# ---- design 1 ----
Fig. 1: design 1, cell outlines without signal wires
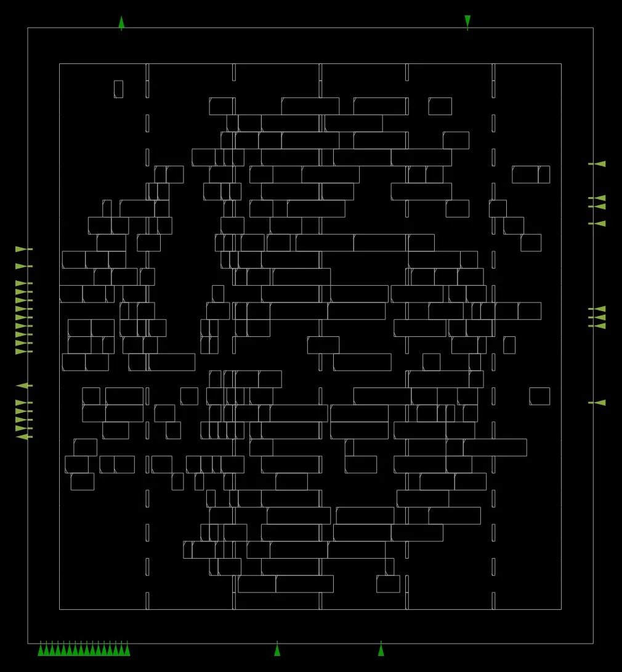
Fig. 2: design 1, wires at chosen ports, followed through buffers
(3 px per um)
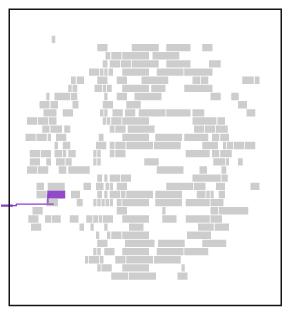
==> src/rtl/hazard_scoreboard.sv <==
// Load-use and long-latency hazard scoreboard beside ID: tracks pending register
// writes from loads (fixed latency) and one optional multiply/divide op.
module hazard_scoreboard #(
    parameter int NREG     = 32,
    parameter int LOAD_LAT = 1,
    parameter int LONG_EN  = 0
) (
    input  logic        clk,
    input  logic        rst,
    input  logic        id_valid,
    input  logic [31:0] idata_ID,
    input  logic        flush,
    input  logic        lu_done,
    input  logic [4:0]  lu_rd,
    output logic        stall,
    output logic        issue,
    output logic        long_pending
);

    localparam int CW = $clog2(LOAD_LAT + 1);

    localparam logic [6:0] OP_LUI    = 7'b0110111;
    localparam logic [6:0] OP_AUIPC  = 7'b0010111;
    localparam logic [6:0] OP_JAL    = 7'b1101111;
    localparam logic [6:0] OP_REG    = 7'b0110011;
    localparam logic [6:0] OP_STORE  = 7'b0100011;
    localparam logic [6:0] OP_BRANCH = 7'b1100011;
    localparam logic [6:0] OP_LOAD   = 7'b0000011;
    localparam logic [6:0] F7_MULDIV = 7'b0000001;

    logic [CW-1:0] r_cnt [1:NREG-1];
    logic          r_lp_valid;
    logic [4:0]    r_lp_rd;

    logic [6:0]  w_op;
    logic [4:0]  w_rs1;
    logic [4:0]  w_rs2;
    logic [4:0]  w_rd;
    logic        w_rs1_used;
    logic        w_rs2_used;
    logic        w_rd_wr;
    logic        w_is_load;
    logic        w_is_long;
    logic [31:0] w_busy;
    logic        w_stall;
    logic        w_issue;

    // A register is hazardous while a load counter runs or the long op targets it.
    function automatic logic f_haz(input logic [4:0] r, input logic [31:0] busy,
                                   input logic lpv, input logic [4:0] lprd);
        return (r != 5'd0) && (busy[r] || (lpv && (lprd == r)));
    endfunction

    assign w_op       = idata_ID[6:0];
    assign w_rs1      = idata_ID[19:15];
    assign w_rs2      = idata_ID[24:20];
    assign w_rd       = idata_ID[11:7];
    assign w_rs1_used = (w_op != OP_LUI) && (w_op != OP_AUIPC) && (w_op != OP_JAL);
    assign w_rs2_used = (w_op == OP_REG) || (w_op == OP_STORE) || (w_op == OP_BRANCH);
    assign w_rd_wr    = (w_op != OP_STORE) && (w_op != OP_BRANCH) && (w_rd != 5'd0);
    assign w_is_load  = (w_op == OP_LOAD);
    assign w_is_long  = (LONG_EN != 0) && (w_op == OP_REG) && (idata_ID[31:25] == F7_MULDIV);

    always_comb begin
        w_busy = '0;
        for (int i = 1; i < NREG; i++) begin
            w_busy[i] = (r_cnt[i] != '0);
        end
    end

    // WAW only needs checking against the long op: load counters are overwritten on issue.
    always_comb begin
        w_stall = 1'b0;
        if (id_valid && !flush) begin
            w_stall = (w_rs1_used && f_haz(w_rs1, w_busy, r_lp_valid, r_lp_rd))
                   || (w_rs2_used && f_haz(w_rs2, w_busy, r_lp_valid, r_lp_rd))
                   || (w_rd_wr && f_haz(w_rd, '0, r_lp_valid, r_lp_rd))
                   || (w_is_long && r_lp_valid);
        end
    end

    assign w_issue      = id_valid && !flush && !w_stall;
    assign stall        = w_stall;
    assign issue        = w_issue;
    assign long_pending = r_lp_valid;

    always_ff @(posedge clk or posedge rst) begin
        if (rst) begin
            for (int i = 1; i < NREG; i++) begin
                r_cnt[i] <= '0;
            end
        end else begin
            for (int i = 1; i < NREG; i++) begin
                if (w_issue && w_rd_wr && (w_rd == 5'(i))) begin
                    r_cnt[i] <= w_is_load ? CW'(LOAD_LAT) : '0;
                end else if (r_cnt[i] != '0) begin
                    r_cnt[i] <= r_cnt[i] - CW'(1);
                end
            end
        end
    end

    always_ff @(posedge clk or posedge rst) begin
        if (rst) begin
            r_lp_valid <= 1'b0;
            r_lp_rd    <= 5'd0;
        end else begin
            if (w_issue && w_rd_wr && w_is_long) begin
                r_lp_valid <= 1'b1;
                r_lp_rd    <= w_rd;
            end else if (lu_done && r_lp_valid && (lu_rd == r_lp_rd)) begin
                r_lp_valid <= 1'b0;
            end
        end
    end

endmodule

==> config.mk <==
export PLATFORM = sky130hd
export DESIGN_NAME = hazard_scoreboard
export DESIGN_NICKNAME = d
export VERILOG_FILES = /design/src/rtl/hazard_scoreboard.sv
export SDC_FILE = /design/constraint.sdc
export NUM_CORES = 1
export LEC_CHECK = 0
export CAP_MARGIN = 20
export CORE_ASPECT_RATIO = 1.1
export CORE_MARGIN = 5
export CORE_UTILIZATION = 30
export CTS_BUF_LIST = sky130_fd_sc_hd__clkbuf_8
export DETAILED_ROUTE_END_ITERATION = 8
export MAX_ROUTING_LAYER = met4
export PLACE_DENSITY_LB_ADDON = 0.1
export SETUP_SLACK_MARGIN = 0.1
export SLEW_MARGIN = 5
export SYNTH_ARGS = -nofsm -noshare
export SYNTH_HDL_FRONTEND = slang
export SYNTH_SLANG_ARGS = --single-unit
==> constraint.sdc <==
create_clock -name clk -period 4.4 [get_ports clk]
set_input_delay 1.32 -clock clk [delete_from_list [all_inputs] [get_ports clk]]
set_output_delay 1.32 -clock clk [all_outputs]
set_load 0.02 [all_outputs]
==> deck_impl_summary.md <==
Synthesis and Place & Route Summary

Logic synthesis
  – #FFs+latches synth: 31
  – Synth Seq Share: 36.6%
  – Syn. warnings: 0
  – EDFF count, synth: 0
  – Yosys top cell by area: dfrtp_1
  – Yosys stat cell total: 190
  – Async SR Flop Fraction: 100%

Run status
  – Outcome: finished clean

Clock tree
  – Root Driver: clkbuf_8
  – Resized cells post-CTS: 41
  – Reg clk slew, reported paths: 0.05 ns
  – Clk latency late pin: 0.27 ns

Routing
  – Final wirelength: 4940 um
  – Routed WL per cell: 15.9 um
  – Detailed-route via count: 1,581
  – Met2 wire len: 2440 um
  – Routed Antenna Nets: 0
  – 1st-pass router iterations: 4

Timing
  – Unrepaired setup endpoints after global routing: false
  – Final setup vio count: 0
  – Ratio of final minimum period to clock period: 96.0%
  – Maximum clock frequency: 0.237 GHz
  – Hold Fails Final Rpt: 0
  – Slew HR: 56.5%
  – Slew @ Worst Pin: 0.646 ns
  – Clock Skew: 0.00217 ns

Final layout
  – Flop Count: 31
  – Area grow syn2layout: 25.8%
  – Combinational share of cell area: 47.4%
  – Non-clk invs: 3
  – Final clock-cell share: 2.72%
  – Sequential cell area share: 29.1%

Die
  – Die Ht: 98.2 um
  – Chip Width: 90.2 um
  – FP Core Util: 30.5%
  – Die ar.: 8860 um2

Global route
  – Total Routing Usage GR: 12.3%
  – First-pass GRT wire length: 8650 um

Place
  – DP Area: 2510 um2
  – I/O Buffers: 27
  – Pre-CTS setup slack: -0.921 ns

Setup path
  – CP required: 3.08 ns
  – Critical path arrival: 2.91 ns
  – Buf/Inv on CP: 3

Power and ir drop
  – Power Density: 215 nW/um2
About Fig. 1:
row count: 32
# fillers: 706

About Fig. 2:
colour	port	bits	direction	end cells	wire
purple	`stall`	1	output	1	18.2 um

[worst register-to-register path, cell delays in order (launching register included)]
cell     delay, ns
dfrtp_1       0.37
mux4_2        0.25
nor3b_2       0.04
or4_4         0.56
o22ai_4       0.19
buf_4         0.46
nor3_1        0.13
[metal layers]
metal,track usage (%),vias up
met4,5.61,0
met5,-,-
met3,1.77,11
li1,-,766
met2,19.5,38
met1,15.5,766
[cell families after synthesis]
group / after synthesis / share of synthesized area (%)
AOI/OAI and AO/OA: 8 / 3.30
buffers and inverters: 20 / 6.72
muxes: 22 / 20.1
DFF: 31 / 36.6
and+or+nand+nor: 108 / 33.1
other: 1 / 0.177
[final timing paths]
check                       endpoint    startpoint  slack (ns)
setup / recovery               stall  idata_ID[22]        0.17
hold / removal             r_cnt[22]           rst        1.31
setup reg to reg           r_cnt[30]     r_cnt[25]        2.27
hold reg to reg            r_cnt[17]     r_cnt[30]        1.47
max in group asynchronous  r_cnt[10]           rst        2.67
min in group clk           r_cnt[17]     r_cnt[30]        1.47
[power breakdown]
part           internal [uW]  switching (uW)  total, uW
Combinational           49.5            53.8        103
Sequential               285          0.0105        285
Clock                    102            82.5        185

# ---- design 2 ----
File: src/rtl/ipsl_pcie_dma_tx_arb.sv
// N-channel, packet-atomic, weighted round-robin TLP arbiter onto the single PCIe core TX AXIS port.
// Optional IPSL_PCIE_TX_ARB_OUT_REG_EN: drive o_axis_* from a 2-entry skid buffer.

module ipsl_pcie_dma_tx_arb_cnt #(
  parameter int CNT_WIDTH = 16
) (
  input  logic                 clk,
  input  logic                 rst_n,
  input  logic                 clr,
  input  logic                 inc,
  output logic [CNT_WIDTH-1:0] cnt
);
  // Clear beats a coincident increment.
  always_ff @(posedge clk or negedge rst_n) begin
    if (!rst_n)   cnt <= '0;
    else if (clr) cnt <= '0;
    else if (inc) cnt <= cnt + CNT_WIDTH'(1);
  end
endmodule

module ipsl_pcie_dma_tx_arb #(
  parameter int CH_NUM       = 3,
  parameter int DATA_WIDTH   = 128,
  parameter int WEIGHT_WIDTH = 4,
  parameter int CNT_WIDTH    = 16
) (
  input  logic                           clk,
  input  logic                           rst_n,
  input  logic [CH_NUM-1:0]              i_ch_tvld,
  output logic [CH_NUM-1:0]              o_ch_trdy,
  input  logic [CH_NUM*DATA_WIDTH-1:0]   i_ch_tdata,
  input  logic [CH_NUM-1:0]              i_ch_tlast,
  input  logic [CH_NUM-1:0]              i_ch_tuser,
  input  logic [CH_NUM*WEIGHT_WIDTH-1:0] i_ch_weight,
  input  logic                           i_axis_trdy,
  output logic                           o_axis_tvld,
  output logic [DATA_WIDTH-1:0]          o_axis_tdata,
  output logic                           o_axis_tlast,
  output logic                           o_axis_tuser,
  output logic [CH_NUM-1:0]              o_grant,
  input  logic                           i_tx_restart,
  output logic [CH_NUM*CNT_WIDTH-1:0]    o_tlp_cnt
);
  localparam int PTR_W = (CH_NUM > 1) ? $clog2(CH_NUM) : 1;
  localparam int BW    = WEIGHT_WIDTH + 1;

  typedef enum logic {IDLE = 1'b0, BUSY = 1'b1} state_t;
  typedef struct packed {
    logic [DATA_WIDTH-1:0] tdata;
    logic                  tlast;
    logic                  tuser;
  } beat_t;

  state_t                              state, state_nxt;
  logic [PTR_W-1:0]                    rr_ptr, rr_ptr_nxt, gnt, gnt_nxt, pick;
  logic                                pick_vld;
  logic [WEIGHT_WIDTH-1:0]             burst_cnt, burst_cnt_nxt;
  logic [CH_NUM-1:0][DATA_WIDTH-1:0]   ch_tdata;
  logic [CH_NUM-1:0][WEIGHT_WIDTH-1:0] ch_weight;
  logic [CH_NUM-1:0][CNT_WIDTH-1:0]    tlp_cnt;
  logic [CH_NUM-1:0]                   gnt_oh, cnt_inc;
  logic [PTR_W:0]                      cand;
  logic [BW-1:0]                       eff_weight, burst_inc;
  logic                                busy, g_tvld, in_rdy, in_hs, eop;
  beat_t                               in_beat;

  assign ch_tdata  = i_ch_tdata;
  assign ch_weight = i_ch_weight;
  assign busy      = (state == BUSY);

  // First requester at or above rr_ptr, wrapping past CH_NUM-1.
  always_comb begin
    pick     = '0;
    pick_vld = 1'b0;
    cand     = '0;
    for (int i = 0; i < CH_NUM; i++) begin
      cand = {1'b0, rr_ptr} + (PTR_W+1)'(i);
      if (cand >= (PTR_W+1)'(CH_NUM)) cand = cand - (PTR_W+1)'(CH_NUM);
      if (!pick_vld && i_ch_tvld[cand[PTR_W-1:0]]) begin
        pick_vld = 1'b1;
        pick     = cand[PTR_W-1:0];
      end
    end
  end

  assign in_beat    = {ch_tdata[gnt], i_ch_tlast[gnt], i_ch_tuser[gnt]};
  assign g_tvld     = busy & i_ch_tvld[gnt];
  assign in_hs      = g_tvld & in_rdy;
  assign eop        = in_hs & in_beat.tlast;
  assign eff_weight = (ch_weight[gnt] == '0) ? BW'(1) : {1'b0, ch_weight[gnt]};
  assign burst_inc  = {1'b0, burst_cnt} + BW'(1);

  always_comb begin
    state_nxt     = state;
    gnt_nxt       = gnt;
    rr_ptr_nxt    = rr_ptr;
    burst_cnt_nxt = burst_cnt;
    case (state)
      IDLE: begin
        if (pick_vld) begin
          state_nxt     = BUSY;
          gnt_nxt       = pick;
          burst_cnt_nxt = '0;
        end
      end
      BUSY: begin
        if (eop) begin
          if ((burst_inc < eff_weight) && i_ch_tvld[gnt]) begin
            burst_cnt_nxt = burst_inc[WEIGHT_WIDTH-1:0];
          end else begin
            state_nxt  = IDLE;
            rr_ptr_nxt = (gnt == PTR_W'(CH_NUM-1)) ? '0 : gnt + PTR_W'(1);
          end
        end
      end
      default: state_nxt = IDLE;
    endcase
  end

  always_ff @(posedge clk or negedge rst_n) begin
    if (!rst_n) begin
      state     <= IDLE;
      gnt       <= '0;
      rr_ptr    <= '0;
      burst_cnt <= '0;
    end else begin
      state     <= state_nxt;
      gnt       <= gnt_nxt;
      rr_ptr    <= rr_ptr_nxt;
      burst_cnt <= burst_cnt_nxt;
    end
  end

  for (genvar k = 0; k < CH_NUM; k++) begin : g_ch
    assign gnt_oh[k]    = busy && (gnt == PTR_W'(k));
    assign o_ch_trdy[k] = gnt_oh[k] & in_rdy;
    assign cnt_inc[k]   = eop & gnt_oh[k];
    ipsl_pcie_dma_tx_arb_cnt #(.CNT_WIDTH(CNT_WIDTH)) u_cnt (
      .clk   (clk),
      .rst_n (rst_n),
      .clr   (i_tx_restart),
      .inc   (cnt_inc[k]),
      .cnt   (tlp_cnt[k])
    );
  end

  assign o_grant   = gnt_oh;
  assign o_tlp_cnt = tlp_cnt;

`ifdef IPSL_PCIE_TX_ARB_OUT_REG_EN
  // Two entries let the source stream at full rate while the core's tready
  // is only seen one cycle late through the registered path.
  beat_t      skid [2];
  logic       wr_ptr, rd_ptr, pop;
  logic [1:0] level;

  assign in_rdy = (level != 2'd2);
  assign pop    = o_axis_tvld & i_axis_trdy;

  always_ff @(posedge clk or negedge rst_n) begin
    if (!rst_n) begin
      skid[0] <= '0;
      skid[1] <= '0;
      wr_ptr  <= 1'b0;
      rd_ptr  <= 1'b0;
      level   <= '0;
    end else begin
      if (in_hs) begin
        skid[wr_ptr] <= in_beat;
        wr_ptr       <= ~wr_ptr;
      end
      if (pop) rd_ptr <= ~rd_ptr;
      case ({in_hs, pop})
        2'b10:   level <= level + 2'd1;
        2'b01:   level <= level - 2'd1;
        default: ;
      endcase
    end
  end

  assign o_axis_tvld  = (level != 2'd0);
  assign o_axis_tdata = skid[rd_ptr].tdata;
  assign o_axis_tlast = skid[rd_ptr].tlast;
  assign o_axis_tuser = skid[rd_ptr].tuser;
`else
  assign in_rdy       = i_axis_trdy;
  assign o_axis_tvld  = g_tvld;
  assign o_axis_tdata = busy ? in_beat.tdata : '0;
  assign o_axis_tlast = busy & in_beat.tlast;
  assign o_axis_tuser = busy & in_beat.tuser;
`endif

endmodule

File: config.mk
export PLATFORM = sky130hd
export DESIGN_NAME = ipsl_pcie_dma_tx_arb
export DESIGN_NICKNAME = d
export VERILOG_FILES = /design/src/rtl/ipsl_pcie_dma_tx_arb.sv
export SDC_FILE = /design/constraint.sdc
export NUM_CORES = 1
export LEC_CHECK = 0
export CAP_MARGIN = 40
export CORE_AREA = 2 2 231 233
export CTS_CLUSTER_SIZE = 28
export DETAILED_ROUTE_END_ITERATION = 7
export DIE_AREA = 0 0 233 235
export SYNTH_ARGS = -nofsm -noshare
export SYNTH_HDL_FRONTEND = slang
export SYNTH_HIERARCHICAL = 1
export SYNTH_SLANG_ARGS = --single-unit
File: constraint.sdc
create_clock -name clk -period 4.1 [get_ports clk]
set_input_delay 0.82 -clock clk [delete_from_list [all_inputs] [get_ports clk]]
set_output_delay 0.82 -clock clk [all_outputs]
set_load 0.01 [all_outputs]
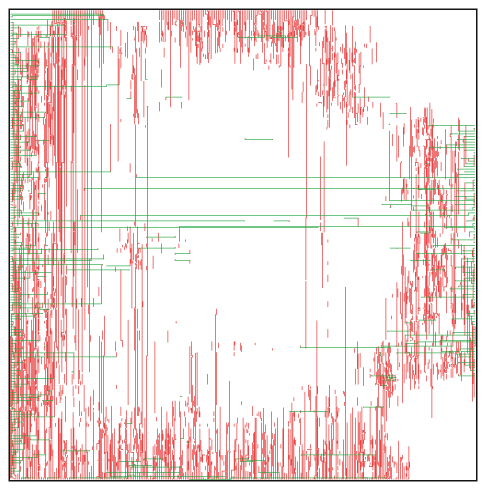
Fig. 3. Signal wires by layer (design 2).
(2 px per um) Two of the layers only.
colour	layer	wire length
green	metal 3	4,080 um
red	metal 2	21.6 mm

==> deck_impl_summary.md <==
Synthesis and Place & Route Summary

Setup path
  – Critical path arrival: 2.85 ns
  – Reg-to-Reg End: burst_cnt[2]
  – Delay-heaviest family, CP: buffers and inverters

Logic synthesis
  – EDFF count, synth: 0
  – Chip Area, Yosys: 6630 um2
  – Synth Instances: 929
  – Synth top area share: 21.5%
  – Main area contributors: dfrtp_1 22%, mux2i_1 21%, nor2_1 18%
  – Adder share: 1.70%
  – Synth Cell Area: 6630 um2
  – Async SR Flop Fraction: 100%
  – Syn. warnings: 6
  – Yosys xor share: 4.09%

Power and ir drop
  – Final total power: 6360 uW
  – Logic power comb: 4940 uW
  – Power Density: 466 nW/um2

Routing
  – Routed Antenna Nets: 0
  – Met3 WL: 4080 um
  – Detailed-route via count: 8,882

Final layout
  – Non-clock buffers: 614
  – Final clock-cell share: 2.09%
  – Flop area: 1430 um2
  – Final cell count without fillers: 2,178

Timing
  – Minimum hold slack: 0.354 ns
  – Hold Fails Final Rpt: 0

Global route
  – Number of global-route vias before repair: 8,811

Run status
  – Outcome: finished clean

Clock tree
  – CTS tree: done
  – CTS sink count: 57

Job
  – Tool Warnings: 30

Place
  – Placed instance count: 2,157

Die
  – Row count: 84
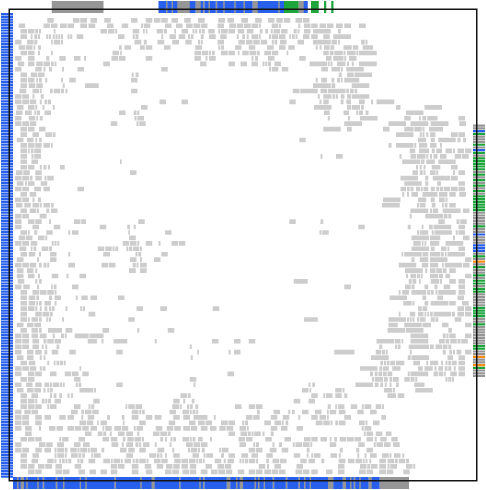
Fig. 4. Pin placement (design 2).
(2 px per um) Pins as bars across the die edge, other pins in grey.
colour	port	pins	direction	edge
green	`o_tlp_cnt`	48	output	34 east, 14 north
blue	`i_ch_tdata`	384	input	171 west, 159 south, 48 north, 6 east
orange	`i_ch_tlast`	3	input	east
all pins by edge	215 south, 171 west, 115 north, 93 east
I/O Buffers: 593
Die Ht: 235 um
Chip Width: 233 um

how the worst min path moves through the flow:
stage                      start                    to  cells past startpoint
finish                     rst_n  g_ch[0].u_cnt/cnt[8]                      1
CTS                        rst_n  g_ch[0].u_cnt/cnt[8]                      1
floorplan           burst_cnt[1]          burst_cnt[1]                      2
global route               rst_n  g_ch[0].u_cnt/cnt[8]                      1
global placement    burst_cnt[1]          burst_cnt[1]                      2
detailed placement  burst_cnt[1]          burst_cnt[1]                      2
worst register-to-register path: stages (launching register included):
cell	delay (ns)
dfrtp_4	0.66
nor2b_4	0.46
buf_12	0.21
buf_12	0.20
o2bb2ai_1	0.21
inv_1	0.08
ha_1	0.30
a21o_1	0.17
a211oi_1	0.40
o211ai_2	0.25
a21oi_1	0.21
a31o_1	0.14
layer usage:
layer  GRT usage (%)  vias to the layer above
li1                -                     4287
met1            20.4                     4130
met2            26.2                      400
met3            4.89                       57
met4            5.94                        8
met5               0                        -
flip-flops by register name, summed over array words and instances, names as in the netlist:
name / count
busy: 1
g_ch.u_cnt/cnt: 48
gnt: 2
burst_cnt: 4
rr_ptr: 2

# ---- design 3 ----
Fig. 5: design 3, wires at chosen ports, followed through buffers
(2 px per um)
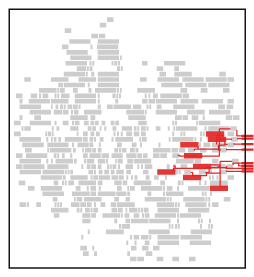
Fig. 6: design 3, sizing map
(4 px per um)
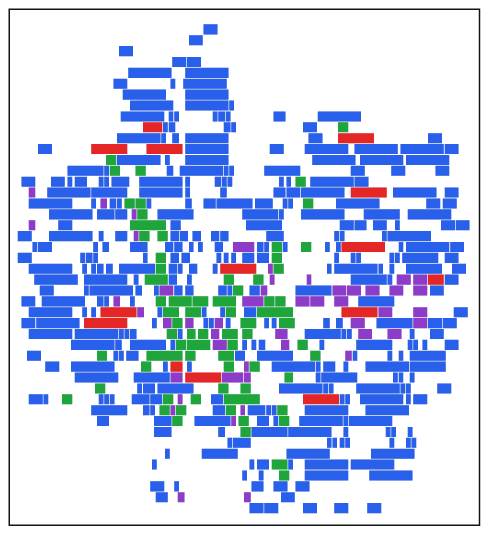
Fig. 7: design 3, cell outlines without signal wires
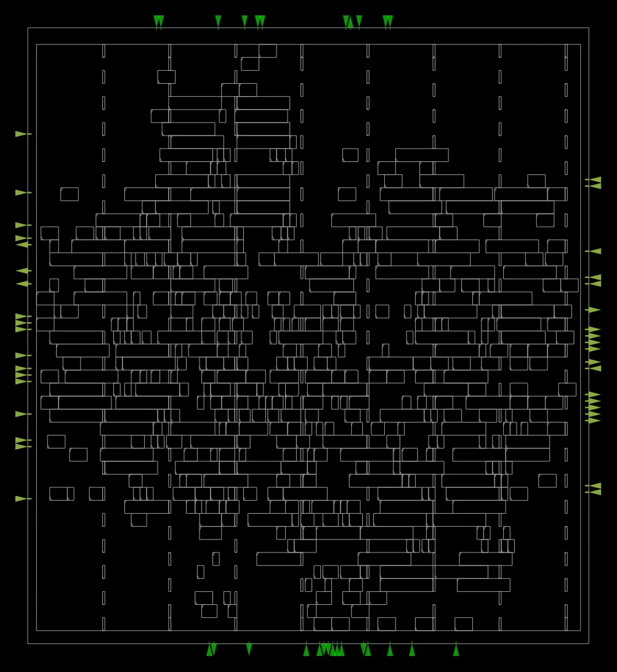
$ cat src/rtl/rr_arb_pkg.sv
// Shared types and helpers for the round-robin arbiter and its requester-side client.
package rr_arb_pkg;

  localparam int ARB_WIDTH = 4;
  localparam int CHW       = $clog2(ARB_WIDTH);

  typedef logic [ARB_WIDTH-1:0] req_vec_t;

  function automatic logic onehot0(input req_vec_t v);
    return (v & (v - req_vec_t'(1))) == '0;
  endfunction

endpackage

$ cat src/rtl/rr_chan_fifo.sv
// Per-channel DEPTH x DW synchronous FIFO with occupancy output.
module rr_chan_fifo #(
  parameter int DW    = 8,
  parameter int DEPTH = 2
) (
  input  logic                     clk,
  input  logic                     reset,
  input  logic                     push,
  input  logic [DW-1:0]            push_data,
  input  logic                     pop,
  output logic [DW-1:0]            head,
  output logic [$clog2(DEPTH):0]   occ,
  output logic                     full,
  output logic                     empty
);
  localparam int AW = $clog2(DEPTH);

  logic [DW-1:0] mem [DEPTH];
  logic [AW-1:0] wr_ptr, rd_ptr;
  logic          do_push, do_pop;

  assign full    = (occ == (AW+1)'(DEPTH));
  assign empty   = (occ == '0);
  assign do_push = push & ~full;
  assign do_pop  = pop & ~empty;
  assign head    = mem[rd_ptr];

  always_ff @(posedge clk or posedge reset) begin
    if (reset) begin
      wr_ptr <= '0;
      rd_ptr <= '0;
      occ    <= '0;
    end else begin
      if (do_push) wr_ptr <= wr_ptr + 1'b1;
      if (do_pop)  rd_ptr <= rd_ptr + 1'b1;
      case ({do_push, do_pop})
        2'b10:   occ <= occ + 1'b1;
        2'b01:   occ <= occ - 1'b1;
        default: ;
      endcase
    end
  end

  // Storage needs no reset; occupancy alone decides what is valid.
  always_ff @(posedge clk) begin
    if (do_push) mem[wr_ptr] <= push_data;
  end

endmodule

$ cat src/rtl/rr_arb_client.sv
// Requester-side front end for the round-robin arbiter: per-channel FIFOs,
// request generation, grant consumption into a single valid/ready output.
module rr_arb_client
  import rr_arb_pkg::*;
#(
  parameter int WIDTH = ARB_WIDTH,
  parameter int DW    = 8,
  parameter int DEPTH = 2
) (
  input  logic                clk,
  input  logic                reset,
  input  logic [WIDTH-1:0]    in_valid,
  output logic [WIDTH-1:0]    in_ready,
  input  logic [WIDTH*DW-1:0] in_data,
  output logic [WIDTH-1:0]    request,
  input  logic [WIDTH-1:0]    grant,
  output logic                out_valid,
  output logic [DW-1:0]       out_data,
  output logic [CHW-1:0]      out_chan,
  input  logic                out_ready,
  output logic                err
);
  localparam int OW = $clog2(DEPTH) + 1;

  logic [DW-1:0]    head [WIDTH];
  logic [OW-1:0]    occ  [WIDTH];
  logic [WIDTH-1:0] full, empty, push, take;
  logic             stall, err_now, any_take;
  logic [DW-1:0]    sel_data;
  logic [CHW-1:0]   sel_chan;

  for (genvar i = 0; i < WIDTH; i++) begin : g_chan
    assign push[i] = in_valid[i] & ~full[i];

    rr_chan_fifo #(
      .DW    (DW),
      .DEPTH (DEPTH)
    ) u_fifo (
      .clk       (clk),
      .reset     (reset),
      .push      (push[i]),
      .push_data (in_data[i*DW +: DW]),
      .pop       (take[i]),
      .head      (head[i]),
      .occ       (occ[i]),
      .full      (full[i]),
      .empty     (empty[i])
    );
  end

  assign in_ready = ~full;
  assign stall    = out_valid & ~out_ready;

  // A malformed grant blocks every pop that cycle; grants during a stall are dropped silently.
  assign err_now  = ~onehot0(grant) | (|(grant & empty & {WIDTH{~stall}}));
  assign take     = (err_now | stall) ? '0 : (grant & ~empty);
  assign any_take = |take;

  // Hide the entry being consumed so the arbiter cannot re-grant it next cycle.
  always_comb begin
    request = '0;
    for (int i = 0; i < WIDTH; i++) begin
      request[i] = ~stall & (take[i] ? (occ[i] > OW'(1)) : ~empty[i]);
    end
  end

  always_comb begin
    sel_data = '0;
    sel_chan = '0;
    for (int i = 0; i < WIDTH; i++) begin
      if (take[i]) begin
        sel_data = head[i];
        sel_chan = CHW'(i);
      end
    end
  end

  always_ff @(posedge clk or posedge reset) begin
    if (reset) begin
      out_valid <= 1'b0;
      out_data  <= '0;
      out_chan  <= '0;
    end else if (any_take) begin
      out_valid <= 1'b1;
      out_data  <= sel_data;
      out_chan  <= sel_chan;
    end else if (out_valid && out_ready) begin
      out_valid <= 1'b0;
    end
  end

  always_ff @(posedge clk or posedge reset) begin
    if (reset)        err <= 1'b0;
    else if (err_now) err <= 1'b1;
  end

endmodule

$ cat config.mk
export PLATFORM = sky130hd
export DESIGN_NAME = rr_arb_client
export DESIGN_NICKNAME = d
export VERILOG_FILES = /design/src/rtl/rr_arb_pkg.sv /design/src/rtl/rr_chan_fifo.sv /design/src/rtl/rr_arb_client.sv
export SDC_FILE = /design/constraint.sdc
export NUM_CORES = 1
export LEC_CHECK = 0
export ABC_AREA = 1
export CORE_ASPECT_RATIO = 1.1
export CORE_MARGIN = 1.5
export CORE_UTILIZATION = 30
export CTS_CLUSTER_DIAMETER = 80
export DETAILED_ROUTE_END_ITERATION = 10
export SLEW_MARGIN = 10
export SYNTH_ARGS = -nofsm -noshare
export SYNTH_HDL_FRONTEND = slang
export SYNTH_SLANG_ARGS = --single-unit
$ cat constraint.sdc
create_clock -name clk -period 2.15 [get_ports clk]
set_input_delay 0.645 -clock clk [delete_from_list [all_inputs] [get_ports clk]]
set_output_delay 0.645 -clock clk [all_outputs]
set_load 0.01 [all_outputs]
==> deck_impl_summary.md <==
Synthesis and Place & Route Summary

Logic synthesis
  – Post-synthesis mux area share: 1.86%
  – Net count after synthesis: 436
  – Synth Cell Area: 4300 um2
  – Syn. warnings: 0
  – Yosys stat cell total: 377
  – Avg Inst Size Synth: 11.4 um2

Min path
  – Worst Hold Launch: out_chan[1]

Setup path
  – End of the critical path: request[1]
  – Reg2Reg Launch Point: g_chan[1].u_fifo.occ[0]
  – Setup CP Type: flop to output port
  – Critical-path top delay cell: dfrtp_1
  – CP required: 1.50 ns

Routing
  – Iter 0 DRT Violations: 115
  – Routed Antenna Nets: 0

Global route
  – Met3 global-route usage: 3.72%
  – Most used routing layer: met2

Clock tree
  – Reg clk slew, reported paths: 0.06 ns
  – H-tree levels: 3
  – Clk buf depth: 2
  – Root Driver: clkbuf_16

Final layout
  – Number of clock-tree buffers in the layout: 10
  – # fillers: 1,338
  – Final net count: 549
  – Max reg flops: 64
  – Non-clk invs: 49

Timing
  – Final setup vio count: 4
  – Setup ws final: -0.203 ns

Power and ir drop
  – LEAKAGE: 0.00255 uW

Run status
  – Outcome: complete, but fails checks
  – Violated checks: negative setup slack

Place
  – DP HPWL: 6730 um
Notes on Fig. 5 above:
colour	port	bits	direction	end cells	wire
red	`out_data`	8	output	8	216 um
num ports: 63
I/O Buffers: 62

Notes on Fig. 6 above:
colour	size	cells	share
red	_6 and larger	14	2.8%
green	_3 and _4 cells	70	14%
blue	_0 and _1 cells	363	73%
purple	_2 cells	48	9.7%
Non-clock buffers: 113
setup ws final: -0.203 ns

Notes on Fig. 7 above:
number of tapcells: 188
row count: 45
sequential cell area share: 44.9%
Core Area: 13,900 um2
Flop Count: 92

==> power breakdown <==
group          internal [uW]  leakage, uW  switching (uW)  total [uW]
sequential              2490     0.000929             342        2830
combinational           1550      0.00146            1580        3130
clock                   1050     0.000159             650        1700
total                   5080      0.00255            2580        7660
==> cell usage in the layout (no fill, tap or decap), drive strengths merged <==
| master | Yosys | routed |
|---|---|---|
| buf | 10 | 57 |
| bufinv | 0 | 2 |
| clkbuf | 1 | 13 |
| clkdlybuf4s50 | 0 | 49 |
| clkinv | 1 | 3 |
| clkinvlp | 0 | 1 |
| dfrtp | 28 | 28 |
| dlygate4sd2 | 0 | 4 |
| edfxtp | 64 | 64 |
| ha | 16 | 16 |
| inv | 48 | 49 |
| mux2i | 8 | 8 |
| nand2 | 81 | 81 |
| nand3 | 20 | 20 |
| nand3b | 3 | 3 |
| nand4 | 16 | 16 |
| nor2 | 36 | 36 |
| nor3 | 2 | 2 |
| o2111ai | 2 | 2 |
| o21ai | 25 | 25 |
| xnor2 | 11 | 11 |
| xor2 | 5 | 5 |

# ---- design 4 ----
Fig. 8: design 4, cell outlines without signal wires
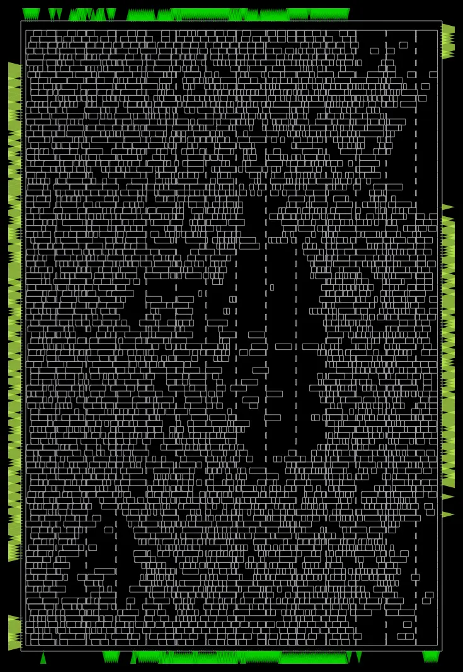
[config.mk]
export PLATFORM = sky130hd
export DESIGN_NAME = operand_fetch
export DESIGN_NICKNAME = d
export VERILOG_FILES = /design/src/rtl/core_pkg.sv /design/src/rtl/operand_bypass.sv /design/src/rtl/operand_fetch.sv
export SDC_FILE = /design/constraint.sdc
export NUM_CORES = 1
export LEC_CHECK = 0
export CAP_MARGIN = 20
export CORE_AREA = 2 2 192 288
export CTS_CLUSTER_DIAMETER = 80
export CTS_CLUSTER_SIZE = 24
export DETAILED_ROUTE_END_ITERATION = 12
export DIE_AREA = 0 0 194 290
export GPL_ROUTABILITY_DRIVEN = 0
export PLACE_DENSITY = 0.72
export SYNTH_ARGS = -nofsm -noshare
export SYNTH_HDL_FRONTEND = slang
export SYNTH_HIERARCHICAL = 1
export SYNTH_SLANG_ARGS = --single-unit
[constraint.sdc]
create_clock -name clk -period 2.5 [get_ports clk]
set_input_delay 0.5 -clock clk [delete_from_list [all_inputs] [get_ports clk]]
set_output_delay 0.5 -clock clk [all_outputs]
set_load 0.01 [all_outputs]
[src/rtl/core_pkg.sv]
// Shared core definitions: datapath widths, instruction field positions and
// the writeback bundle that the writeback stage, the register file and the
// operand fetch stage all agree on.
package core_pkg;

  localparam int unsigned XLEN  = 64;
  localparam int unsigned ILEN  = 32;
  localparam int unsigned RegAw = 5;

  // Register specifier fields inside a 32-bit instruction word.
  localparam int unsigned Rs1Lsb = 15;
  localparam int unsigned Rs1Msb = 19;
  localparam int unsigned Rs2Lsb = 20;
  localparam int unsigned Rs2Msb = 24;
  localparam int unsigned RdLsb  = 7;
  localparam int unsigned RdMsb  = 11;

  typedef logic [RegAw-1:0] reg_addr_t;

  typedef struct packed {
    logic            we;
    reg_addr_t       rd;
    logic [XLEN-1:0] data;
  } wb_t;

endpackage

[src/rtl/operand_bypass.sv]
// Single-operand resolver. Picks the freshest value for register rs_i from
// two candidate writes and the register file read data.
//   rs_i      : source register specifier
//   cur_i     : write presented this cycle (highest priority)
//   last_i    : write presented last cycle (second priority)
//   rf_data_i : register file read data (fallback)
//   val_o     : resolved operand; x0 always reads as zero
module operand_bypass
  import core_pkg::*;
(
  input  reg_addr_t       rs_i,
  input  wb_t             cur_i,
  input  wb_t             last_i,
  input  logic [XLEN-1:0] rf_data_i,
  output logic [XLEN-1:0] val_o
);

  logic cur_hit;
  logic last_hit;

  assign cur_hit  = cur_i.we && (cur_i.rd == rs_i);
  assign last_hit = last_i.we && (last_i.rd == rs_i);

  always_comb begin
    if (rs_i == '0) begin
      val_o = '0;
    end else if (cur_hit) begin
      val_o = cur_i.data;
    end else if (last_hit) begin
      val_o = last_i.data;
    end else begin
      val_o = rf_data_i;
    end
  end

endmodule

[src/rtl/operand_fetch.sv]
// Operand fetch stage between decode and execute.
// Two slots: S1 holds an instruction whose register file read is in flight,
// OUT holds an instruction with resolved operands for execute. Writebacks not
// yet visible in the file are bypassed into S1, and snooped into a stalled OUT.
//   clk, rst           : clock, synchronous active-high reset
//   flush              : drop everything in flight
//   in_*               : instruction from decode (valid/ready)
//   rf_rs1/2, rf_data* : register file read port (1-cycle read latency)
//   wb_*               : writeback port, shared with the register file
//   out_*              : instruction plus resolved operands to execute
module operand_fetch
  import core_pkg::*;
(
  input  logic            clk,
  input  logic            rst,
  input  logic            flush,
  input  logic            in_valid,
  output logic            in_ready,
  input  logic [ILEN-1:0] in_instr,
  input  logic [XLEN-1:0] in_pc,
  output logic [4:0]      rf_rs1,
  output logic [4:0]      rf_rs2,
  input  logic [XLEN-1:0] rf_data1,
  input  logic [XLEN-1:0] rf_data2,
  input  logic            wb_we,
  input  logic [4:0]      wb_rd,
  input  logic [XLEN-1:0] wb_data,
  output logic            out_valid,
  input  logic            out_ready,
  output logic [ILEN-1:0] out_instr,
  output logic [XLEN-1:0] out_pc,
  output logic [4:0]      out_rd,
  output logic [XLEN-1:0] out_rs1_val,
  output logic [XLEN-1:0] out_rs2_val
);

  wb_t wb_cur;
  wb_t lwb_q, lwb_d;

  logic            s1_valid_q, s1_valid_d;
  logic [ILEN-1:0] s1_instr_q, s1_instr_d;
  logic [XLEN-1:0] s1_pc_q, s1_pc_d;

  logic            out_valid_q, out_valid_d;
  logic [ILEN-1:0] out_instr_q, out_instr_d;
  logic [XLEN-1:0] out_pc_q, out_pc_d;
  logic [XLEN-1:0] out_rs1_val_q, out_rs1_val_d;
  logic [XLEN-1:0] out_rs2_val_q, out_rs2_val_d;

  logic out_fire;
  logic s1_adv;
  logic in_fire;

  logic [XLEN-1:0] s1_rs1_val, s1_rs2_val;
  logic [XLEN-1:0] snoop_rs1_val, snoop_rs2_val;

  assign wb_cur = '{we: wb_we, rd: wb_rd, data: wb_data};

  assign out_fire = out_valid_q & out_ready;
  assign s1_adv   = s1_valid_q & (~out_valid_q | out_ready);
  assign in_ready = ~rst & ~flush & (~s1_valid_q | s1_adv);
  assign in_fire  = in_valid & in_ready;

  // A stalled S1 keeps re-reading so its file data tracks committed writes.
  always_comb begin
    if (rst) begin
      rf_rs1 = '0;
      rf_rs2 = '0;
    end else if (in_fire) begin
      rf_rs1 = in_instr[Rs1Msb:Rs1Lsb];
      rf_rs2 = in_instr[Rs2Msb:Rs2Lsb];
    end else begin
      rf_rs1 = s1_instr_q[Rs1Msb:Rs1Lsb];
      rf_rs2 = s1_instr_q[Rs2Msb:Rs2Lsb];
    end
  end

  // lwb covers the write that committed on the same edge the file sampled.
  operand_bypass u_s1_rs1 (
    .rs_i      (s1_instr_q[Rs1Msb:Rs1Lsb]),
    .cur_i     (wb_cur),
    .last_i    (lwb_q),
    .rf_data_i (rf_data1),
    .val_o     (s1_rs1_val)
  );

  operand_bypass u_s1_rs2 (
    .rs_i      (s1_instr_q[Rs2Msb:Rs2Lsb]),
    .cur_i     (wb_cur),
    .last_i    (lwb_q),
    .rf_data_i (rf_data2),
    .val_o     (s1_rs2_val)
  );

  // OUT snoop: only the live write matters, the held value is the fallback.
  operand_bypass u_out_rs1 (
    .rs_i      (out_instr_q[Rs1Msb:Rs1Lsb]),
    .cur_i     (wb_cur),
    .last_i    ('0),
    .rf_data_i (out_rs1_val_q),
    .val_o     (snoop_rs1_val)
  );

  operand_bypass u_out_rs2 (
    .rs_i      (out_instr_q[Rs2Msb:Rs2Lsb]),
    .cur_i     (wb_cur),
    .last_i    ('0),
    .rf_data_i (out_rs2_val_q),
    .val_o     (snoop_rs2_val)
  );

  always_comb begin
    lwb_d         = wb_cur;
    s1_valid_d    = s1_valid_q;
    s1_instr_d    = s1_instr_q;
    s1_pc_d       = s1_pc_q;
    out_valid_d   = out_valid_q;
    out_instr_d   = out_instr_q;
    out_pc_d      = out_pc_q;
    out_rs1_val_d = out_rs1_val_q;
    out_rs2_val_d = out_rs2_val_q;

    if (flush) begin
      s1_valid_d  = 1'b0;
      out_valid_d = 1'b0;
    end else begin
      if (in_fire) begin
        s1_valid_d = 1'b1;
        s1_instr_d = in_instr;
        s1_pc_d    = in_pc;
      end else if (s1_adv) begin
        s1_valid_d = 1'b0;
      end

      if (s1_adv) begin
        out_valid_d   = 1'b1;
        out_instr_d   = s1_instr_q;
        out_pc_d      = s1_pc_q;
        out_rs1_val_d = s1_rs1_val;
        out_rs2_val_d = s1_rs2_val;
      end else if (out_fire) begin
        out_valid_d = 1'b0;
      end else if (out_valid_q) begin
        // Stalled in OUT: keep operands fresh against live writebacks.
        out_rs1_val_d = snoop_rs1_val;
        out_rs2_val_d = snoop_rs2_val;
      end
    end
  end

  always_ff @(posedge clk) begin
    if (rst) begin
      lwb_q         <= '0;
      s1_valid_q    <= 1'b0;
      s1_instr_q    <= '0;
      s1_pc_q       <= '0;
      out_valid_q   <= 1'b0;
      out_instr_q   <= '0;
      out_pc_q      <= '0;
      out_rs1_val_q <= '0;
      out_rs2_val_q <= '0;
    end else begin
      lwb_q         <= lwb_d;
      s1_valid_q    <= s1_valid_d;
      s1_instr_q    <= s1_instr_d;
      s1_pc_q       <= s1_pc_d;
      out_valid_q   <= out_valid_d;
      out_instr_q   <= out_instr_d;
      out_pc_q      <= out_pc_d;
      out_rs1_val_q <= out_rs1_val_d;
      out_rs2_val_q <= out_rs2_val_d;
    end
  end

  assign out_valid   = out_valid_q;
  assign out_instr   = out_instr_q;
  assign out_pc      = out_pc_q;
  assign out_rd      = out_instr_q[RdMsb:RdLsb];
  assign out_rs1_val = out_rs1_val_q;
  assign out_rs2_val = out_rs2_val_q;

endmodule
==> deck_impl_summary.md <==
Synthesis and Place & Route Summary

Setup path
  – Crit path largest cell delay: 0.35 ns

Final layout
  – Data buffer area share: 22.3%
  – Number of logic gates: 2,194

Clock tree
  – CTS tree: done
  – Clk buf depth: 3
  – Reg clk slew, reported paths: 0.10 ns

Logic synthesis
  – EDFF count, synth: 0
  – Synth Cell Area: 23,900 um2
  – Yosys xor share: 1.47%

Run status
  – Outcome: complete, but fails checks
  – Violated checks: max-slew violations

Global route
  – Number of global-route vias before repair: 27,100
  – First-pass GRT wire length: 157,000 um

Timing
  – Slew Limit Fails: 130

Power and ir drop
  – Logic power comb: 3340 uW

Routing
  – Detailed-route via count: 27,400

Job
  – Max-cap violations: 0

Place
  – Placed instance count: 4,063
Notes on Fig. 8 above:
row count: 104
# fillers: 4,832

==> layer usage <==
layer / wire [um] / vias to the layer above
li1: - / 11900
met1: 35900 / 12800
met2: 48600 / 2051
met3: 12200 / 523
met4: 7170 / 14
met5: 86 / -
==> cell usage in the layout, fill, tap and decap left out, types with 75 or more instances in the layout <==
master,n
clkdlybuf4s50_1,522
nor3_1,385
dfxtp_1,383
o21ai_0,347
nand4_1,260
a311oi_1,253
nor2b_1,166
conb_1,142
inv_1,128
nor2_1,128
a2111oi_2,120
mux2_2,104
a21oi_1,97
nand3_1,96
buf_4,75
==> stage by stage <==
| stage | utilization, % | setup WS (ns) |
|---|---|---|
| 5_1_grt | 58.4 | -0.000123 |
| 4_1_cts | 58.2 | 0.00894 |
| 2_1_floorplan | - | 0.292 |
| 6_report | 58.4 | 0.0465 |
| 3_5_place_dp | 56.9 | -0.520 |
| 3_3_place_gp | 56.9 | -0.499 |
==> final timing paths <==
path	slack (ns)	to	start	depth (start not counted)
worst max-delay path	0.05	rf_rs1[1]	s1_valid_q	6
worst min-delay path	0.35	lwb_q[65]	wb_rd[1]	2
worst max register to register	0.06	out_rs1_val[6]	s1_instr_q[19]	7
worst min register to register	0.46	out_pc[25]	s1_pc_q[25]	2

# ---- design 5 ----
===== src/rtl/fakeram_w16_l512_fifo_ctrl.sv =====
// Stream FIFO controller around the dual-port fakeram_w16_l512 macro.
// rw0 writes, rw1 reads with 1-cycle latency into a 2-entry register output queue.
module fakeram_w16_l512_fifo_ctrl #(
  parameter int BITS       = 16,
  parameter int WORD_DEPTH = 512,
  parameter int ADDR_WIDTH = 9
) (
  input  logic                  clk,
  input  logic                  rst_n,
  input  logic                  in_valid,
  output logic                  in_ready,
  input  logic [BITS-1:0]       in_data,
  output logic                  out_valid,
  input  logic                  out_ready,
  output logic [BITS-1:0]       out_data,
  output logic [ADDR_WIDTH+1:0] level,
  output logic                  rw0_clk,
  output logic                  rw0_ce_out,
  output logic                  rw0_we_out,
  output logic [ADDR_WIDTH-1:0] rw0_addr_out,
  output logic [BITS-1:0]       rw0_wd_out,
  input  logic [BITS-1:0]       rw0_rd_in,
  output logic                  rw1_clk,
  output logic                  rw1_ce_out,
  output logic                  rw1_we_out,
  output logic [ADDR_WIDTH-1:0] rw1_addr_out,
  output logic [BITS-1:0]       rw1_wd_out,
  input  logic [BITS-1:0]       rw1_rd_in
);
  localparam int CW = ADDR_WIDTH + 1;

  logic [ADDR_WIDTH-1:0] wr_ptr_q, wr_ptr_d, rd_ptr_q, rd_ptr_d;
  logic [CW-1:0]         ram_count_q, ram_count_d;
  logic                  rd_pending_q, rd_pending_d;
  logic [1:0]            oq_count_q, oq_count_d;
  logic                  oq_head_q, oq_head_d;
  logic [1:0][BITS-1:0]  oq_data_q, oq_data_d;
  logic                  push, pop, issue;
  logic [2:0]            oq_future;
  logic                  unused_rd0;

  function automatic logic [ADDR_WIDTH-1:0] ptr_inc(input logic [ADDR_WIDTH-1:0] p);
    return (p == ADDR_WIDTH'(WORD_DEPTH - 1)) ? '0 : p + 1'b1;
  endfunction

  assign unused_rd0 = ^rw0_rd_in;
  assign rw0_clk    = clk;
  assign rw1_clk    = clk;

  always_comb begin
    in_ready  = rst_n & (ram_count_q != CW'(WORD_DEPTH));
    push      = in_valid & in_ready;
    out_valid = (oq_count_q != 2'd0);
    out_data  = oq_data_q[oq_head_q];
    pop       = out_valid & out_ready;
    // Occupancy the queue will have once the in-flight read lands; a new read
    // may only be launched if that leaves room for it.
    oq_future = {1'b0, oq_count_q} + {2'b0, rd_pending_q} - {2'b0, pop};
    issue     = rst_n & (ram_count_q != '0) & (oq_future <= 3'd1);

    rw0_ce_out   = push;
    rw0_we_out   = push;
    rw0_addr_out = wr_ptr_q;
    rw0_wd_out   = in_data;
    rw1_ce_out   = issue;
    rw1_we_out   = 1'b0;
    rw1_addr_out = rd_ptr_q;
    rw1_wd_out   = '0;

    level = {1'b0, ram_count_q} + (ADDR_WIDTH+2)'(rd_pending_q) + (ADDR_WIDTH+2)'(oq_count_q);
  end

  always_comb begin
    wr_ptr_d     = push  ? ptr_inc(wr_ptr_q) : wr_ptr_q;
    rd_ptr_d     = issue ? ptr_inc(rd_ptr_q) : rd_ptr_q;
    ram_count_d  = ram_count_q + CW'(push) - CW'(issue);
    rd_pending_d = issue;
    oq_count_d   = oq_count_q + 2'(rd_pending_q) - 2'(pop);
    oq_head_d    = oq_head_q ^ pop;
    oq_data_d    = oq_data_q;
    // Issue throttling guarantees at most one resident entry at capture time.
    if (rd_pending_q)
      oq_data_d[oq_head_q ^ oq_count_q[0]] = rw1_rd_in;
  end

  always_ff @(posedge clk) begin
    if (!rst_n) begin
      wr_ptr_q     <= '0;
      rd_ptr_q     <= '0;
      ram_count_q  <= '0;
      rd_pending_q <= 1'b0;
      oq_count_q   <= '0;
      oq_head_q    <= 1'b0;
      oq_data_q    <= '0;
    end else begin
      wr_ptr_q     <= wr_ptr_d;
      rd_ptr_q     <= rd_ptr_d;
      ram_count_q  <= ram_count_d;
      rd_pending_q <= rd_pending_d;
      oq_count_q   <= oq_count_d;
      oq_head_q    <= oq_head_d;
      oq_data_q    <= oq_data_d;
    end
  end
endmodule


===== config.mk =====
export PLATFORM = sky130hd
export DESIGN_NAME = fakeram_w16_l512_fifo_ctrl
export DESIGN_NICKNAME = d
export VERILOG_FILES = /design/src/rtl/fakeram_w16_l512_fifo_ctrl.sv
export SDC_FILE = /design/constraint.sdc
export NUM_CORES = 1
export LEC_CHECK = 0
export CAP_MARGIN = 15
export CORE_ASPECT_RATIO = 1.25
export CORE_MARGIN = 10
export CORE_UTILIZATION = 40
export DETAILED_ROUTE_END_ITERATION = 6
export GPL_ROUTABILITY_DRIVEN = 0
export PLACE_DENSITY = 0.84
export REMOVE_ABC_BUFFERS = 1
export SKIP_CTS_REPAIR_TIMING = 1
export SLEW_MARGIN = 20
export SYNTH_ARGS = -nofsm -noshare
export SYNTH_HDL_FRONTEND = slang
export SYNTH_SLANG_ARGS = --single-unit

===== constraint.sdc =====
create_clock -name clk -period 6.4 [get_ports clk]
set_clock_uncertainty 0.05 [all_clocks]
set_input_delay 1.28 -clock clk [delete_from_list [all_inputs] [get_ports clk]]
set_output_delay 1.28 -clock clk [all_outputs]
set_load 0.03 [all_outputs]

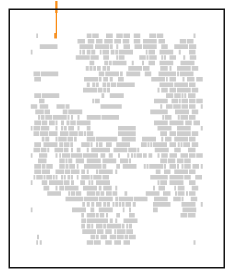
Fig. 9. Wires at chosen ports, followed through buffers (design 5).
(2 px per um)
colour	port	bits	direction	end cells	wire
orange	`rw1_we_out`	1	output	1	11.7 um

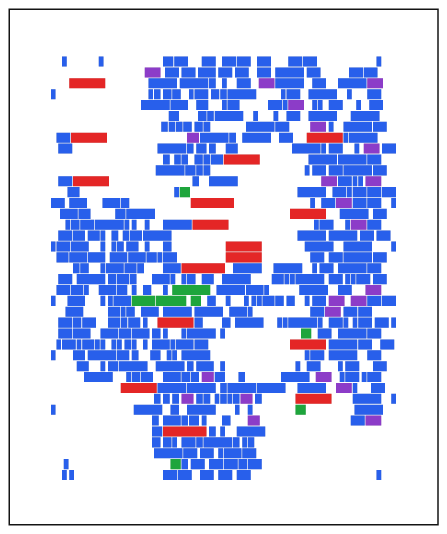
Fig. 10. Sizing map (design 5).
(4 px per um)
colour	size	cells	share
green	_3 and _4 cells	8	1.7%
purple	_2 cells	22	4.7%
red	_6 and larger	16	3.4%
blue	_0 and _1 cells	423	90%

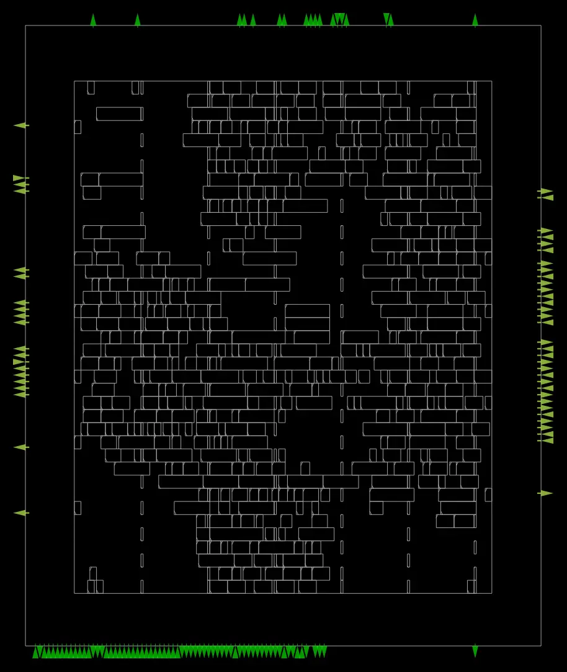
Fig. 11. Cell outlines without signal wires (design 5).
number of tapcells: 123
# fillers: 841

==> deck_impl_summary.md <==
Synthesis and Place & Route Summary

Power and ir drop
  – Sequential share of power: 22.9%
  – Pwr top: combinational cells
  – Clock network fraction of total power: 29.4%
  – Sw power: 966 uW

Routing
  – 1st-pass router iterations: 4
  – Residual DRC count: 0
  – Detailed-route via count: 2,951

Logic synthesis
  – Yosys stat cell total: 409
  – Main area contributors: dfxtp_1 34%, ha_1 9.6%, mux2i_1 9.0%

Place
  – Placed instance count: 572

Final layout
  – Share of cells above drive strength 1: 9.81%

Global route
  – Grt total ovfl: 0

Die
  – Num ports: 137

Run status
  – Outcome: finished clean

Setup path
  – Critical path cell sequence: clkdlybuf4s50_1 -> and2_1 -> ha_1 -> inv_1 -> ha_1 -> fa_1 -> xnor2_1 -> a311oi_4 -> and2_1 -> clkdlybuf4s50_1
  – Reg2Reg Launch Point: oq_count_q[1]

Clock tree
  – CTS tree: done
state kept, by name, indices dropped and copies added (netlist names):
register,cells
rw0_addr_out,9
rw1_addr_out,9
ram_count_q,10
oq_data_q,32
oq_head_q,1
oq_count_q,2
rd_pending_q,1
cells by family (layout without fill, tap and decap cells):
kind of cell,count (synthesis),in the layout
AOI/OAI and AO/OA,44,44
adders and majority gates,33,33
DFF,64,64
muxes,51,51
and+or+nand+nor,123,123
other,1,17
xor gates and xnor gates,18,18
buffers and inverters,75,119
through the flow:
step | power [uW] | utilization [%] | hold WS (ns)
4_1_cts | 2520 | 52.5 | 0.433
6_report | 2490 | 52.5 | 0.435
3_3_place_gp | 1770 | 47.7 | 0.413
2_1_floorplan | 1410 | - | 0.408
3_5_place_dp | 1820 | 47.7 | 0.425
5_1_grt | 2650 | 52.5 | 0.464
routing by layer:
layer | GRT usage (%) | vias to the layer above | wire length (um)
met4 | 6.54 | 0 | 179
li1 | - | 1449 | -
met2 | 21.0 | 113 | 4280
met1 | 13.9 | 1372 | 3750
met5 | 1.79 | - | 0
met3 | 6.59 | 17 | 829

# ---- design 6 ----
Fig. 12: design 6, cell outlines without signal wires
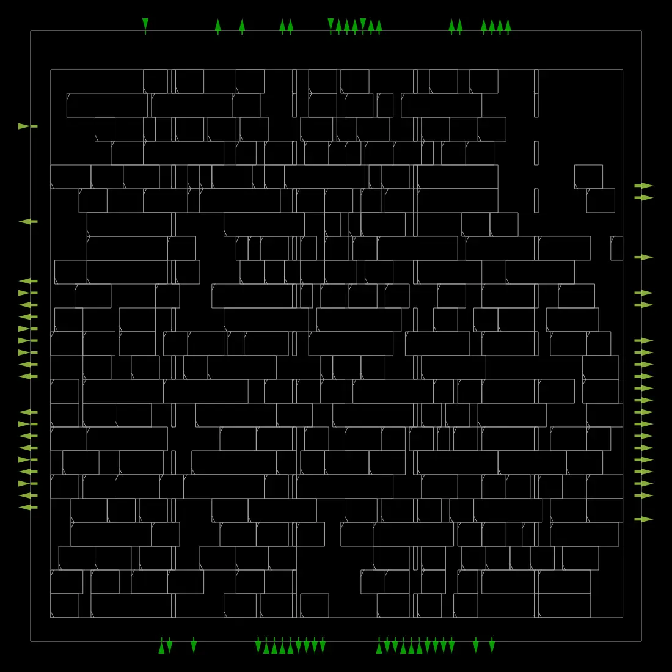
**src/rtl/instr_fetch_decode.sv**
```systemverilog
// instr_fetch_decode: fetches 16-bit instructions from program memory and
// decodes each one into a single execute cycle of register-file/ALU controls.
// Handshake: mem_rd is raised in FETCH and held, with mem_addr stable, until a
// cycle in which mem_valid is high; that cycle transfers mem_rdata into IR.
// mem_valid is ignored in every cycle where mem_rd is low.
module instr_fetch_decode #(
    parameter int ADDR_W = 8
) (
    input  logic              clk,
    input  logic              reset,
    input  logic              run,
    output logic              mem_rd,
    output logic [ADDR_W-1:0] mem_addr,
    input  logic              mem_valid,
    input  logic [15:0]       mem_rdata,
    output logic [15:0]       RegEnable,
    output logic [3:0]        MuxControlA,
    output logic [3:0]        MuxControlB,
    output logic              MuxControlC,
    output logic [15:0]       AluControl,
    output logic [ADDR_W-1:0] pc,
    output logic              halted,
    output logic [2:0]        dbg_state
);

    typedef enum logic [2:0] {
        S_IDLE    = 3'd0,
        S_FETCH   = 3'd1,
        S_DECODE  = 3'd2,
        S_EXECUTE = 3'd3,
        S_HALT    = 3'd4
    } state_t;

    state_t              r_state;
    logic [ADDR_W-1:0]   r_pc;
    logic [15:0]         r_ir;
    logic                r_mem_rd;
    logic                r_halted;

    logic [3:0]          w_op;
    logic [3:0]          w_rd;
    logic [3:0]          w_ext;
    logic [3:0]          w_rs;
    logic                w_is_nop;
    logic                w_is_halt;
    logic                w_is_reg;

    assign w_op      = r_ir[15:12];
    assign w_rd      = r_ir[11:8];
    assign w_ext     = r_ir[7:4];
    assign w_rs      = r_ir[3:0];
    assign w_is_nop  = (w_op == 4'h0) && (w_ext == 4'h0);
    assign w_is_halt = (w_op == 4'hF);
    assign w_is_reg  = (w_op == 4'h0) && (w_ext != 4'h0);

    // Control FSM: sequences fetch/decode/execute and owns pc, IR, mem_rd, halted.
    always_ff @(posedge clk or posedge reset) begin
        if (reset) begin
            r_state  <= S_IDLE;
            r_pc     <= '0;
            r_ir     <= '0;
            r_mem_rd <= 1'b0;
            r_halted <= 1'b0;
        end else begin
            case (r_state)
                S_IDLE: begin
                    if (run) begin
                        r_state  <= S_FETCH;
                        r_mem_rd <= 1'b1;
                    end
                end
                S_FETCH: begin
                    if (mem_valid) begin
                        r_ir     <= mem_rdata;
                        r_mem_rd <= 1'b0;
                        r_state  <= S_DECODE;
                    end
                end
                S_DECODE: begin
                    r_state <= S_EXECUTE;
                end
                S_EXECUTE: begin
                    // pc naturally wraps at 2**ADDR_W.
                    r_pc <= r_pc + ADDR_W'(1);
                    if (w_is_halt) begin
                        r_state  <= S_HALT;
                        r_halted <= 1'b1;
                    end else if (run) begin
                        r_state  <= S_FETCH;
                        r_mem_rd <= 1'b1;
                    end else begin
                        r_state <= S_IDLE;
                    end
                end
                S_HALT: begin
                    r_state <= S_HALT;
                end
                default: begin
                    r_state  <= S_IDLE;
                    r_mem_rd <= 1'b0;
                end
            endcase
        end
    end

    // Decode of the held IR; write enable only pulses in EXECUTE, never for r0.
    always_comb begin
        MuxControlA = w_rd;
        MuxControlB = 4'h0;
        MuxControlC = 1'b0;
        RegEnable   = 16'h0000;
        if (w_is_reg) begin
            MuxControlB = w_rs;
        end else if (w_is_nop) begin
            MuxControlB = w_rs;
        end else if (!w_is_halt) begin
            MuxControlC = 1'b1;
        end
        if ((r_state == S_EXECUTE) && !w_is_nop && !w_is_halt && (w_rd != 4'h0)) begin
            RegEnable = 16'(1) << w_rd;
        end
    end

    assign AluControl = r_ir;
    assign mem_rd     = r_mem_rd;
    assign mem_addr   = r_pc;
    assign pc         = r_pc;
    assign halted     = r_halted;
    assign dbg_state  = r_state;

endmodule

```
**config.mk**
```make
export PLATFORM = sky130hd
export DESIGN_NAME = instr_fetch_decode
export DESIGN_NICKNAME = d
export VERILOG_FILES = /design/src/rtl/instr_fetch_decode.sv
export SDC_FILE = /design/constraint.sdc
export NUM_CORES = 1
export LEC_CHECK = 0
export CAP_MARGIN = 20
export CORE_MARGIN = 2
export CORE_UTILIZATION = 35
export DETAILED_ROUTE_END_ITERATION = 7
export MAX_ROUTING_LAYER = met4
export PLACE_DENSITY_LB_ADDON = 0.25
export SYNTH_ARGS = -nofsm -noshare
export SYNTH_HDL_FRONTEND = slang
export SYNTH_SLANG_ARGS = --single-unit
```
**constraint.sdc**
```tcl
create_clock -name clk -period 1.65 [get_ports clk]
set_input_delay 0.33 -clock clk [delete_from_list [all_inputs] [get_ports clk]]
set_output_delay 0.33 -clock clk [all_outputs]
set_load 0.03 [all_outputs]
```
==> deck_impl_summary.md <==
Synthesis and Place & Route Summary

Run status
  – Outcome: complete, but fails checks
  – Violated checks: negative setup slack

Final layout
  – Flop Count: 29
  – Area grow syn2layout: 87.9%
  – Non-clk invs: 3

Power and ir drop
  – Power Density: 2080 nW/um2
  – Pwr top: combinational cells
  – IR drop worst, VDD: 1180 uV
  – Share of total power in combinational logic: 65.6%

Routing
  – 1st-pass router iterations: 4
  – Final wirelength: 4270 um
  – Wire length on met1: 1600 um
  – Routed Antenna Nets: 0
  – Via-to-Cell Ratio: 4.81
  – Routed WL per cell: 14.7 um

Timing
  – Setup ws final: -0.580 ns
  – Final setup vio count: 20
  – Ratio of final minimum period to clock period: 135%

Setup path
  – Critical path cell sequence: or4_4 -> o211ai_4 -> buf_12 -> nor4_4 -> buf_4
  – Delay-heaviest family, CP: simple AND/OR/NAND/NOR gates
  – Flop2flop setup slack: 0.12 ns
  – Critical path arrival: 1.90 ns
  – Worst path depth: 5

Logic synthesis
  – Post-synthesis mux area share: 12.6%
  – Net count after synthesis: 157
  – Adder share: 0.827%

Clock tree
  – CTS Hold Buffers Added: 0

Global route
  – Met3 global-route usage: 5.38%

Job
  – Max-cap violations: 0

Die
  – Number of tapcells: 50
## Picture notes: Fig. 12
sequential cell area share: 25.8%
Core Area: 4090 um2
# fillers: 326

==> per-stage QoR <==
step	setup slack, ns	area [um2]	hold WS (ns)	total power, uW
floorplan	-0.428	1720	0.408	3690
global placement	-0.693	2690	0.456	5160
detailed placement	-0.730	2690	0.478	5280
CTS	-0.634	2860	0.432	6050
global route	-0.638	2840	0.486	6230
finish	-0.580	2840	0.419	5920
==> state kept, by name (all words and copies together), names as in the netlist <==
name / flops
halted: 1
mem_addr: 8
mem_rd: 1
dbg_state: 3
AluControl: 16
==> placed cells by master (no fill, tap or decap), types with 3 or more instances in the layout <==
master and count:
mux2_2 16, and2_4 5, nand4_1 4, clkdlybuf4s50_1 19
inv_1 3, nand3_1 3, nand2_1 6, dfrtp_2 6
clkbuf_8 6, nor3_4 9, buf_12 3, buf_6 18
nand2b_1 4, nor2_1 4, dlygate4sd2_1 32, dfrtp_1 23
nor4_4 7, xnor2_1 5, buf_4 42
==> worst register-to-register path, delay by kind of cell, from the launching register on <==
kind                   cells  cell delay, ns
buffers and inverters      2            0.33
flip-flops                 1            0.40
multiplexers               1            0.35
AND/OR/NAND/NOR            2            0.33

# ---- design 7 ----
Fig. 13: design 7, wires at chosen ports, followed through buffers
(1.5 px per um)
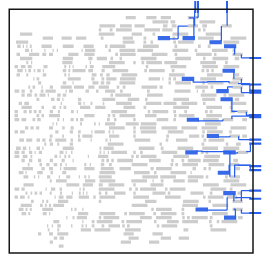
Fig. 14: design 7, signal wires by layer
(3 px per um) Two of the layers only.
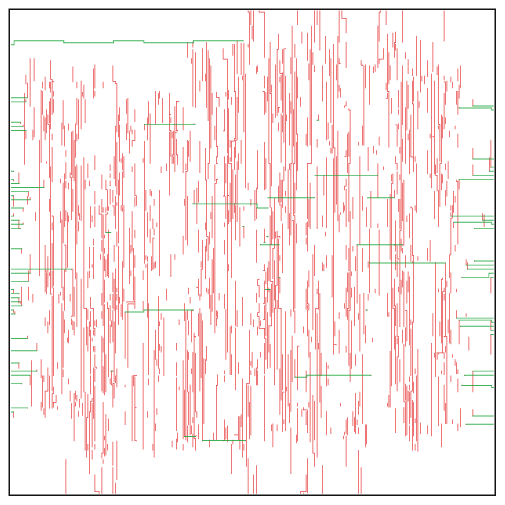
--- src/rtl/fetch_queue.sv ---
// Instruction-fetch front end: PC generator, single-outstanding imem port, DEPTH-entry prefetch FIFO.
// Optional macro FETCH_BYPASS_EN presents a response straight to the decoder when the FIFO is empty.
module fetch_queue #(
  parameter int ADDR_W = 16,
  parameter int INSTR_W = 16,
  parameter int DEPTH = 4,
  parameter logic [ADDR_W-1:0] RESET_PC = '0
) (
  input  logic                       clk,
  input  logic                       rst,
  input  logic                       hlt,
  input  logic                       redirect,
  input  logic [ADDR_W-1:0]          redirect_addr,
  output logic                       imem_req,
  output logic [ADDR_W-1:0]          imem_addr,
  input  logic [INSTR_W-1:0]         imem_rdata,
  output logic                       instr_valid,
  output logic [INSTR_W-1:0]         instr,
  output logic [ADDR_W-1:0]          instr_addr,
  input  logic                       instr_ready,
  output logic [$clog2(DEPTH):0]     level
);
  localparam int PTR_W = $clog2(DEPTH);
  localparam int LVL_W = PTR_W + 1;

  logic [ADDR_W-1:0]  fetch_pc_reg;
  logic [INSTR_W-1:0] instr_mem [DEPTH];
  logic [ADDR_W-1:0]  addr_mem [DEPTH];
  logic [PTR_W-1:0]   rd_ptr_reg;
  logic [PTR_W-1:0]   wr_ptr_reg;
  logic [LVL_W-1:0]   count_reg;
  logic [LVL_W-1:0]   count_next;
  logic               inflight_reg;
  logic [ADDR_W-1:0]  inflight_addr_reg;

  logic               kill;
  logic               resp_valid;
  logic               bypass;
  logic               pop;
  logic               fifo_pop;
  logic               wr_en;
  logic [LVL_W:0]     occupancy;

  // A response landing in a redirect cycle belongs to the squashed path.
  assign kill       = redirect;
  assign resp_valid = inflight_reg && !kill && !rst;

  // Reserve a slot for the outstanding request so the FIFO can never overflow.
  assign occupancy = {1'b0, count_reg} + {{LVL_W{1'b0}}, inflight_reg};
  assign imem_req  = !rst && !hlt && !redirect && (occupancy < (LVL_W+1)'(DEPTH));
  assign imem_addr = fetch_pc_reg;

`ifdef FETCH_BYPASS_EN
  assign bypass = resp_valid && (count_reg == '0);
`else
  assign bypass = 1'b0;
`endif

  assign instr_valid = (count_reg != '0) || bypass;
  assign instr       = bypass ? imem_rdata : instr_mem[rd_ptr_reg];
  assign instr_addr  = bypass ? inflight_addr_reg : addr_mem[rd_ptr_reg];
  assign level       = count_reg;

  assign pop      = instr_valid && instr_ready && !redirect;
  assign fifo_pop = pop && !bypass;
  assign wr_en    = resp_valid && !(bypass && instr_ready);

  always_comb begin
    count_next = count_reg;
    case ({wr_en, fifo_pop})
      2'b10:   count_next = count_reg + LVL_W'(1);
      2'b01:   count_next = count_reg - LVL_W'(1);
      default: count_next = count_reg;
    endcase
  end

  always_ff @(posedge clk) begin
    if (rst) begin
      fetch_pc_reg      <= RESET_PC;
      rd_ptr_reg        <= '0;
      wr_ptr_reg        <= '0;
      count_reg         <= '0;
      inflight_reg      <= 1'b0;
      inflight_addr_reg <= '0;
    end else if (redirect) begin
      fetch_pc_reg <= redirect_addr;
      rd_ptr_reg   <= '0;
      wr_ptr_reg   <= '0;
      count_reg    <= '0;
      inflight_reg <= 1'b0;
    end else begin
      if (imem_req) begin
        fetch_pc_reg      <= fetch_pc_reg + ADDR_W'(1);
        inflight_addr_reg <= fetch_pc_reg;
      end
      inflight_reg <= imem_req;
      if (wr_en) begin
        wr_ptr_reg <= wr_ptr_reg + PTR_W'(1);
      end
      if (fifo_pop) begin
        rd_ptr_reg <= rd_ptr_reg + PTR_W'(1);
      end
      count_reg <= count_next;
    end
  end

  // Storage is cleared on reset so the head reads as zero until the first fill.
  always_ff @(posedge clk) begin
    if (rst) begin
      for (int i = 0; i < DEPTH; i++) begin
        instr_mem[i] <= '0;
        addr_mem[i]  <= '0;
      end
    end else if (wr_en) begin
      instr_mem[wr_ptr_reg] <= imem_rdata;
      addr_mem[wr_ptr_reg]  <= inflight_addr_reg;
    end
  end

endmodule
--- config.mk ---
export PLATFORM = sky130hd
export DESIGN_NAME = fetch_queue
export DESIGN_NICKNAME = d
export VERILOG_FILES = /design/src/rtl/fetch_queue.sv
export SDC_FILE = /design/constraint.sdc
export NUM_CORES = 1
export LEC_CHECK = 0
export CAP_MARGIN = 20
export CELL_PAD_IN_SITES_DETAIL_PLACEMENT = 1
export CELL_PAD_IN_SITES_GLOBAL_PLACEMENT = 2
export CORE_MARGIN = 2
export CORE_UTILIZATION = 30
export CTS_CLUSTER_SIZE = 28
export DETAILED_ROUTE_END_ITERATION = 10
export PLACE_DENSITY_LB_ADDON = 0.1
export SYNTH_ARGS = -nofsm -noshare
export SYNTH_HDL_FRONTEND = slang
export SYNTH_SLANG_ARGS = --single-unit
--- constraint.sdc ---
create_clock -name clk -period 2.4 [get_ports clk]
set_input_delay 0.36 -clock clk [delete_from_list [all_inputs] [get_ports clk]]
set_output_delay 0.36 -clock clk [all_outputs]
set_load 0.1 [all_outputs]
==> deck_impl_summary.md <==
Synthesis and Place & Route Summary

Logic synthesis
  – Top-count cell post-synth: edfxtp_1
  – Synth cell count leaders: 128 x edfxtp_1, 96 x and2_1, 45 x nand2_1
  – Chip Area, Yosys: 7440 um2
  – Synth Cell Area: 7440 um2
  – Net count after synthesis: 601

Die
  – Core Area: 24,300 um2
  – Num ports: 90

Setup path
  – Reg-to-Reg End: level[2]
  – CP Capture Type: output port
  – Reg2Reg Launch Point: level[2]

Power and ir drop
  – Power Density: 676 nW/um2

Clock tree
  – Clk latency late pin: 0.43 ns
  – CTS tree: done
  – H-tree levels: 4

Routing
  – Max Used Layer: met4

Run status
  – Outcome: finished clean
## Picture notes: Fig. 13
colour	port	bits	direction	end cells	wire
blue	`instr`	16	output	16	384 um

## Picture notes: Fig. 14
colour	layer	wire length
green	metal 3	643 um
red	metal 2	9,910 um

## metrics by stage
step	utilization, %	power (uW)	setup TNS (ns)	hold WS [ns]
after floorplan	-	3810	0	0.457
after global placement	37.8	4140	-0.0137	0.477
after detailed placement	37.8	4150	-0.164	0.488
after CTS	40.0	6660	0	0.467
after global routing	40.0	6800	0	0.475
final	40.0	6580	0	0.482
## how the worst min path moves through the flow
stage          cells past startpoint  slack [ns]                 start              endpoint
2_1_floorplan                      2        0.46  inflight_addr_reg[0]  inflight_addr_reg[0]
3_3_place_gp                       2        0.48  inflight_addr_reg[7]  inflight_addr_reg[7]
3_5_place_dp                       2        0.49  inflight_addr_reg[7]  inflight_addr_reg[7]
4_1_cts                            3        0.47      redirect_addr[6]          imem_addr[6]
5_1_grt                            3        0.47      redirect_addr[6]          imem_addr[6]
6_report                           3        0.48      redirect_addr[6]          imem_addr[6]
## worst max-delay path, stage by stage (launching register included)
cell,delay [ns]
dfxtp_2,0.34
buf_12,0.27
mux4_2,0.62
buf_12,0.20

# ---- design 8 ----
[src/rtl/tanh_pwl_pipe_if.sv]
// Handshake bundle for the tanh_pwl_pipe activation unit.
//   in_data/in_mode/in_valid/in_ready    : upstream stream (MAC array side)
//   out_data/out_sat/out_valid/out_ready : downstream stream (next-layer buffer side)
//   busy                                 : any stage holds a valid sample
// master = producer/consumer environment, slave = the unit itself.
interface tanh_pwl_pipe_if #(
    parameter int W = 8
);
    logic [W-1:0] in_data;
    logic         in_mode;
    logic         in_valid;
    logic         in_ready;
    logic [W-1:0] out_data;
    logic         out_sat;
    logic         out_valid;
    logic         out_ready;
    logic         busy;

    modport master (
        output in_data, in_mode, in_valid, out_ready,
        input  in_ready, out_data, out_sat, out_valid, busy
    );

    modport slave (
        input  in_data, in_mode, in_valid, out_ready,
        output in_ready, out_data, out_sat, out_valid, busy
    );
endinterface

[src/rtl/tanh_pwl_pipe.sv]
// Three-stage pipelined piecewise-linear tanh.
//   Input  Q3.(W-3) signed, output Q1.(W-1) signed.
//   S1: sign / mode / magnitude, S2: segment evaluation, S3: rescale, mode
//   masking and sign restore (output registers).
// Ports:
//   clk   : rising-edge clock
//   reset : asynchronous active-high reset
//   bus   : tanh_pwl_pipe_if.slave (stream in, stream out, busy)
// Global stall: every stage advances only when the output register is empty
// or being drained, so in_ready depends combinationally on out_ready.
module tanh_pwl_pipe #(
    parameter int W        = 8,
    parameter int APX_DROP = 4
) (
    input  logic            clk,
    input  logic            reset,
    tanh_pwl_pipe_if.slave  bus
);

    localparam int F = W - 3;

    localparam logic [W-1:0] ONE      = {{(W-1){1'b0}}, 1'b1};
    localparam logic [W-1:0] TH_H     = ONE << (F - 1);
    localparam logic [W-1:0] TH_O     = ONE << F;
    localparam logic [W-1:0] TH_T     = ONE << (F + 1);
    localparam logic [W-1:0] OFF1     = ONE << (F - 2);
    localparam logic [W-1:0] OFF2     = (ONE << (F - 1)) + (ONE << (F - 3));
    localparam logic [W-1:0] MAG_MAX  = {1'b0, {(W-1){1'b1}}};
    localparam logic [W-1:0] APX_MASK = ~((ONE << APX_DROP) - ONE);

    logic en;

    logic         s1_valid;
    logic         s1_sign;
    logic         s1_mode;
    logic [W-1:0] s1_mag;

    logic         s2_valid;
    logic         s2_sign;
    logic         s2_mode;
    logic         s2_sat;
    logic [W-1:0] s2_y;

    logic         s3_valid;
    logic [W-1:0] s3_data;
    logic         s3_sat;

    logic [W-1:0] in_mag;
    logic [W-1:0] seg_y;
    logic         seg_sat;
    logic [W-1:0] out_mag;
    logic [W-1:0] out_next;

    assign en           = !s3_valid || bus.out_ready;
    assign bus.in_ready = en;

    assign bus.out_valid = s3_valid;
    assign bus.out_data  = s3_data;
    assign bus.out_sat   = s3_sat;
    assign bus.busy      = s1_valid || s2_valid || s3_valid;

    // Most negative input maps to 2^(W-1), which still fits as unsigned W bits.
    assign in_mag = bus.in_data[W-1] ? (~bus.in_data + ONE) : bus.in_data;

    always_comb begin
        seg_y   = s1_mag;
        seg_sat = 1'b0;
        if (s1_mag >= TH_T) begin
            seg_y   = '0;
            seg_sat = 1'b1;
        end else if (s1_mag >= TH_O) begin
            seg_y = (s1_mag >> 3) + OFF2;
        end else if (s1_mag >= TH_H) begin
            seg_y = (s1_mag >> 1) + OFF1;
        end
    end

    // y stays below 2^F, so y << 2 never reaches the sign bit.
    always_comb begin
        out_mag = s2_sat ? MAG_MAX : (s2_y << 2);
        if (s2_mode) begin
            out_mag = out_mag & APX_MASK;
        end
        out_next = s2_sign ? (~out_mag + ONE) : out_mag;
    end

    always_ff @(posedge clk or posedge reset) begin
        if (reset) begin
            s1_valid <= 1'b0;
            s1_sign  <= 1'b0;
            s1_mode  <= 1'b0;
            s1_mag   <= '0;
            s2_valid <= 1'b0;
            s2_sign  <= 1'b0;
            s2_mode  <= 1'b0;
            s2_sat   <= 1'b0;
            s2_y     <= '0;
            s3_valid <= 1'b0;
            s3_data  <= '0;
            s3_sat   <= 1'b0;
        end else if (en) begin
            s1_valid <= bus.in_valid;
            s1_sign  <= bus.in_data[W-1];
            s1_mode  <= bus.in_mode;
            s1_mag   <= in_mag;
            s2_valid <= s1_valid;
            s2_sign  <= s1_sign;
            s2_mode  <= s1_mode;
            s2_sat   <= seg_sat;
            s2_y     <= seg_y;
            s3_valid <= s2_valid;
            s3_data  <= out_next;
            s3_sat   <= s2_sat;
        end
    end

endmodule

[src/flat_wrapper.sv]
// flat-port wrapper written by rule: the top's interface ports become plain ports
module tanh_pwl_pipe_flat 
#(
    parameter int W        = 8,
    parameter int APX_DROP = 4
)
  (clk, reset, bus_in_data, bus_in_mode, bus_in_valid, bus_out_ready, bus_in_ready, bus_out_data, bus_out_sat, bus_out_valid, bus_busy);
  tanh_pwl_pipe_if #(.W(W)) bus_i ();
  input  logic clk;
  input  logic reset;
  input wire logic [$bits(bus_i.in_data)-1:0] bus_in_data;
  input wire logic [$bits(bus_i.in_mode)-1:0] bus_in_mode;
  input wire logic [$bits(bus_i.in_valid)-1:0] bus_in_valid;
  input wire logic [$bits(bus_i.out_ready)-1:0] bus_out_ready;
  output wire logic [$bits(bus_i.in_ready)-1:0] bus_in_ready;
  output wire logic [$bits(bus_i.out_data)-1:0] bus_out_data;
  output wire logic [$bits(bus_i.out_sat)-1:0] bus_out_sat;
  output wire logic [$bits(bus_i.out_valid)-1:0] bus_out_valid;
  output wire logic [$bits(bus_i.busy)-1:0] bus_busy;
  assign bus_i.in_data = bus_in_data;
  assign bus_i.in_mode = bus_in_mode;
  assign bus_i.in_valid = bus_in_valid;
  assign bus_i.out_ready = bus_out_ready;
  assign bus_in_ready = bus_i.in_ready;
  assign bus_out_data = bus_i.out_data;
  assign bus_out_sat = bus_i.out_sat;
  assign bus_out_valid = bus_i.out_valid;
  assign bus_busy = bus_i.busy;
  tanh_pwl_pipe #(.W(W), .APX_DROP(APX_DROP)) u_core (.clk(clk), .reset(reset), .bus(bus_i));
endmodule
[config.mk]
export PLATFORM = sky130hd
export DESIGN_NAME = tanh_pwl_pipe_flat
export DESIGN_NICKNAME = d
export VERILOG_FILES = /design/src/rtl/tanh_pwl_pipe_if.sv /design/src/rtl/tanh_pwl_pipe.sv /design/src/flat_wrapper.sv
export SDC_FILE = /design/constraint.sdc
export NUM_CORES = 1
export LEC_CHECK = 0
export ABC_AREA = 0
export ABC_CLOCK_PERIOD_IN_PS = 3700
export CAP_MARGIN = 20
export CORE_MARGIN = 3
export CORE_UTILIZATION = 58
export DETAILED_ROUTE_END_ITERATION = 8
export PLACE_DENSITY_LB_ADDON = 0.25
export SETUP_SLACK_MARGIN = 0.5
export SYNTH_ARGS = -nofsm -noshare
export SYNTH_HDL_FRONTEND = slang
export SYNTH_SLANG_ARGS = --single-unit
[constraint.sdc]
create_clock -name clk -period 3.7 [get_ports clk]
set_clock_uncertainty 0.2 [all_clocks]
set_input_delay 1.11 -clock clk [delete_from_list [all_inputs] [get_ports clk]]
set_output_delay 1.11 -clock clk [all_outputs]
set_load 0.02 [all_outputs]
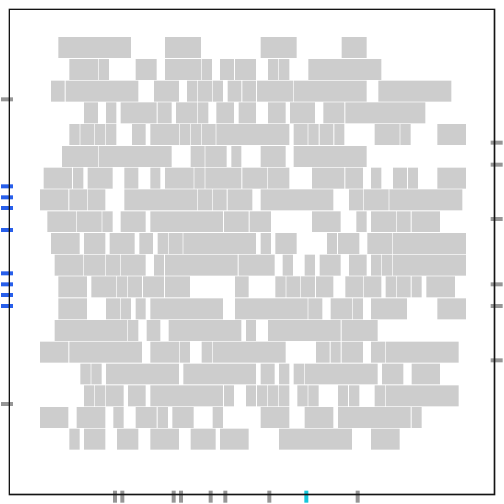
Fig. 15. Pin placement (design 8).
(8 px per um) Pins as bars across the die edge, other pins in grey.
colour	port	pins	direction	edge
cyan	`bus_out_sat`	1	output	south
blue	`bus_in_data`	8	input	west
I/O Buffers: 24
Chip Width: 60.5 um
Die Ht: 60.5 um

==> deck_impl_summary.md <==
Synthesis and Place & Route Summary

Die
  – Die ar.: 3660 um2

Run status
  – Outcome: finished clean

Routing
  – Residual DRC count: 0
  – Detailed-route via count: 1,431
  – 1st-pass router iterations: 4
  – Routed Antenna Nets: 0

Timing
  – Hold Fails Final Rpt: 0
  – Unrepaired setup endpoints after global routing: false
  – Final setup vio count: 0

Clock tree
  – H-tree levels: 2
  – Root Driver: clkbuf_4
  – Reg clk slew, reported paths: 0.09 ns

Global route
  – First-pass GRT wire length: 5500 um
  – Most used routing layer: met2
  – Met1 usage: 23.6%
  – Initial antenna violation count: 0

Power and ir drop
  – Clock network fraction of total power: 13.3%
  – P_int: 833 uW
  – Sequential share of power: 42.1%
  – Sw power: 579 uW

Setup path
  – Crit path largest cell delay: 0.25 ns
  – Buf/Inv on CP: 3
  – Crit path max fanout: 2
  – Critical path arrival: 1.72 ns
  – Critical path startpoint category: input port
  – Critical-path top delay cell: dlygate4sd2_1

Logic synthesis
  – Yosys xor share: 4.58%
  – Top-count cell post-synth: nand2_1
  – Syn. warnings: 0
  – Async SR Flop Fraction: 100%
  – Post-synthesis mux area share: 1.75%

Min path
  – Min-delay worst type: flop to flop
-- routing by layer --
metal | vias up | share of wire, % | wire length (um)
met5 | - | 0 | 0
met4 | 0 | 1.3 | 43
met3 | 5 | 4.6 | 147
met2 | 31 | 53 | 1700
met1 | 694 | 41 | 1330
li1 | 701 | - | -
-- per-stage QoR --
step / worst slack (ns) / util [%] / cells
after global routing: 0.622 / 73.3 / 249
after floorplan: 0.560 / - / 191
after CTS: 0.666 / 73.3 / 249
after global placement: 0.0958 / 71.6 / 241
final: 0.667 / 73.3 / 249
after detailed placement: 0.101 / 71.6 / 241
-- path summary, 6_finish.rpt --
path | startpoint | end | slack (ns)
worst max-delay path | bus_out_ready | bus_in_ready | 0.67
worst min-delay path | u_core.s1_sign | u_core.s1_sign | 0.28
worst min register to register | u_core.s1_sign | u_core.s1_sign | 0.28
min in group asynchronous | reset | u_core.s2_valid | 0.95
max in group asynchronous | reset | u_core.bus.out_data[5] | 2.07
worst max register to register | u_core.s1_mag[5] | u_core.s2_y[3] | 1.75
-- cell type report --
type,instances,share of cell area (%)
timing repair buffer,27,12.7
inverter,10,1.84
sequential,31,38.0
multi-input combinational,142,42.9
tap,31,1.90
clock inverter,3,0.736
clock buffer,5,1.84

# ---- design 9 ----
Fig. 16: design 9, wires at chosen ports, followed through buffers
(1 px per um)
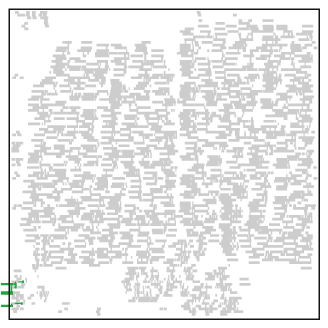
Fig. 17: design 9, pin placement
(1.5 px per um) Pins as bars across the die edge, other pins in grey.
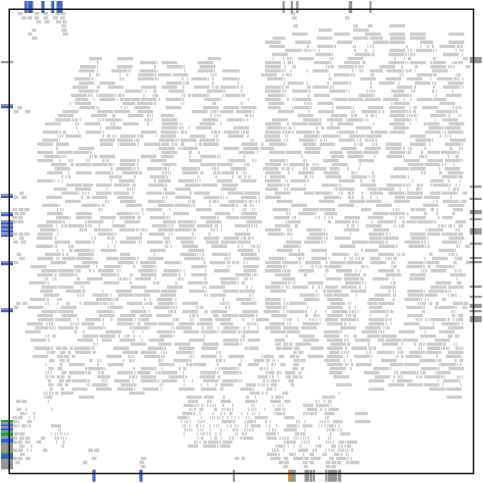
### src/rtl/ws2812b_pkg.sv
// Shared WS2812B definitions: driver timing, pixel word layout and scheduler states.
package ws2812b_pkg;

  localparam int BIT_CYCLES   = 63;
  localparam int LATCH_CYCLES = 2601;
  localparam int T0H_CYCLES   = 20;
  localparam int T1H_CYCLES   = 40;

  localparam int RED_LSB   = 16;
  localparam int GREEN_LSB = 8;
  localparam int BLUE_LSB  = 0;

  typedef enum logic [1:0] {
    IDLE,
    COPY,
    TRIGGER,
    SENDING
  } state_t;

endpackage

### src/rtl/ws2812b_rr_arbiter2.sv
// Two-way round-robin grant; the pointer only moves on contested grants.
module ws2812b_rr_arbiter2 (
  input  logic clk,
  input  logic reset,
  input  logic stall,
  input  logic req0,
  input  logic req1,
  output logic gnt0,
  output logic gnt1
);

  logic ptr;

  assign gnt0 = !stall && req0 && (!req1 || !ptr);
  assign gnt1 = !stall && req1 && (!req0 || ptr);

  always_ff @(posedge clk) begin
    if (reset) begin
      ptr <= 1'b0;
    end else if (!stall && req0 && req1) begin
      ptr <= ~ptr;
    end
  end

endmodule

### src/rtl/ws2812b_frame_scheduler.sv
// Double-buffered pixel store and frame sequencer for one WS2812B chain.
// state   | meaning
// IDLE    | waiting for commit or auto-refresh expiry
// COPY    | back[k] -> front[k], one index per cycle
// TRIGGER | one-cycle update_frame pulse to the driver
// SENDING | front frozen while the driver streams and latches
module ws2812b_frame_scheduler
  import ws2812b_pkg::*;
#(
  parameter int MAX_POS             = 16,
  parameter int BIT_CYCLES          = ws2812b_pkg::BIT_CYCLES,
  parameter int LATCH_CYCLES        = ws2812b_pkg::LATCH_CYCLES,
  parameter int GUARD_CYCLES        = 8,
  parameter int AUTO_REFRESH_CYCLES = 0,
  localparam int AW = (MAX_POS > 1) ? $clog2(MAX_POS) : 1
) (
  input  logic          clk,
  input  logic          reset,
  input  logic          wr0_valid,
  output logic          wr0_ready,
  input  logic [AW-1:0] wr0_addr,
  input  logic [23:0]   wr0_rgb,
  input  logic          wr1_valid,
  output logic          wr1_ready,
  input  logic [AW-1:0] wr1_addr,
  input  logic [23:0]   wr1_rgb,
  input  logic          commit,
  output logic          busy,
  output logic [15:0]   frame_count,
  output logic          update_frame,
  input  logic [AW-1:0] drv_led_number,
  output logic [7:0]    drv_red,
  output logic [7:0]    drv_green,
  output logic [7:0]    drv_blue
);

  localparam int FRAME_CYCLES = MAX_POS * 24 * BIT_CYCLES + LATCH_CYCLES + GUARD_CYCLES;
  localparam int FW = $clog2(FRAME_CYCLES);
  localparam logic [FW-1:0] FRAME_LOAD = FW'(FRAME_CYCLES - 1);
  localparam logic [AW-1:0] LAST_IDX = AW'(MAX_POS - 1);
  localparam int REFRESH_MAX = (AUTO_REFRESH_CYCLES > 0) ? AUTO_REFRESH_CYCLES - 1 : 0;
  localparam int RW = (REFRESH_MAX > 0) ? $clog2(REFRESH_MAX + 1) : 1;
  localparam logic [RW-1:0] REFRESH_TC = RW'(REFRESH_MAX);

  state_t        state;
  logic [AW-1:0] copy_idx;
  logic [FW-1:0] frame_timer;
  logic [RW-1:0] refresh_timer;
  logic          refresh_armed;
  logic          commit_pending;
  logic          refresh_hit;
  logic          copy_stall;

  logic [23:0] back_mem  [MAX_POS];
  logic [23:0] front_mem [MAX_POS];

  logic          wr_en;
  logic [AW-1:0] wr_addr;
  logic [23:0]   wr_data;
  logic [23:0]   front_word;

  assign copy_stall = (state == COPY);

  ws2812b_rr_arbiter2 u_arb (
    .clk   (clk),
    .reset (reset),
    .stall (copy_stall),
    .req0  (wr0_valid),
    .req1  (wr1_valid),
    .gnt0  (wr0_ready),
    .gnt1  (wr1_ready)
  );

  assign wr_en   = (wr0_valid && wr0_ready) || (wr1_valid && wr1_ready);
  assign wr_addr = (wr0_valid && wr0_ready) ? wr0_addr : wr1_addr;
  assign wr_data = (wr0_valid && wr0_ready) ? wr0_rgb : wr1_rgb;

  always_ff @(posedge clk) begin
    if (wr_en) begin
      back_mem[wr_addr] <= wr_data;
    end
  end

  always_ff @(posedge clk) begin
    if (state == COPY) begin
      front_mem[copy_idx] <= back_mem[copy_idx];
    end
  end

  assign front_word = front_mem[drv_led_number];
  assign drv_red    = front_word[RED_LSB +: 8];
  assign drv_green  = front_word[GREEN_LSB +: 8];
  assign drv_blue   = front_word[BLUE_LSB +: 8];

  // Auto-refresh stays disarmed after reset until the front buffer has been filled once.
  assign refresh_hit = (AUTO_REFRESH_CYCLES != 0) && refresh_armed && (refresh_timer == REFRESH_TC);

  always_ff @(posedge clk) begin
    if (reset) begin
      state          <= IDLE;
      update_frame   <= 1'b0;
      busy           <= 1'b0;
      frame_count    <= 16'd0;
      commit_pending <= 1'b0;
      refresh_timer  <= '0;
      refresh_armed  <= 1'b0;
      copy_idx       <= '0;
      frame_timer    <= '0;
    end else begin
      update_frame <= 1'b0;
      if (commit) begin
        commit_pending <= 1'b1;
      end
      if (refresh_timer != REFRESH_TC) begin
        refresh_timer <= refresh_timer + 1'b1;
      end
      case (state)
        IDLE: begin
          if (commit_pending || commit) begin
            state          <= COPY;
            busy           <= 1'b1;
            copy_idx       <= '0;
            commit_pending <= 1'b0;
            refresh_armed  <= 1'b1;
          end else if (refresh_hit) begin
            state         <= TRIGGER;
            busy          <= 1'b1;
            update_frame  <= 1'b1;
            frame_count   <= frame_count + 16'd1;
            refresh_timer <= '0;
          end
        end
        COPY: begin
          copy_idx <= copy_idx + 1'b1;
          if (copy_idx == LAST_IDX) begin
            state         <= TRIGGER;
            update_frame  <= 1'b1;
            frame_count   <= frame_count + 16'd1;
            refresh_timer <= '0;
          end
        end
        TRIGGER: begin
          state       <= SENDING;
          frame_timer <= FRAME_LOAD;
        end
        SENDING: begin
          if (frame_timer == '0) begin
            state <= IDLE;
            busy  <= 1'b0;
          end else begin
            frame_timer <= frame_timer - 1'b1;
          end
        end
        default: state <= IDLE;
      endcase
    end
  end

endmodule

### config.mk
export PLATFORM = sky130hd
export DESIGN_NAME = ws2812b_frame_scheduler
export DESIGN_NICKNAME = d
export VERILOG_FILES = /design/src/rtl/ws2812b_pkg.sv /design/src/rtl/ws2812b_rr_arbiter2.sv /design/src/rtl/ws2812b_frame_scheduler.sv
export SDC_FILE = /design/constraint.sdc
export NUM_CORES = 1
export LEC_CHECK = 0
export ABC_AREA = 1
export CAP_MARGIN = 20
export CORE_UTILIZATION = 35
export CTS_CLUSTER_SIZE = 16
export DETAILED_ROUTE_END_ITERATION = 16
export PLACE_DENSITY = 0.48
export SYNTH_ARGS = -nofsm -noshare
export SYNTH_HDL_FRONTEND = slang
export SYNTH_HIERARCHICAL = 1
export SYNTH_SLANG_ARGS = --single-unit
### constraint.sdc
create_clock -name clk -period 6.1 [get_ports clk]
set_clock_uncertainty 0.15 [all_clocks]
set_input_delay 1.83 -clock clk [delete_from_list [all_inputs] [get_ports clk]]
set_output_delay 1.83 -clock clk [all_outputs]
set_load 0.005 [all_outputs]
==> deck_impl_summary.md <==
Synthesis and Place & Route Summary

Power and ir drop
  – Clock network fraction of total power: 35.6%
  – Sequential share of power: 48.5%
  – Logic power comb: 2220 uW

Clock tree
  – CTS tree: done
  – CTS sink count: 813
  – Setup Fix Bufs, Post-CTS: 0
  – H-tree levels: 3

Logic synthesis
  – Net count after synthesis: 2,741
  – Async SR Flop Fraction: 0%
  – Top-count cell post-synth: edfxtp_1
  – Synth Cell Area: 32,900 um2
  – EDFF count, synth: 768

Routing
  – Final wirelength: 86,100 um
  – Met2 wire len: 41,200 um
  – Met3 WL: 4070 um

Global route
  – Met3 global-route usage: 2.50%
  – First-pass GRT wire length: 128,000 um
  – Pin count of the biggest net entering global routing: 109
  – Met1 usage: 24.5%

Place
  – Placed instance count: 3,916

Setup path
  – CP Capture Type: output port
  – Critical path arrival: 3.76 ns
  – Worst reg2reg path depth: 8
  – Delay-heaviest family, CP: buffers and inverters
  – End of the critical path: drv_blue[2]

Final layout
  – Flop Count: 813
  – # fillers: 8,626
  – Number of logic gates: 1,624
  – Share of cells above drive strength 1: 8.85%

Die
  – Die Ht: 308 um

Min path
  – Hold path depth: 2

Run status
  – Outcome: finished clean
About Fig. 16:
colour	port	bits	direction	end cells	wire
green	`wr1_addr`	4	input	4	39.5 um
I/O Buffers: 108
num ports: 109

About Fig. 17:
colour	port	pins	direction	edge
blue	`wr1_rgb`	24	input	15 west, 7 north, 2 south
green	`wr1_addr`	4	input	west
orange	`commit`	1	input	south
all pins by edge	43 west, 24 south, 22 east, 20 north

registers in the layout, summed over array words and instances, names as in the netlist, named ones only:
| name | cells |
|---|---|
| u_arb/ptr | 1 |
| busy | 1 |
| copy_idx | 4 |
| state | 2 |
| frame_timer | 15 |
| back_mem | 384 |
| front_mem | 384 |
| update_frame | 1 |
| frame_count | 16 |
| commit_pending | 1 |
layout by cell type, fill, tap and decap left out, types with 24 or more instances in the layout:
| cell | count |
|---|---|
| clkbuf_1 | 24 |
| clkdlybuf4s50_1 | 105 |
| mux2_2 | 24 |
| dfxtp_1 | 42 |
| nor2_4 | 32 |
| clkinv_1 | 25 |
| nand2_1 | 135 |
| o211ai_1 | 192 |
| nand3_1 | 79 |
| clkbuf_16 | 88 |
| o21ai_0 | 265 |
| nor2_1 | 636 |
| inv_1 | 55 |
| buf_4 | 39 |
| a21oi_1 | 25 |
| o21ai_1 | 189 |
| edfxtp_1 | 768 |
cell families after synthesis:
kind of cell	count (synthesis)	share of synthesized area (%)
AND/OR/NAND/NOR	911	11.1
adder cells (fa/ha/maj)	11	0.419
flip-flops	813	72.9
multiplexers	24	0.822
buffers and inverters	228	2.95
AND-OR/OR-AND	673	11.7
XOR/XNOR	5	0.133

# ---- design 10 ----
Fig. 18: design 10, cell outlines without signal wires
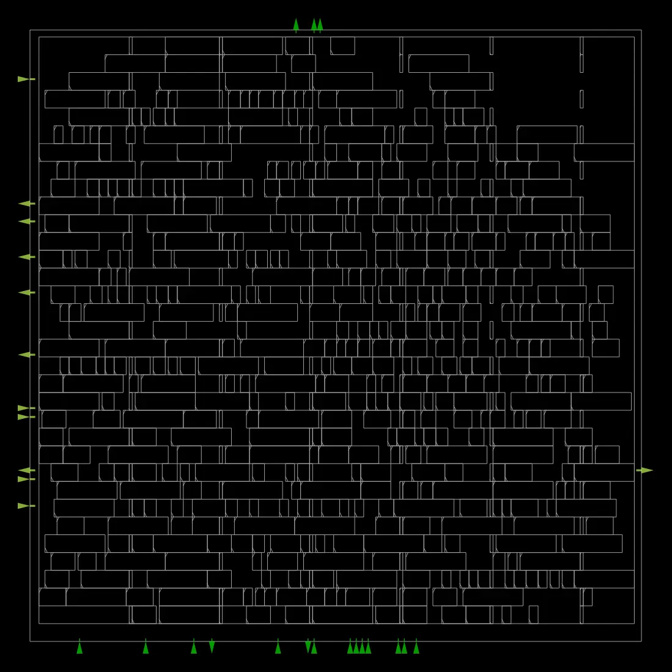
Fig. 19: design 10, pin placement
(4 px per um) Pins as bars across the die edge, other pins in grey.
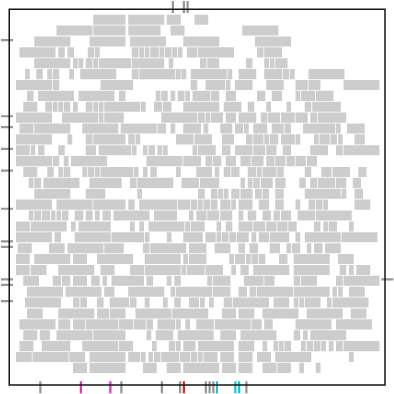
[src/rtl/kp_calc_core.sv]
// Keypad calculator core: hex digits shift into an entry register, and a
// four-state sequencer runs one register-file operation at a time.
// Optional macro KP_CALC_SAT_EN saturates ADD/SUB instead of wrapping.
module kp_calc_core #(
  parameter int WIDTH = 8,
  parameter int NREGS = 4,
  localparam int AW = (NREGS > 1) ? $clog2(NREGS) : 1
) (
  input  logic             clk,
  input  logic             rst_n,
  input  logic             key_valid,
  input  logic [3:0]       key_code,
  input  logic             op_valid,
  input  logic [2:0]       op,
  input  logic [AW-1:0]    dst,
  input  logic [AW-1:0]    src_a,
  input  logic [AW-1:0]    src_b,
  output logic [WIDTH-1:0] result,
  output logic             zero_flag,
  output logic             carry_flag,
  output logic             busy,
  output logic             done
);

  typedef enum logic [1:0] {S_IDLE, S_FETCH, S_EXEC, S_DONE} state_t;

  localparam logic [2:0] OP_LOAD = 3'd0, OP_ADD = 3'd1, OP_SUB = 3'd2, OP_AND = 3'd3,
                         OP_OR   = 3'd4, OP_XOR = 3'd5, OP_SHL = 3'd6, OP_CLR = 3'd7;

  state_t                        state_q, state_d;
  logic [2:0]                    op_q, op_d;
  logic [AW-1:0]                 dst_q, dst_d, srca_q, srca_d, srcb_q, srcb_d;
  logic [WIDTH-1:0]              a_q, a_d, b_q, b_d, ent_q, ent_d, entry_q, entry_d;
  logic [NREGS-1:0][WIDTH-1:0]   regs_q, regs_d;
  logic [WIDTH-1:0]              result_q, result_d;
  logic                          zero_q, zero_d, carry_q, carry_d;
  logic                          busy_q, busy_d, done_q, done_d;
  logic                          armed_q, armed_d;

  logic [WIDTH:0]   sum_w, diff_w;
  logic [WIDTH-1:0] add_res, sub_res, alu_res;
  logic             alu_cy;
  logic             key_ok, op_ok;

  // Strobes are blanked on the first edge after reset release.
  assign key_ok = key_valid & armed_q;
  assign op_ok  = op_valid & armed_q;

  assign sum_w  = {1'b0, a_q} + {1'b0, b_q};
  assign diff_w = {1'b0, a_q} - {1'b0, b_q};

`ifdef KP_CALC_SAT_EN
  assign add_res = sum_w[WIDTH]  ? {WIDTH{1'b1}} : sum_w[WIDTH-1:0];
  assign sub_res = diff_w[WIDTH] ? {WIDTH{1'b0}} : diff_w[WIDTH-1:0];
`else
  assign add_res = sum_w[WIDTH-1:0];
  assign sub_res = diff_w[WIDTH-1:0];
`endif

  always_comb begin
    alu_res = '0;
    alu_cy  = 1'b0;
    case (op_q)
      OP_LOAD: alu_res = ent_q;
      OP_ADD:  begin alu_res = add_res; alu_cy = sum_w[WIDTH]; end
      OP_SUB:  begin alu_res = sub_res; alu_cy = diff_w[WIDTH]; end
      OP_AND:  alu_res = a_q & b_q;
      OP_OR:   alu_res = a_q | b_q;
      OP_XOR:  alu_res = a_q ^ b_q;
      OP_SHL:  begin alu_res = {a_q[WIDTH-2:0], 1'b0}; alu_cy = a_q[WIDTH-1]; end
      default: alu_res = '0;
    endcase
  end

  always_comb begin
    state_d  = state_q;
    op_d     = op_q;
    dst_d    = dst_q;
    srca_d   = srca_q;
    srcb_d   = srcb_q;
    a_d      = a_q;
    b_d      = b_q;
    ent_d    = ent_q;
    entry_d  = entry_q;
    regs_d   = regs_q;
    result_d = result_q;
    zero_d   = zero_q;
    carry_d  = carry_q;
    busy_d   = busy_q;
    done_d   = done_q;
    armed_d  = 1'b1;
    case (state_q)
      S_IDLE: if (op_ok) begin
        state_d = S_FETCH;
        op_d    = op;
        dst_d   = dst;
        srca_d  = src_a;
        srcb_d  = src_b;
        busy_d  = 1'b1;
      end
      S_FETCH: begin
        a_d     = regs_q[srca_q];
        b_d     = regs_q[srcb_q];
        ent_d   = entry_q;
        if (op_q == OP_LOAD) entry_d = '0;
        state_d = S_EXEC;
      end
      S_EXEC: begin
        if (op_q == OP_CLR) regs_d = '0;
        else                regs_d[dst_q] = alu_res;
        result_d = alu_res;
        zero_d   = (alu_res == '0);
        carry_d  = alu_cy;
        done_d   = 1'b1;
        state_d  = S_DONE;
      end
      default: begin
        done_d  = 1'b0;
        busy_d  = 1'b0;
        state_d = S_IDLE;
      end
    endcase
    // Applied after the LOAD clear so a coincident key lands in a clean entry.
    if (key_ok) entry_d = {entry_d[WIDTH-5:0], key_code};
  end

  always_ff @(posedge clk or negedge rst_n) begin
    if (!rst_n) begin
      state_q  <= S_IDLE;
      op_q     <= '0;
      dst_q    <= '0;
      srca_q   <= '0;
      srcb_q   <= '0;
      a_q      <= '0;
      b_q      <= '0;
      ent_q    <= '0;
      entry_q  <= '0;
      regs_q   <= '0;
      result_q <= '0;
      zero_q   <= 1'b1;
      carry_q  <= 1'b0;
      busy_q   <= 1'b0;
      done_q   <= 1'b0;
      armed_q  <= 1'b0;
    end else begin
      state_q  <= state_d;
      op_q     <= op_d;
      dst_q    <= dst_d;
      srca_q   <= srca_d;
      srcb_q   <= srcb_d;
      a_q      <= a_d;
      b_q      <= b_d;
      ent_q    <= ent_d;
      entry_q  <= entry_d;
      regs_q   <= regs_d;
      result_q <= result_d;
      zero_q   <= zero_d;
      carry_q  <= carry_d;
      busy_q   <= busy_d;
      done_q   <= done_d;
      armed_q  <= armed_d;
    end
  end

  assign result     = result_q;
  assign zero_flag  = zero_q;
  assign carry_flag = carry_q;
  assign busy       = busy_q;
  assign done       = done_q;

endmodule

[config.mk]
export PLATFORM = sky130hd
export DESIGN_NAME = kp_calc_core
export DESIGN_NICKNAME = d
export VERILOG_FILES = /design/src/rtl/kp_calc_core.sv
export SDC_FILE = /design/constraint.sdc
export NUM_CORES = 1
export LEC_CHECK = 0
export CORE_UTILIZATION = 60
export DETAILED_ROUTE_END_ITERATION = 7
export GPL_ROUTABILITY_DRIVEN = 0
export PLACE_DENSITY = 0.77
export SYNTH_ARGS = -nofsm -noshare
export SYNTH_HDL_FRONTEND = slang
export SYNTH_SLANG_ARGS = --single-unit
[constraint.sdc]
create_clock -name clk -period 3 [get_ports clk]
set_input_delay 0.75 -clock clk [delete_from_list [all_inputs] [get_ports clk]]
set_output_delay 0.75 -clock clk [all_outputs]
set_load 0.01 [all_outputs]
==> deck_impl_summary.md <==
Synthesis and Place & Route Summary

Run status
  – Outcome: finished clean

Power and ir drop
  – Clock network fraction of total power: 12.5%
  – Sw Ratio: 43.8%
  – Sequential share of power: 35.7%

Routing
  – 1st-pass router iterations: 5
  – Via-to-Cell Ratio: 6.04
  – Met3 WL: 538 um
  – Routed WL per cell: 18.2 um
  – Routed Antenna Nets: 0
  – Detailed-route via count: 3,809

Logic synthesis
  – Post-synthesis compound-gate area fraction: 16.6%
  – Post-synthesis mux area share: 12.6%
  – Yosys stat cell total: 498
  – Synth Cell Area: 5030 um2

Die
  – Die Ht: 93.5 um
  – Die ar.: 8750 um2
  – FP Core Util: 61.5%
  – Num ports: 29

Place
  – I/O Buffers: 28
  – DP HPWL: 8640 um
  – Pre-CTS setup slack: 0.273 ns

Global route
  – Met1 usage: 39.0%
  – Pin count of the biggest net entering global routing: 52

Setup path
  – End of the critical path: result[7]
  – Crit. Startpoint: a_q[3]
  – Crit path max fanout: 11
  – Critical-path top delay cell: ha_1
  – Critical path cell sequence: inv_1 -> ha_1 -> nor2_1 -> a2111oi_1 -> o21ai_0 -> mux2i_1 -> a211o_1 -> mux2_2

Job
  – Max-cap violations: 0
  – Tool Warnings: 46

Final layout
  – Top cell excl fill/tap: dfrtp_1
  – Flop area: 2200 um2

Clock tree
  – H-tree levels: 3
  – CTS buffer count: 9
  – CTS tree: done
  – Clk latency late pin: 0.36 ns
  – Root Driver: clkbuf_8
  – CTS sink count: 88

Min path
  – Min-delay worst type: input port to asynchronous set/reset pin
## Picture notes: Fig. 18
row count: 33
# fillers: 645

## Picture notes: Fig. 19
colour	port	pins	direction	edge
cyan	`op`	3	input	south
magenta	`src_a`	2	input	south
red	`key_valid`	1	input	south
all pins by edge	14 south, 11 west, 3 north, 1 east

==> state kept, by name (all words and copies together), names as in the netlist <==
register	cells
srcb_q	2
entry_q	8
srca_q	2
op_q	3
state_q	2
zero_flag	1
b_q	8
a_q	8
result	8
done	1
busy	1
armed_q	1
ent_q	8
dst_q	2
carry_flag	1
regs_q	32
==> area by class of cell <==
cell class                      instances  area share, %
Multi-Input combinational cell        351           46.4
Clock inverter                          5          0.762
Tap cell                              105           2.35
Clock buffer                           11           2.35
Sequential cell                        88           39.5
Timing Repair Buffer                   37           6.41
Inverter                               34           2.29
==> worst max-delay path: cells and delay by family, from the launching register on <==
| kind | cells | cell delay [ns] |
|---|---|---|
| compound gates | 3 | 1.05 |
| simple gates | 1 | 0.12 |
| flops | 1 | 0.41 |
| mux | 2 | 0.45 |
| buf+inv | 1 | 0.08 |
| fa+ha+maj | 1 | 0.53 |
==> stage by stage <==
step                      util (%)  std cells  cell area [um2]  total power, uW  hold WS, ns
after floorplan                  -        498             5030             4370        0.454
after global placement        66.2        615             5410             5140        0.465
after detailed placement      66.2        615             5410             5290        0.476
after CTS                     68.3        631             5580             6060        0.359
after global routing          68.3        631             5580             6550        0.368
final                         68.3        631             5580             6070        0.347

# ---- design 11 ----
==> src/rtl/alu_exec_stage.sv <==
// Registered execute-stage ALU: decodes ALUFun into arith/logic/shift/compare,
// registers result, flags and destination tag at the EX/MEM boundary.
module alu_exec_stage #(
  parameter int WIDTH = 32,
  parameter int RD_W  = 5
) (
  input  logic             clk,
  input  logic             reset,
  input  logic             in_valid,
  input  logic             stall,
  input  logic             flush,
  input  logic [5:0]       ALUFun,
  input  logic             Sign,
  input  logic [WIDTH-1:0] A,
  input  logic [WIDTH-1:0] B,
  input  logic [RD_W-1:0]  rd_in,
  output logic             out_valid,
  output logic [WIDTH-1:0] Z,
  output logic             zero,
  output logic             overflow,
  output logic             illegal,
  output logic [RD_W-1:0]  rd_out
);

  typedef enum logic [1:0] {
    CLS_ARITH = 2'b00,
    CLS_LOGIC = 2'b01,
    CLS_SHIFT = 2'b10,
    CLS_CMP   = 2'b11
  } alu_class_e;

  alu_class_e       cls;
  logic [WIDTH-1:0] sum;
  logic [WIDTH-1:0] res;
  logic             res_ovf;
  logic             res_ill;
  logic             a_neg;
  logic             a_zero;

  assign cls    = alu_class_e'(ALUFun[5:4]);
  assign sum    = ALUFun[0] ? (A - B) : (A + B);
  assign a_neg  = A[WIDTH-1];
  assign a_zero = (A == '0);

  always_comb begin
    res     = '0;
    res_ovf = 1'b0;
    res_ill = 1'b0;
    unique case (cls)
      CLS_ARITH: begin
        res = sum;
        // ADD overflows on like-signed operands, SUB on unlike-signed ones
        res_ovf = Sign && ((A[WIDTH-1] ^ B[WIDTH-1]) == ALUFun[0])
                       && (sum[WIDTH-1] != A[WIDTH-1]);
      end
      CLS_LOGIC: begin
        unique case (ALUFun[3:0])
          4'b1000: res = A & B;
          4'b1110: res = A | B;
          4'b0110: res = A ^ B;
          4'b0001: res = ~(A | B);
          4'b1010: res = A;
          default: res_ill = 1'b1;
        endcase
      end
      CLS_SHIFT: begin
        unique case (ALUFun[1:0])
          2'b00:   res = B << A[4:0];
          2'b01:   res = B >> A[4:0];
          2'b11:   res = WIDTH'($signed(B) >>> A[4:0]);
          default: res_ill = 1'b1;
        endcase
      end
      CLS_CMP: begin
        unique case (ALUFun[3:1])
          3'b001:  res[0] = (A == B);
          3'b000:  res[0] = (A != B);
          3'b010:  res[0] = Sign ? ($signed(A) < $signed(B)) : (A < B);
          3'b110:  res[0] = a_neg || a_zero;
          3'b100:  res[0] = a_neg;
          3'b111:  res[0] = !a_neg && !a_zero;
          default: res_ill = 1'b1;
        endcase
      end
      default: res_ill = 1'b1;
    endcase
    if (res_ill) begin
      res     = '0;
      res_ovf = 1'b0;
    end
  end

  always_ff @(posedge clk) begin
    if (!reset) begin
      out_valid <= 1'b0;
      Z         <= '0;
      zero      <= 1'b0;
      overflow  <= 1'b0;
      illegal   <= 1'b0;
      rd_out    <= '0;
    end else if (flush) begin
      out_valid <= 1'b0;
      overflow  <= 1'b0;
      illegal   <= 1'b0;
    end else if (!stall) begin
      out_valid <= in_valid;
      if (in_valid) begin
        Z        <= res;
        zero     <= (res == '0);
        overflow <= res_ovf;
        illegal  <= res_ill;
        rd_out   <= rd_in;
      end else begin
        overflow <= 1'b0;
        illegal  <= 1'b0;
      end
    end
  end

endmodule

==> config.mk <==
export PLATFORM = sky130hd
export DESIGN_NAME = alu_exec_stage
export DESIGN_NICKNAME = d
export VERILOG_FILES = /design/src/rtl/alu_exec_stage.sv
export SDC_FILE = /design/constraint.sdc
export NUM_CORES = 1
export LEC_CHECK = 0
export CAP_MARGIN = 20
export CORE_AREA = 2 2 198 200
export CTS_BUF_LIST = sky130_fd_sc_hd__clkbuf_8
export CTS_CLUSTER_DIAMETER = 200
export CTS_CLUSTER_SIZE = 8
export DETAILED_ROUTE_END_ITERATION = 8
export DIE_AREA = 0 0 200 202
export PLACE_DENSITY_LB_ADDON = 0.08
export SLEW_MARGIN = 0
export SYNTH_ARGS = -nofsm -noshare
export SYNTH_HDL_FRONTEND = slang
export SYNTH_SLANG_ARGS = --single-unit
export TNS_END_PERCENT = 1
==> constraint.sdc <==
create_clock -name clk -period 6.2 [get_ports clk]
set_clock_uncertainty 0.2 [all_clocks]
set_input_delay 1.24 -clock clk [delete_from_list [all_inputs] [get_ports clk]]
set_output_delay 1.24 -clock clk [all_outputs]
set_load 0.01 [all_outputs]
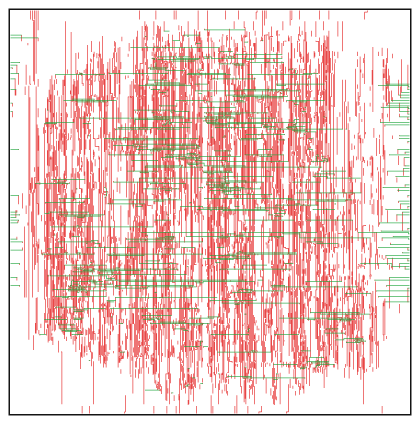
Fig. 20. Signal wires by layer (design 11).
(2 px per um) Two of the layers only.
colour	layer	wire length
red	metal 2	29.6 mm
green	metal 3	5,510 um

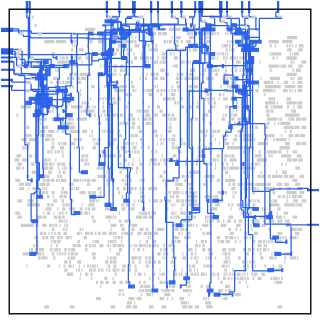
Fig. 21. Wires at chosen ports, followed through buffers (design 11).
(1.5 px per um)
colour	port	bits	direction	end cells	wire
blue	`B`	32	input	155	6,690 um
I/O Buffers: 121
num ports: 122

==> deck_impl_summary.md <==
Synthesis and Place & Route Summary

Final layout
  – Top cell excl fill/tap: nor2_1
  – Leading cell kind: multi-input combinational cells
  – Non-clock buffers: 231
  – Design Area, Final: 13,700 um2
  – Logic cell area: 9670 um2
  – Non-clk invs: 97

Die
  – Number of tapcells: 518
  – Row count: 72

Clock tree
  – H-tree levels: 2
  – CTS tree: done
  – CTS Hold Buffers Added: 0
  – Resized cells post-CTS: 0
  – Root Driver: clkbuf_8

Run status
  – Outcome: finished clean

Setup path
  – Delay-heaviest family, CP: AND-OR/OR-AND gates
  – Critical path arrival: 5.94 ns
  – CP required: 6.25 ns
  – Critical-path top delay cell: a211oi_1
  – CP Capture Type: flop
  – Buf/Inv on CP: 1
  – Crit path largest cell delay: 0.66 ns

Global route
  – Grt total ovfl: 0
  – Number of global-route vias before repair: 13,500

Timing
  – Tmin final: 5.89 ns
  – Maximum clock frequency: 0.170 GHz
  – Unrepaired setup endpoints after global routing: false
  – Slew HR: 35.6%

Power and ir drop
  – LEAKAGE: 0.00536 uW

Logic synthesis
  – Main area contributors: ha_1 11%, dfxtp_1 7.2%, a21oi_1 6.7%
  – Yosys top cell by area: ha_1

Job
  – Max-cap violations: 0

Routing
  – Met2 wire len: 29,600 um
  – Iter 0 DRT Violations: 1,941

Place
  – Pre-CTS setup slack: 0.155 ns
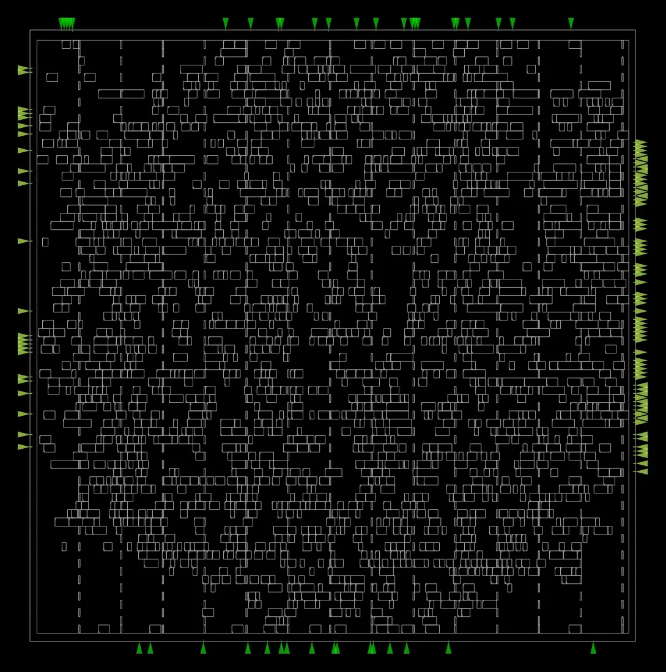
Fig. 22. Cell outlines without signal wires (design 11).
Final Util: 35.9%
# fillers: 4,208
sequential cell area share: 5.97%
final cell count without fillers: 2,304

[where the power goes]
part | internal, uW | leakage [uW] | total [uW] | switching (uW)
Clock | 162 | 0.0000687 | 264 | 102
Combinational | 434 | 0.00496 | 1200 | 770
Sequential | 275 | 0.000334 | 283 | 8.18
Total | 871 | 0.00536 | 1750 | 881
[path summary, 6_finish.rpt]
| check | from | end | depth (start not counted) |
|---|---|---|---|
| setup / recovery | B[0] | zero | 15 |
| hold / removal | rd_out[2] | rd_out[2] | 2 |
| setup reg to reg | Z[0] | Z[0] | 2 |
| hold reg to reg | rd_out[2] | rd_out[2] | 2 |
[state kept, by name, indices dropped and copies added, names as in the netlist]
signal / flops
illegal: 1
out_valid: 1
overflow: 1
Z: 32
zero: 1
rd_out: 5
[cells by family (layout without fill, tap and decap cells)]
| logic type | count (synthesis) | after routing | share of synthesized area [%] |
|---|---|---|---|
| AOI/OAI and AO/OA | 598 | 598 | 35.2 |
| and+or+nand+nor | 566 | 566 | 22.9 |
| buffers and inverters | 237 | 336 | 8.53 |
| muxes | 117 | 117 | 13.0 |
| adders and majority gates | 98 | 98 | 10.9 |
| DFF | 41 | 41 | 7.20 |
| xor gates and xnor gates | 30 | 30 | 2.30 |

# ---- design 12 ----
Fig. 23: design 12, signal wires by layer
(10 px per um) Two of the layers only.
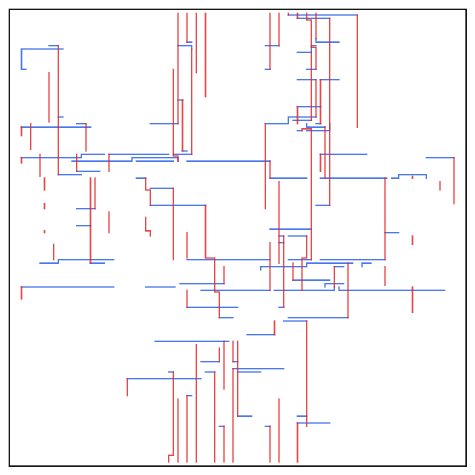
Fig. 24: design 12, wires at chosen ports, followed through buffers
(6 px per um)
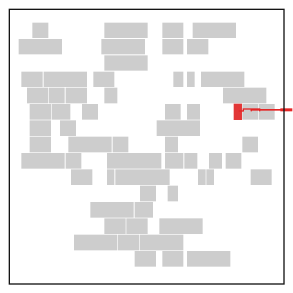
### src/rtl/scan_ctrl.sv
// scan_ctrl: sequences an external 14-bit address counter through one frame
// (0..LAST_ADDR), offering each address downstream with a req/rdy handshake.
// The counter itself lives outside; this block only steers it with clear/keep.
//
// Optional feature: define SCAN_CTRL_PAUSE_EN to add a 'pause' input that
// stalls the scan (req=0, counter held) while keeping busy asserted.
module scan_ctrl #(
  parameter int LAST_ADDR = 16383,  // final address of a frame, 1..16383
  parameter int ROW_LEN   = 128     // pixels per row, power of two, 2..8192
) (
  input  logic        clk,
  input  logic        rst,
`ifdef SCAN_CTRL_PAUSE_EN
  input  logic        pause,
`endif
  input  logic        start,
  input  logic [13:0] count,
  input  logic        rdy,
  output logic        clear,
  output logic        keep,
  output logic        req,
  output logic [13:0] addr,
  output logic        row_end,
  output logic        busy,
  output logic        done
);

  // State encoding kept as plain constants so older tooling can read it.
  localparam logic [1:0] IDLE = 2'd0;
  localparam logic [1:0] RUN  = 2'd1;
  localparam logic [1:0] DONE = 2'd2;

  localparam logic [13:0] LAST     = 14'(LAST_ADDR);
  localparam logic [13:0] ROW_MASK = 14'(ROW_LEN - 1);

  logic [1:0] state_q;
  logic [1:0] state_d;

  // A stall blocks the transfer even when downstream is ready.
  logic stall;
`ifdef SCAN_CTRL_PAUSE_EN
  assign stall = pause;
`else
  assign stall = 1'b0;
`endif

  logic xfer;
  logic last_pix;
  assign xfer     = (state_q == RUN) && rdy && !stall;
  assign last_pix = (count & ROW_MASK) == ROW_MASK;

  // Next-state logic: start only matters in IDLE; DONE always falls back to IDLE.
  always_comb begin
    // NOTE: every always_comb output gets a default first so no path can infer a latch.
    state_d = state_q;
    case (state_q)
      IDLE:    if (start) state_d = RUN;
      RUN:     if (xfer && (count == LAST)) state_d = DONE;
      DONE:    state_d = IDLE;
      default: state_d = IDLE;
    endcase
  end

  // State register; reset aborts any scan immediately and without a done pulse.
  always_ff @(posedge clk or posedge rst) begin
    // NOTE: sequential state uses non-blocking assignment so all flops update together.
    if (rst) state_q <= IDLE;
    else     state_q <= state_d;
  end

  // Output decode: combinational from state, count and rdy (and pause when built in).
  always_comb begin
    clear   = 1'b1;
    keep    = 1'b0;
    req     = 1'b0;
    busy    = 1'b0;
    done    = 1'b0;
    row_end = 1'b0;
    addr    = count;
    case (state_q)
      RUN: begin
        clear   = 1'b0;
        busy    = 1'b1;
        req     = !stall;
        keep    = stall || !rdy;
        row_end = !stall && last_pix;
      end
      DONE: begin
        done = 1'b1;
      end
      default: ;
    endcase
  end

endmodule
### config.mk
export PLATFORM = sky130hd
export DESIGN_NAME = scan_ctrl
export DESIGN_NICKNAME = d
export VERILOG_FILES = /design/src/rtl/scan_ctrl.sv
export SDC_FILE = /design/constraint.sdc
export NUM_CORES = 1
export LEC_CHECK = 0
export CELL_PAD_IN_SITES_DETAIL_PLACEMENT = 0
export CELL_PAD_IN_SITES_GLOBAL_PLACEMENT = 1
export CORE_UTILIZATION = 13
export DETAILED_ROUTE_END_ITERATION = 7
export HOLD_SLACK_MARGIN = 0.12
export PLACE_DENSITY_LB_ADDON = 0.25
export SLEW_MARGIN = 20
export SYNTH_ARGS = -nofsm -noshare
export SYNTH_HDL_FRONTEND = slang
export SYNTH_SLANG_ARGS = --single-unit
export TNS_END_PERCENT = 10
### constraint.sdc
create_clock -name clk -period 2.05 [get_ports clk]
set_input_delay 0.41 -clock clk [delete_from_list [all_inputs] [get_ports clk]]
set_output_delay 0.41 -clock clk [all_outputs]
set_load 0.05 [all_outputs]
==> deck_impl_summary.md <==
Synthesis and Place & Route Summary

Setup path
  – Critical path cell sequence: clkdlybuf4s50_1 -> and4_1 -> nand4_1 -> nor2_2 -> buf_12
  – Worst reg2reg path depth: 2
  – Setup CP Type: input port to output port
  – Critical path arrival: 1.55 ns
  – CP required: 1.64 ns
  – Critical path startpoint category: input port

Timing
  – Ratio of final minimum period to clock period: 95.5%
  – Clock Skew: 0.000463 ns
  – Slew @ Worst Pin: 0.234 ns
  – Setup ws final: 0.0918 ns
  – Hold Fails Final Rpt: 0

Clock tree
  – Clk buf depth: 2
  – Reg clk slew, reported paths: 0.03 ns
  – Setup Fix Bufs, Post-CTS: 0
  – H-tree levels: 1
  – CTS tree: done
  – Root Driver: clkbuf_4
  – CTS Hold Buffers Added: 0

Run status
  – Outcome: finished clean

Final layout
  – Reg with most FFs: state_q
  – Final cell count without fillers: 87
  – Antenna fix cells: 0
  – Final net count: 82
  – Final Util: 42.9%
  – Area grow syn2layout: 204%

Logic synthesis
  – Yosys top cell by area: buf_4
  – Post-synthesis compound-gate area fraction: 3.55%
  – Syn. warnings: 0
  – Async SR Flop Fraction: 100%
  – Adder share: 0%
  – Synth top area share: 45.7%
  – Synth cell count leaders: 15 x buf_4, 4 x nor2_1
  – Synth Cell Area: 246 um2

Die
  – Die Ht: 45.5 um

Global route
  – Initial antenna violation count: 0
  – First-pass GRT wire length: 1170 um

Power and ir drop
  – IR drop worst, VDD: 208 uV

Routing
  – Via-to-Cell Ratio: 3.51
## Picture notes: Fig. 23
colour	layer	wire length
blue	metal 1	282 um
red	metal 2	383 um
detailed-route via count: 305
Routed WL per cell: 8.56 um
Total Routing Usage GR: 8.51%
final wirelength: 745 um

## Picture notes: Fig. 24
colour	port	bits	direction	end cells	wire
red	`busy`	1	output	1	9.20 um

## area by class of cell
type / instances / area (um2)
timing repair buffer: 42 / 558
fill: 169 / 997
multi-input combinational: 13 / 78.8
inverter: 2 / 7.51
sequential: 2 / 50.0
clock buffer: 3 / 22.5
tap: 25 / 31.3
## power by group
group | switching, uW | leakage [uW] | internal, uW
combinational | 80.6 | 0.000287 | 92.4
clock | 20.8 | 0.0000138 | 64.5
sequential | 0.00465 | 0.0000227 | 39.8
## worst min path at each step
stage | end | slack [ns] | start | cells past startpoint
floorplan | state_q[0] | 0.15 | rst | 1
global placement | state_q[1] | 0.46 | state_q[1] | 1
detailed placement | state_q[1] | 0.48 | state_q[1] | 1
CTS | state_q[0] | 0.33 | rst | 2
global route | state_q[0] | 0.33 | rst | 2
finish | state_q[0] | 0.34 | rst | 2
## metal layers
metal / vias up / wire, um / GRT usage, %
met2: 18 / 382 / 11.7
met4: 0 / 0 / 5.45
li1: 154 / - / -
met5: - / 0 / 0
met3: 0 / 80 / 6.75
met1: 133 / 282 / 8.81
## worst max-delay path, delay by kind of cell
| family | cells | cell delay (ns) |
|---|---|---|
| buffers and inverters | 2 | 0.62 |
| and+or+nand+nor | 3 | 0.51 |


==> screenshots <==
Sizing map.
picture 1
(2 px per um)
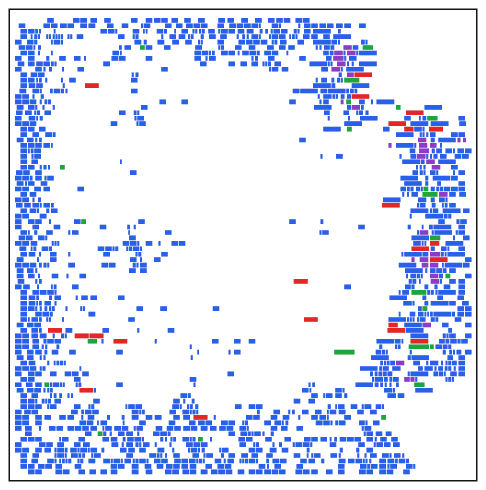
picture 2
(8 px per um)
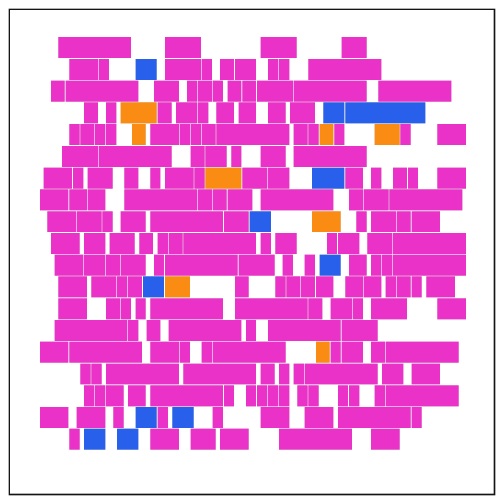
picture 3
(4 px per um)
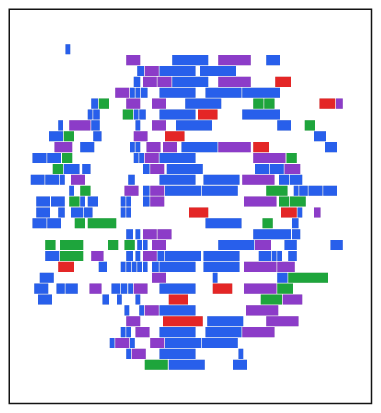
picture 4
(10 px per um)
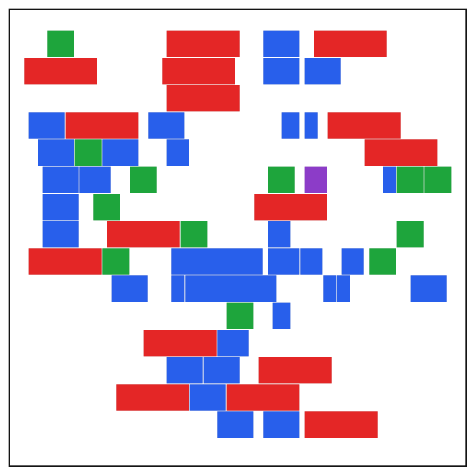
picture 5
(3 px per um)
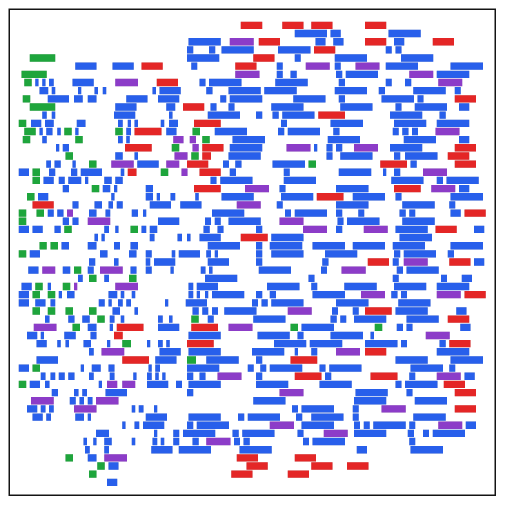
picture 6
(6 px per um)
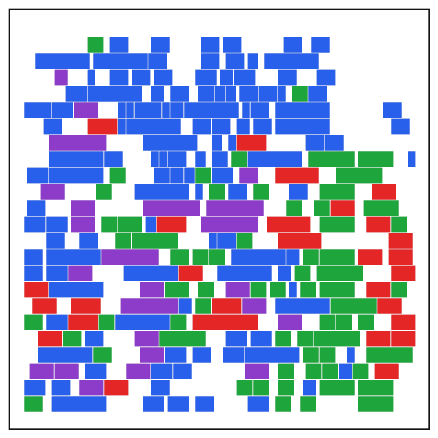
| picture | from |
|---|---|
| picture 1 | design 2 |
| picture 3 | design 1 |
| picture 5 | design 7 |
| picture 6 | design 6 |
| picture 2 | design 8 |
| picture 4 | design 12 |

Key to picture 3:
colour	size	cells	share
green	_3 and _4 cells	26	12%
red	_6 and larger	11	4.9%
purple	_2 cells	50	22%
blue	_0 and _1 cells	139	62%


==> layout pictures side by side <==
Sizing map.
image #1
(1.5 px per um)
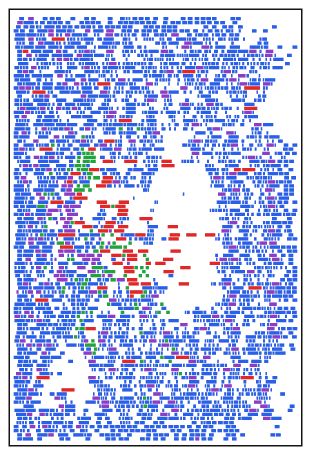
image #2
(2 px per um)
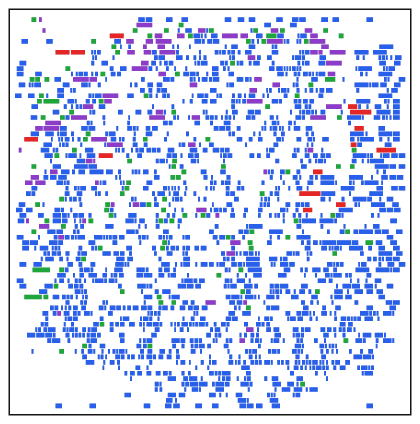
image #3
(1.5 px per um)
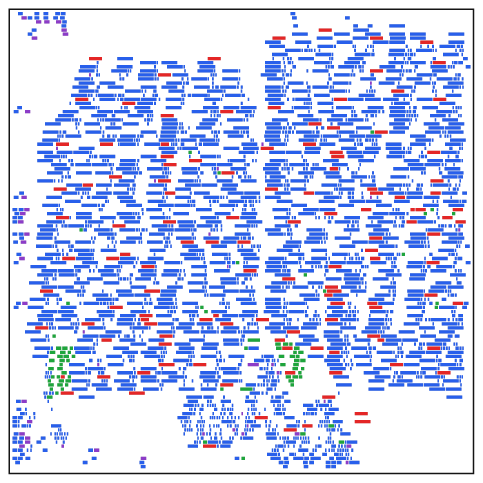
image #4
(4 px per um)
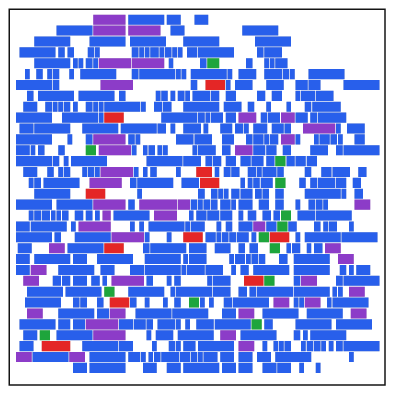
image #4: design 10
image #1: design 4
image #3: design 9
image #2: design 11
The one with the largest die is image #3.

Key to image #2:
colour	size	cells	share
blue	_0 and _1 cells	1,583	89%
red	_6 and larger	14	0.78%
green	_3 and _4 cells	111	6.2%
purple	_2 cells	78	4.4%

Power figures rest on the tool's default switching activity, not on a simulated workload.
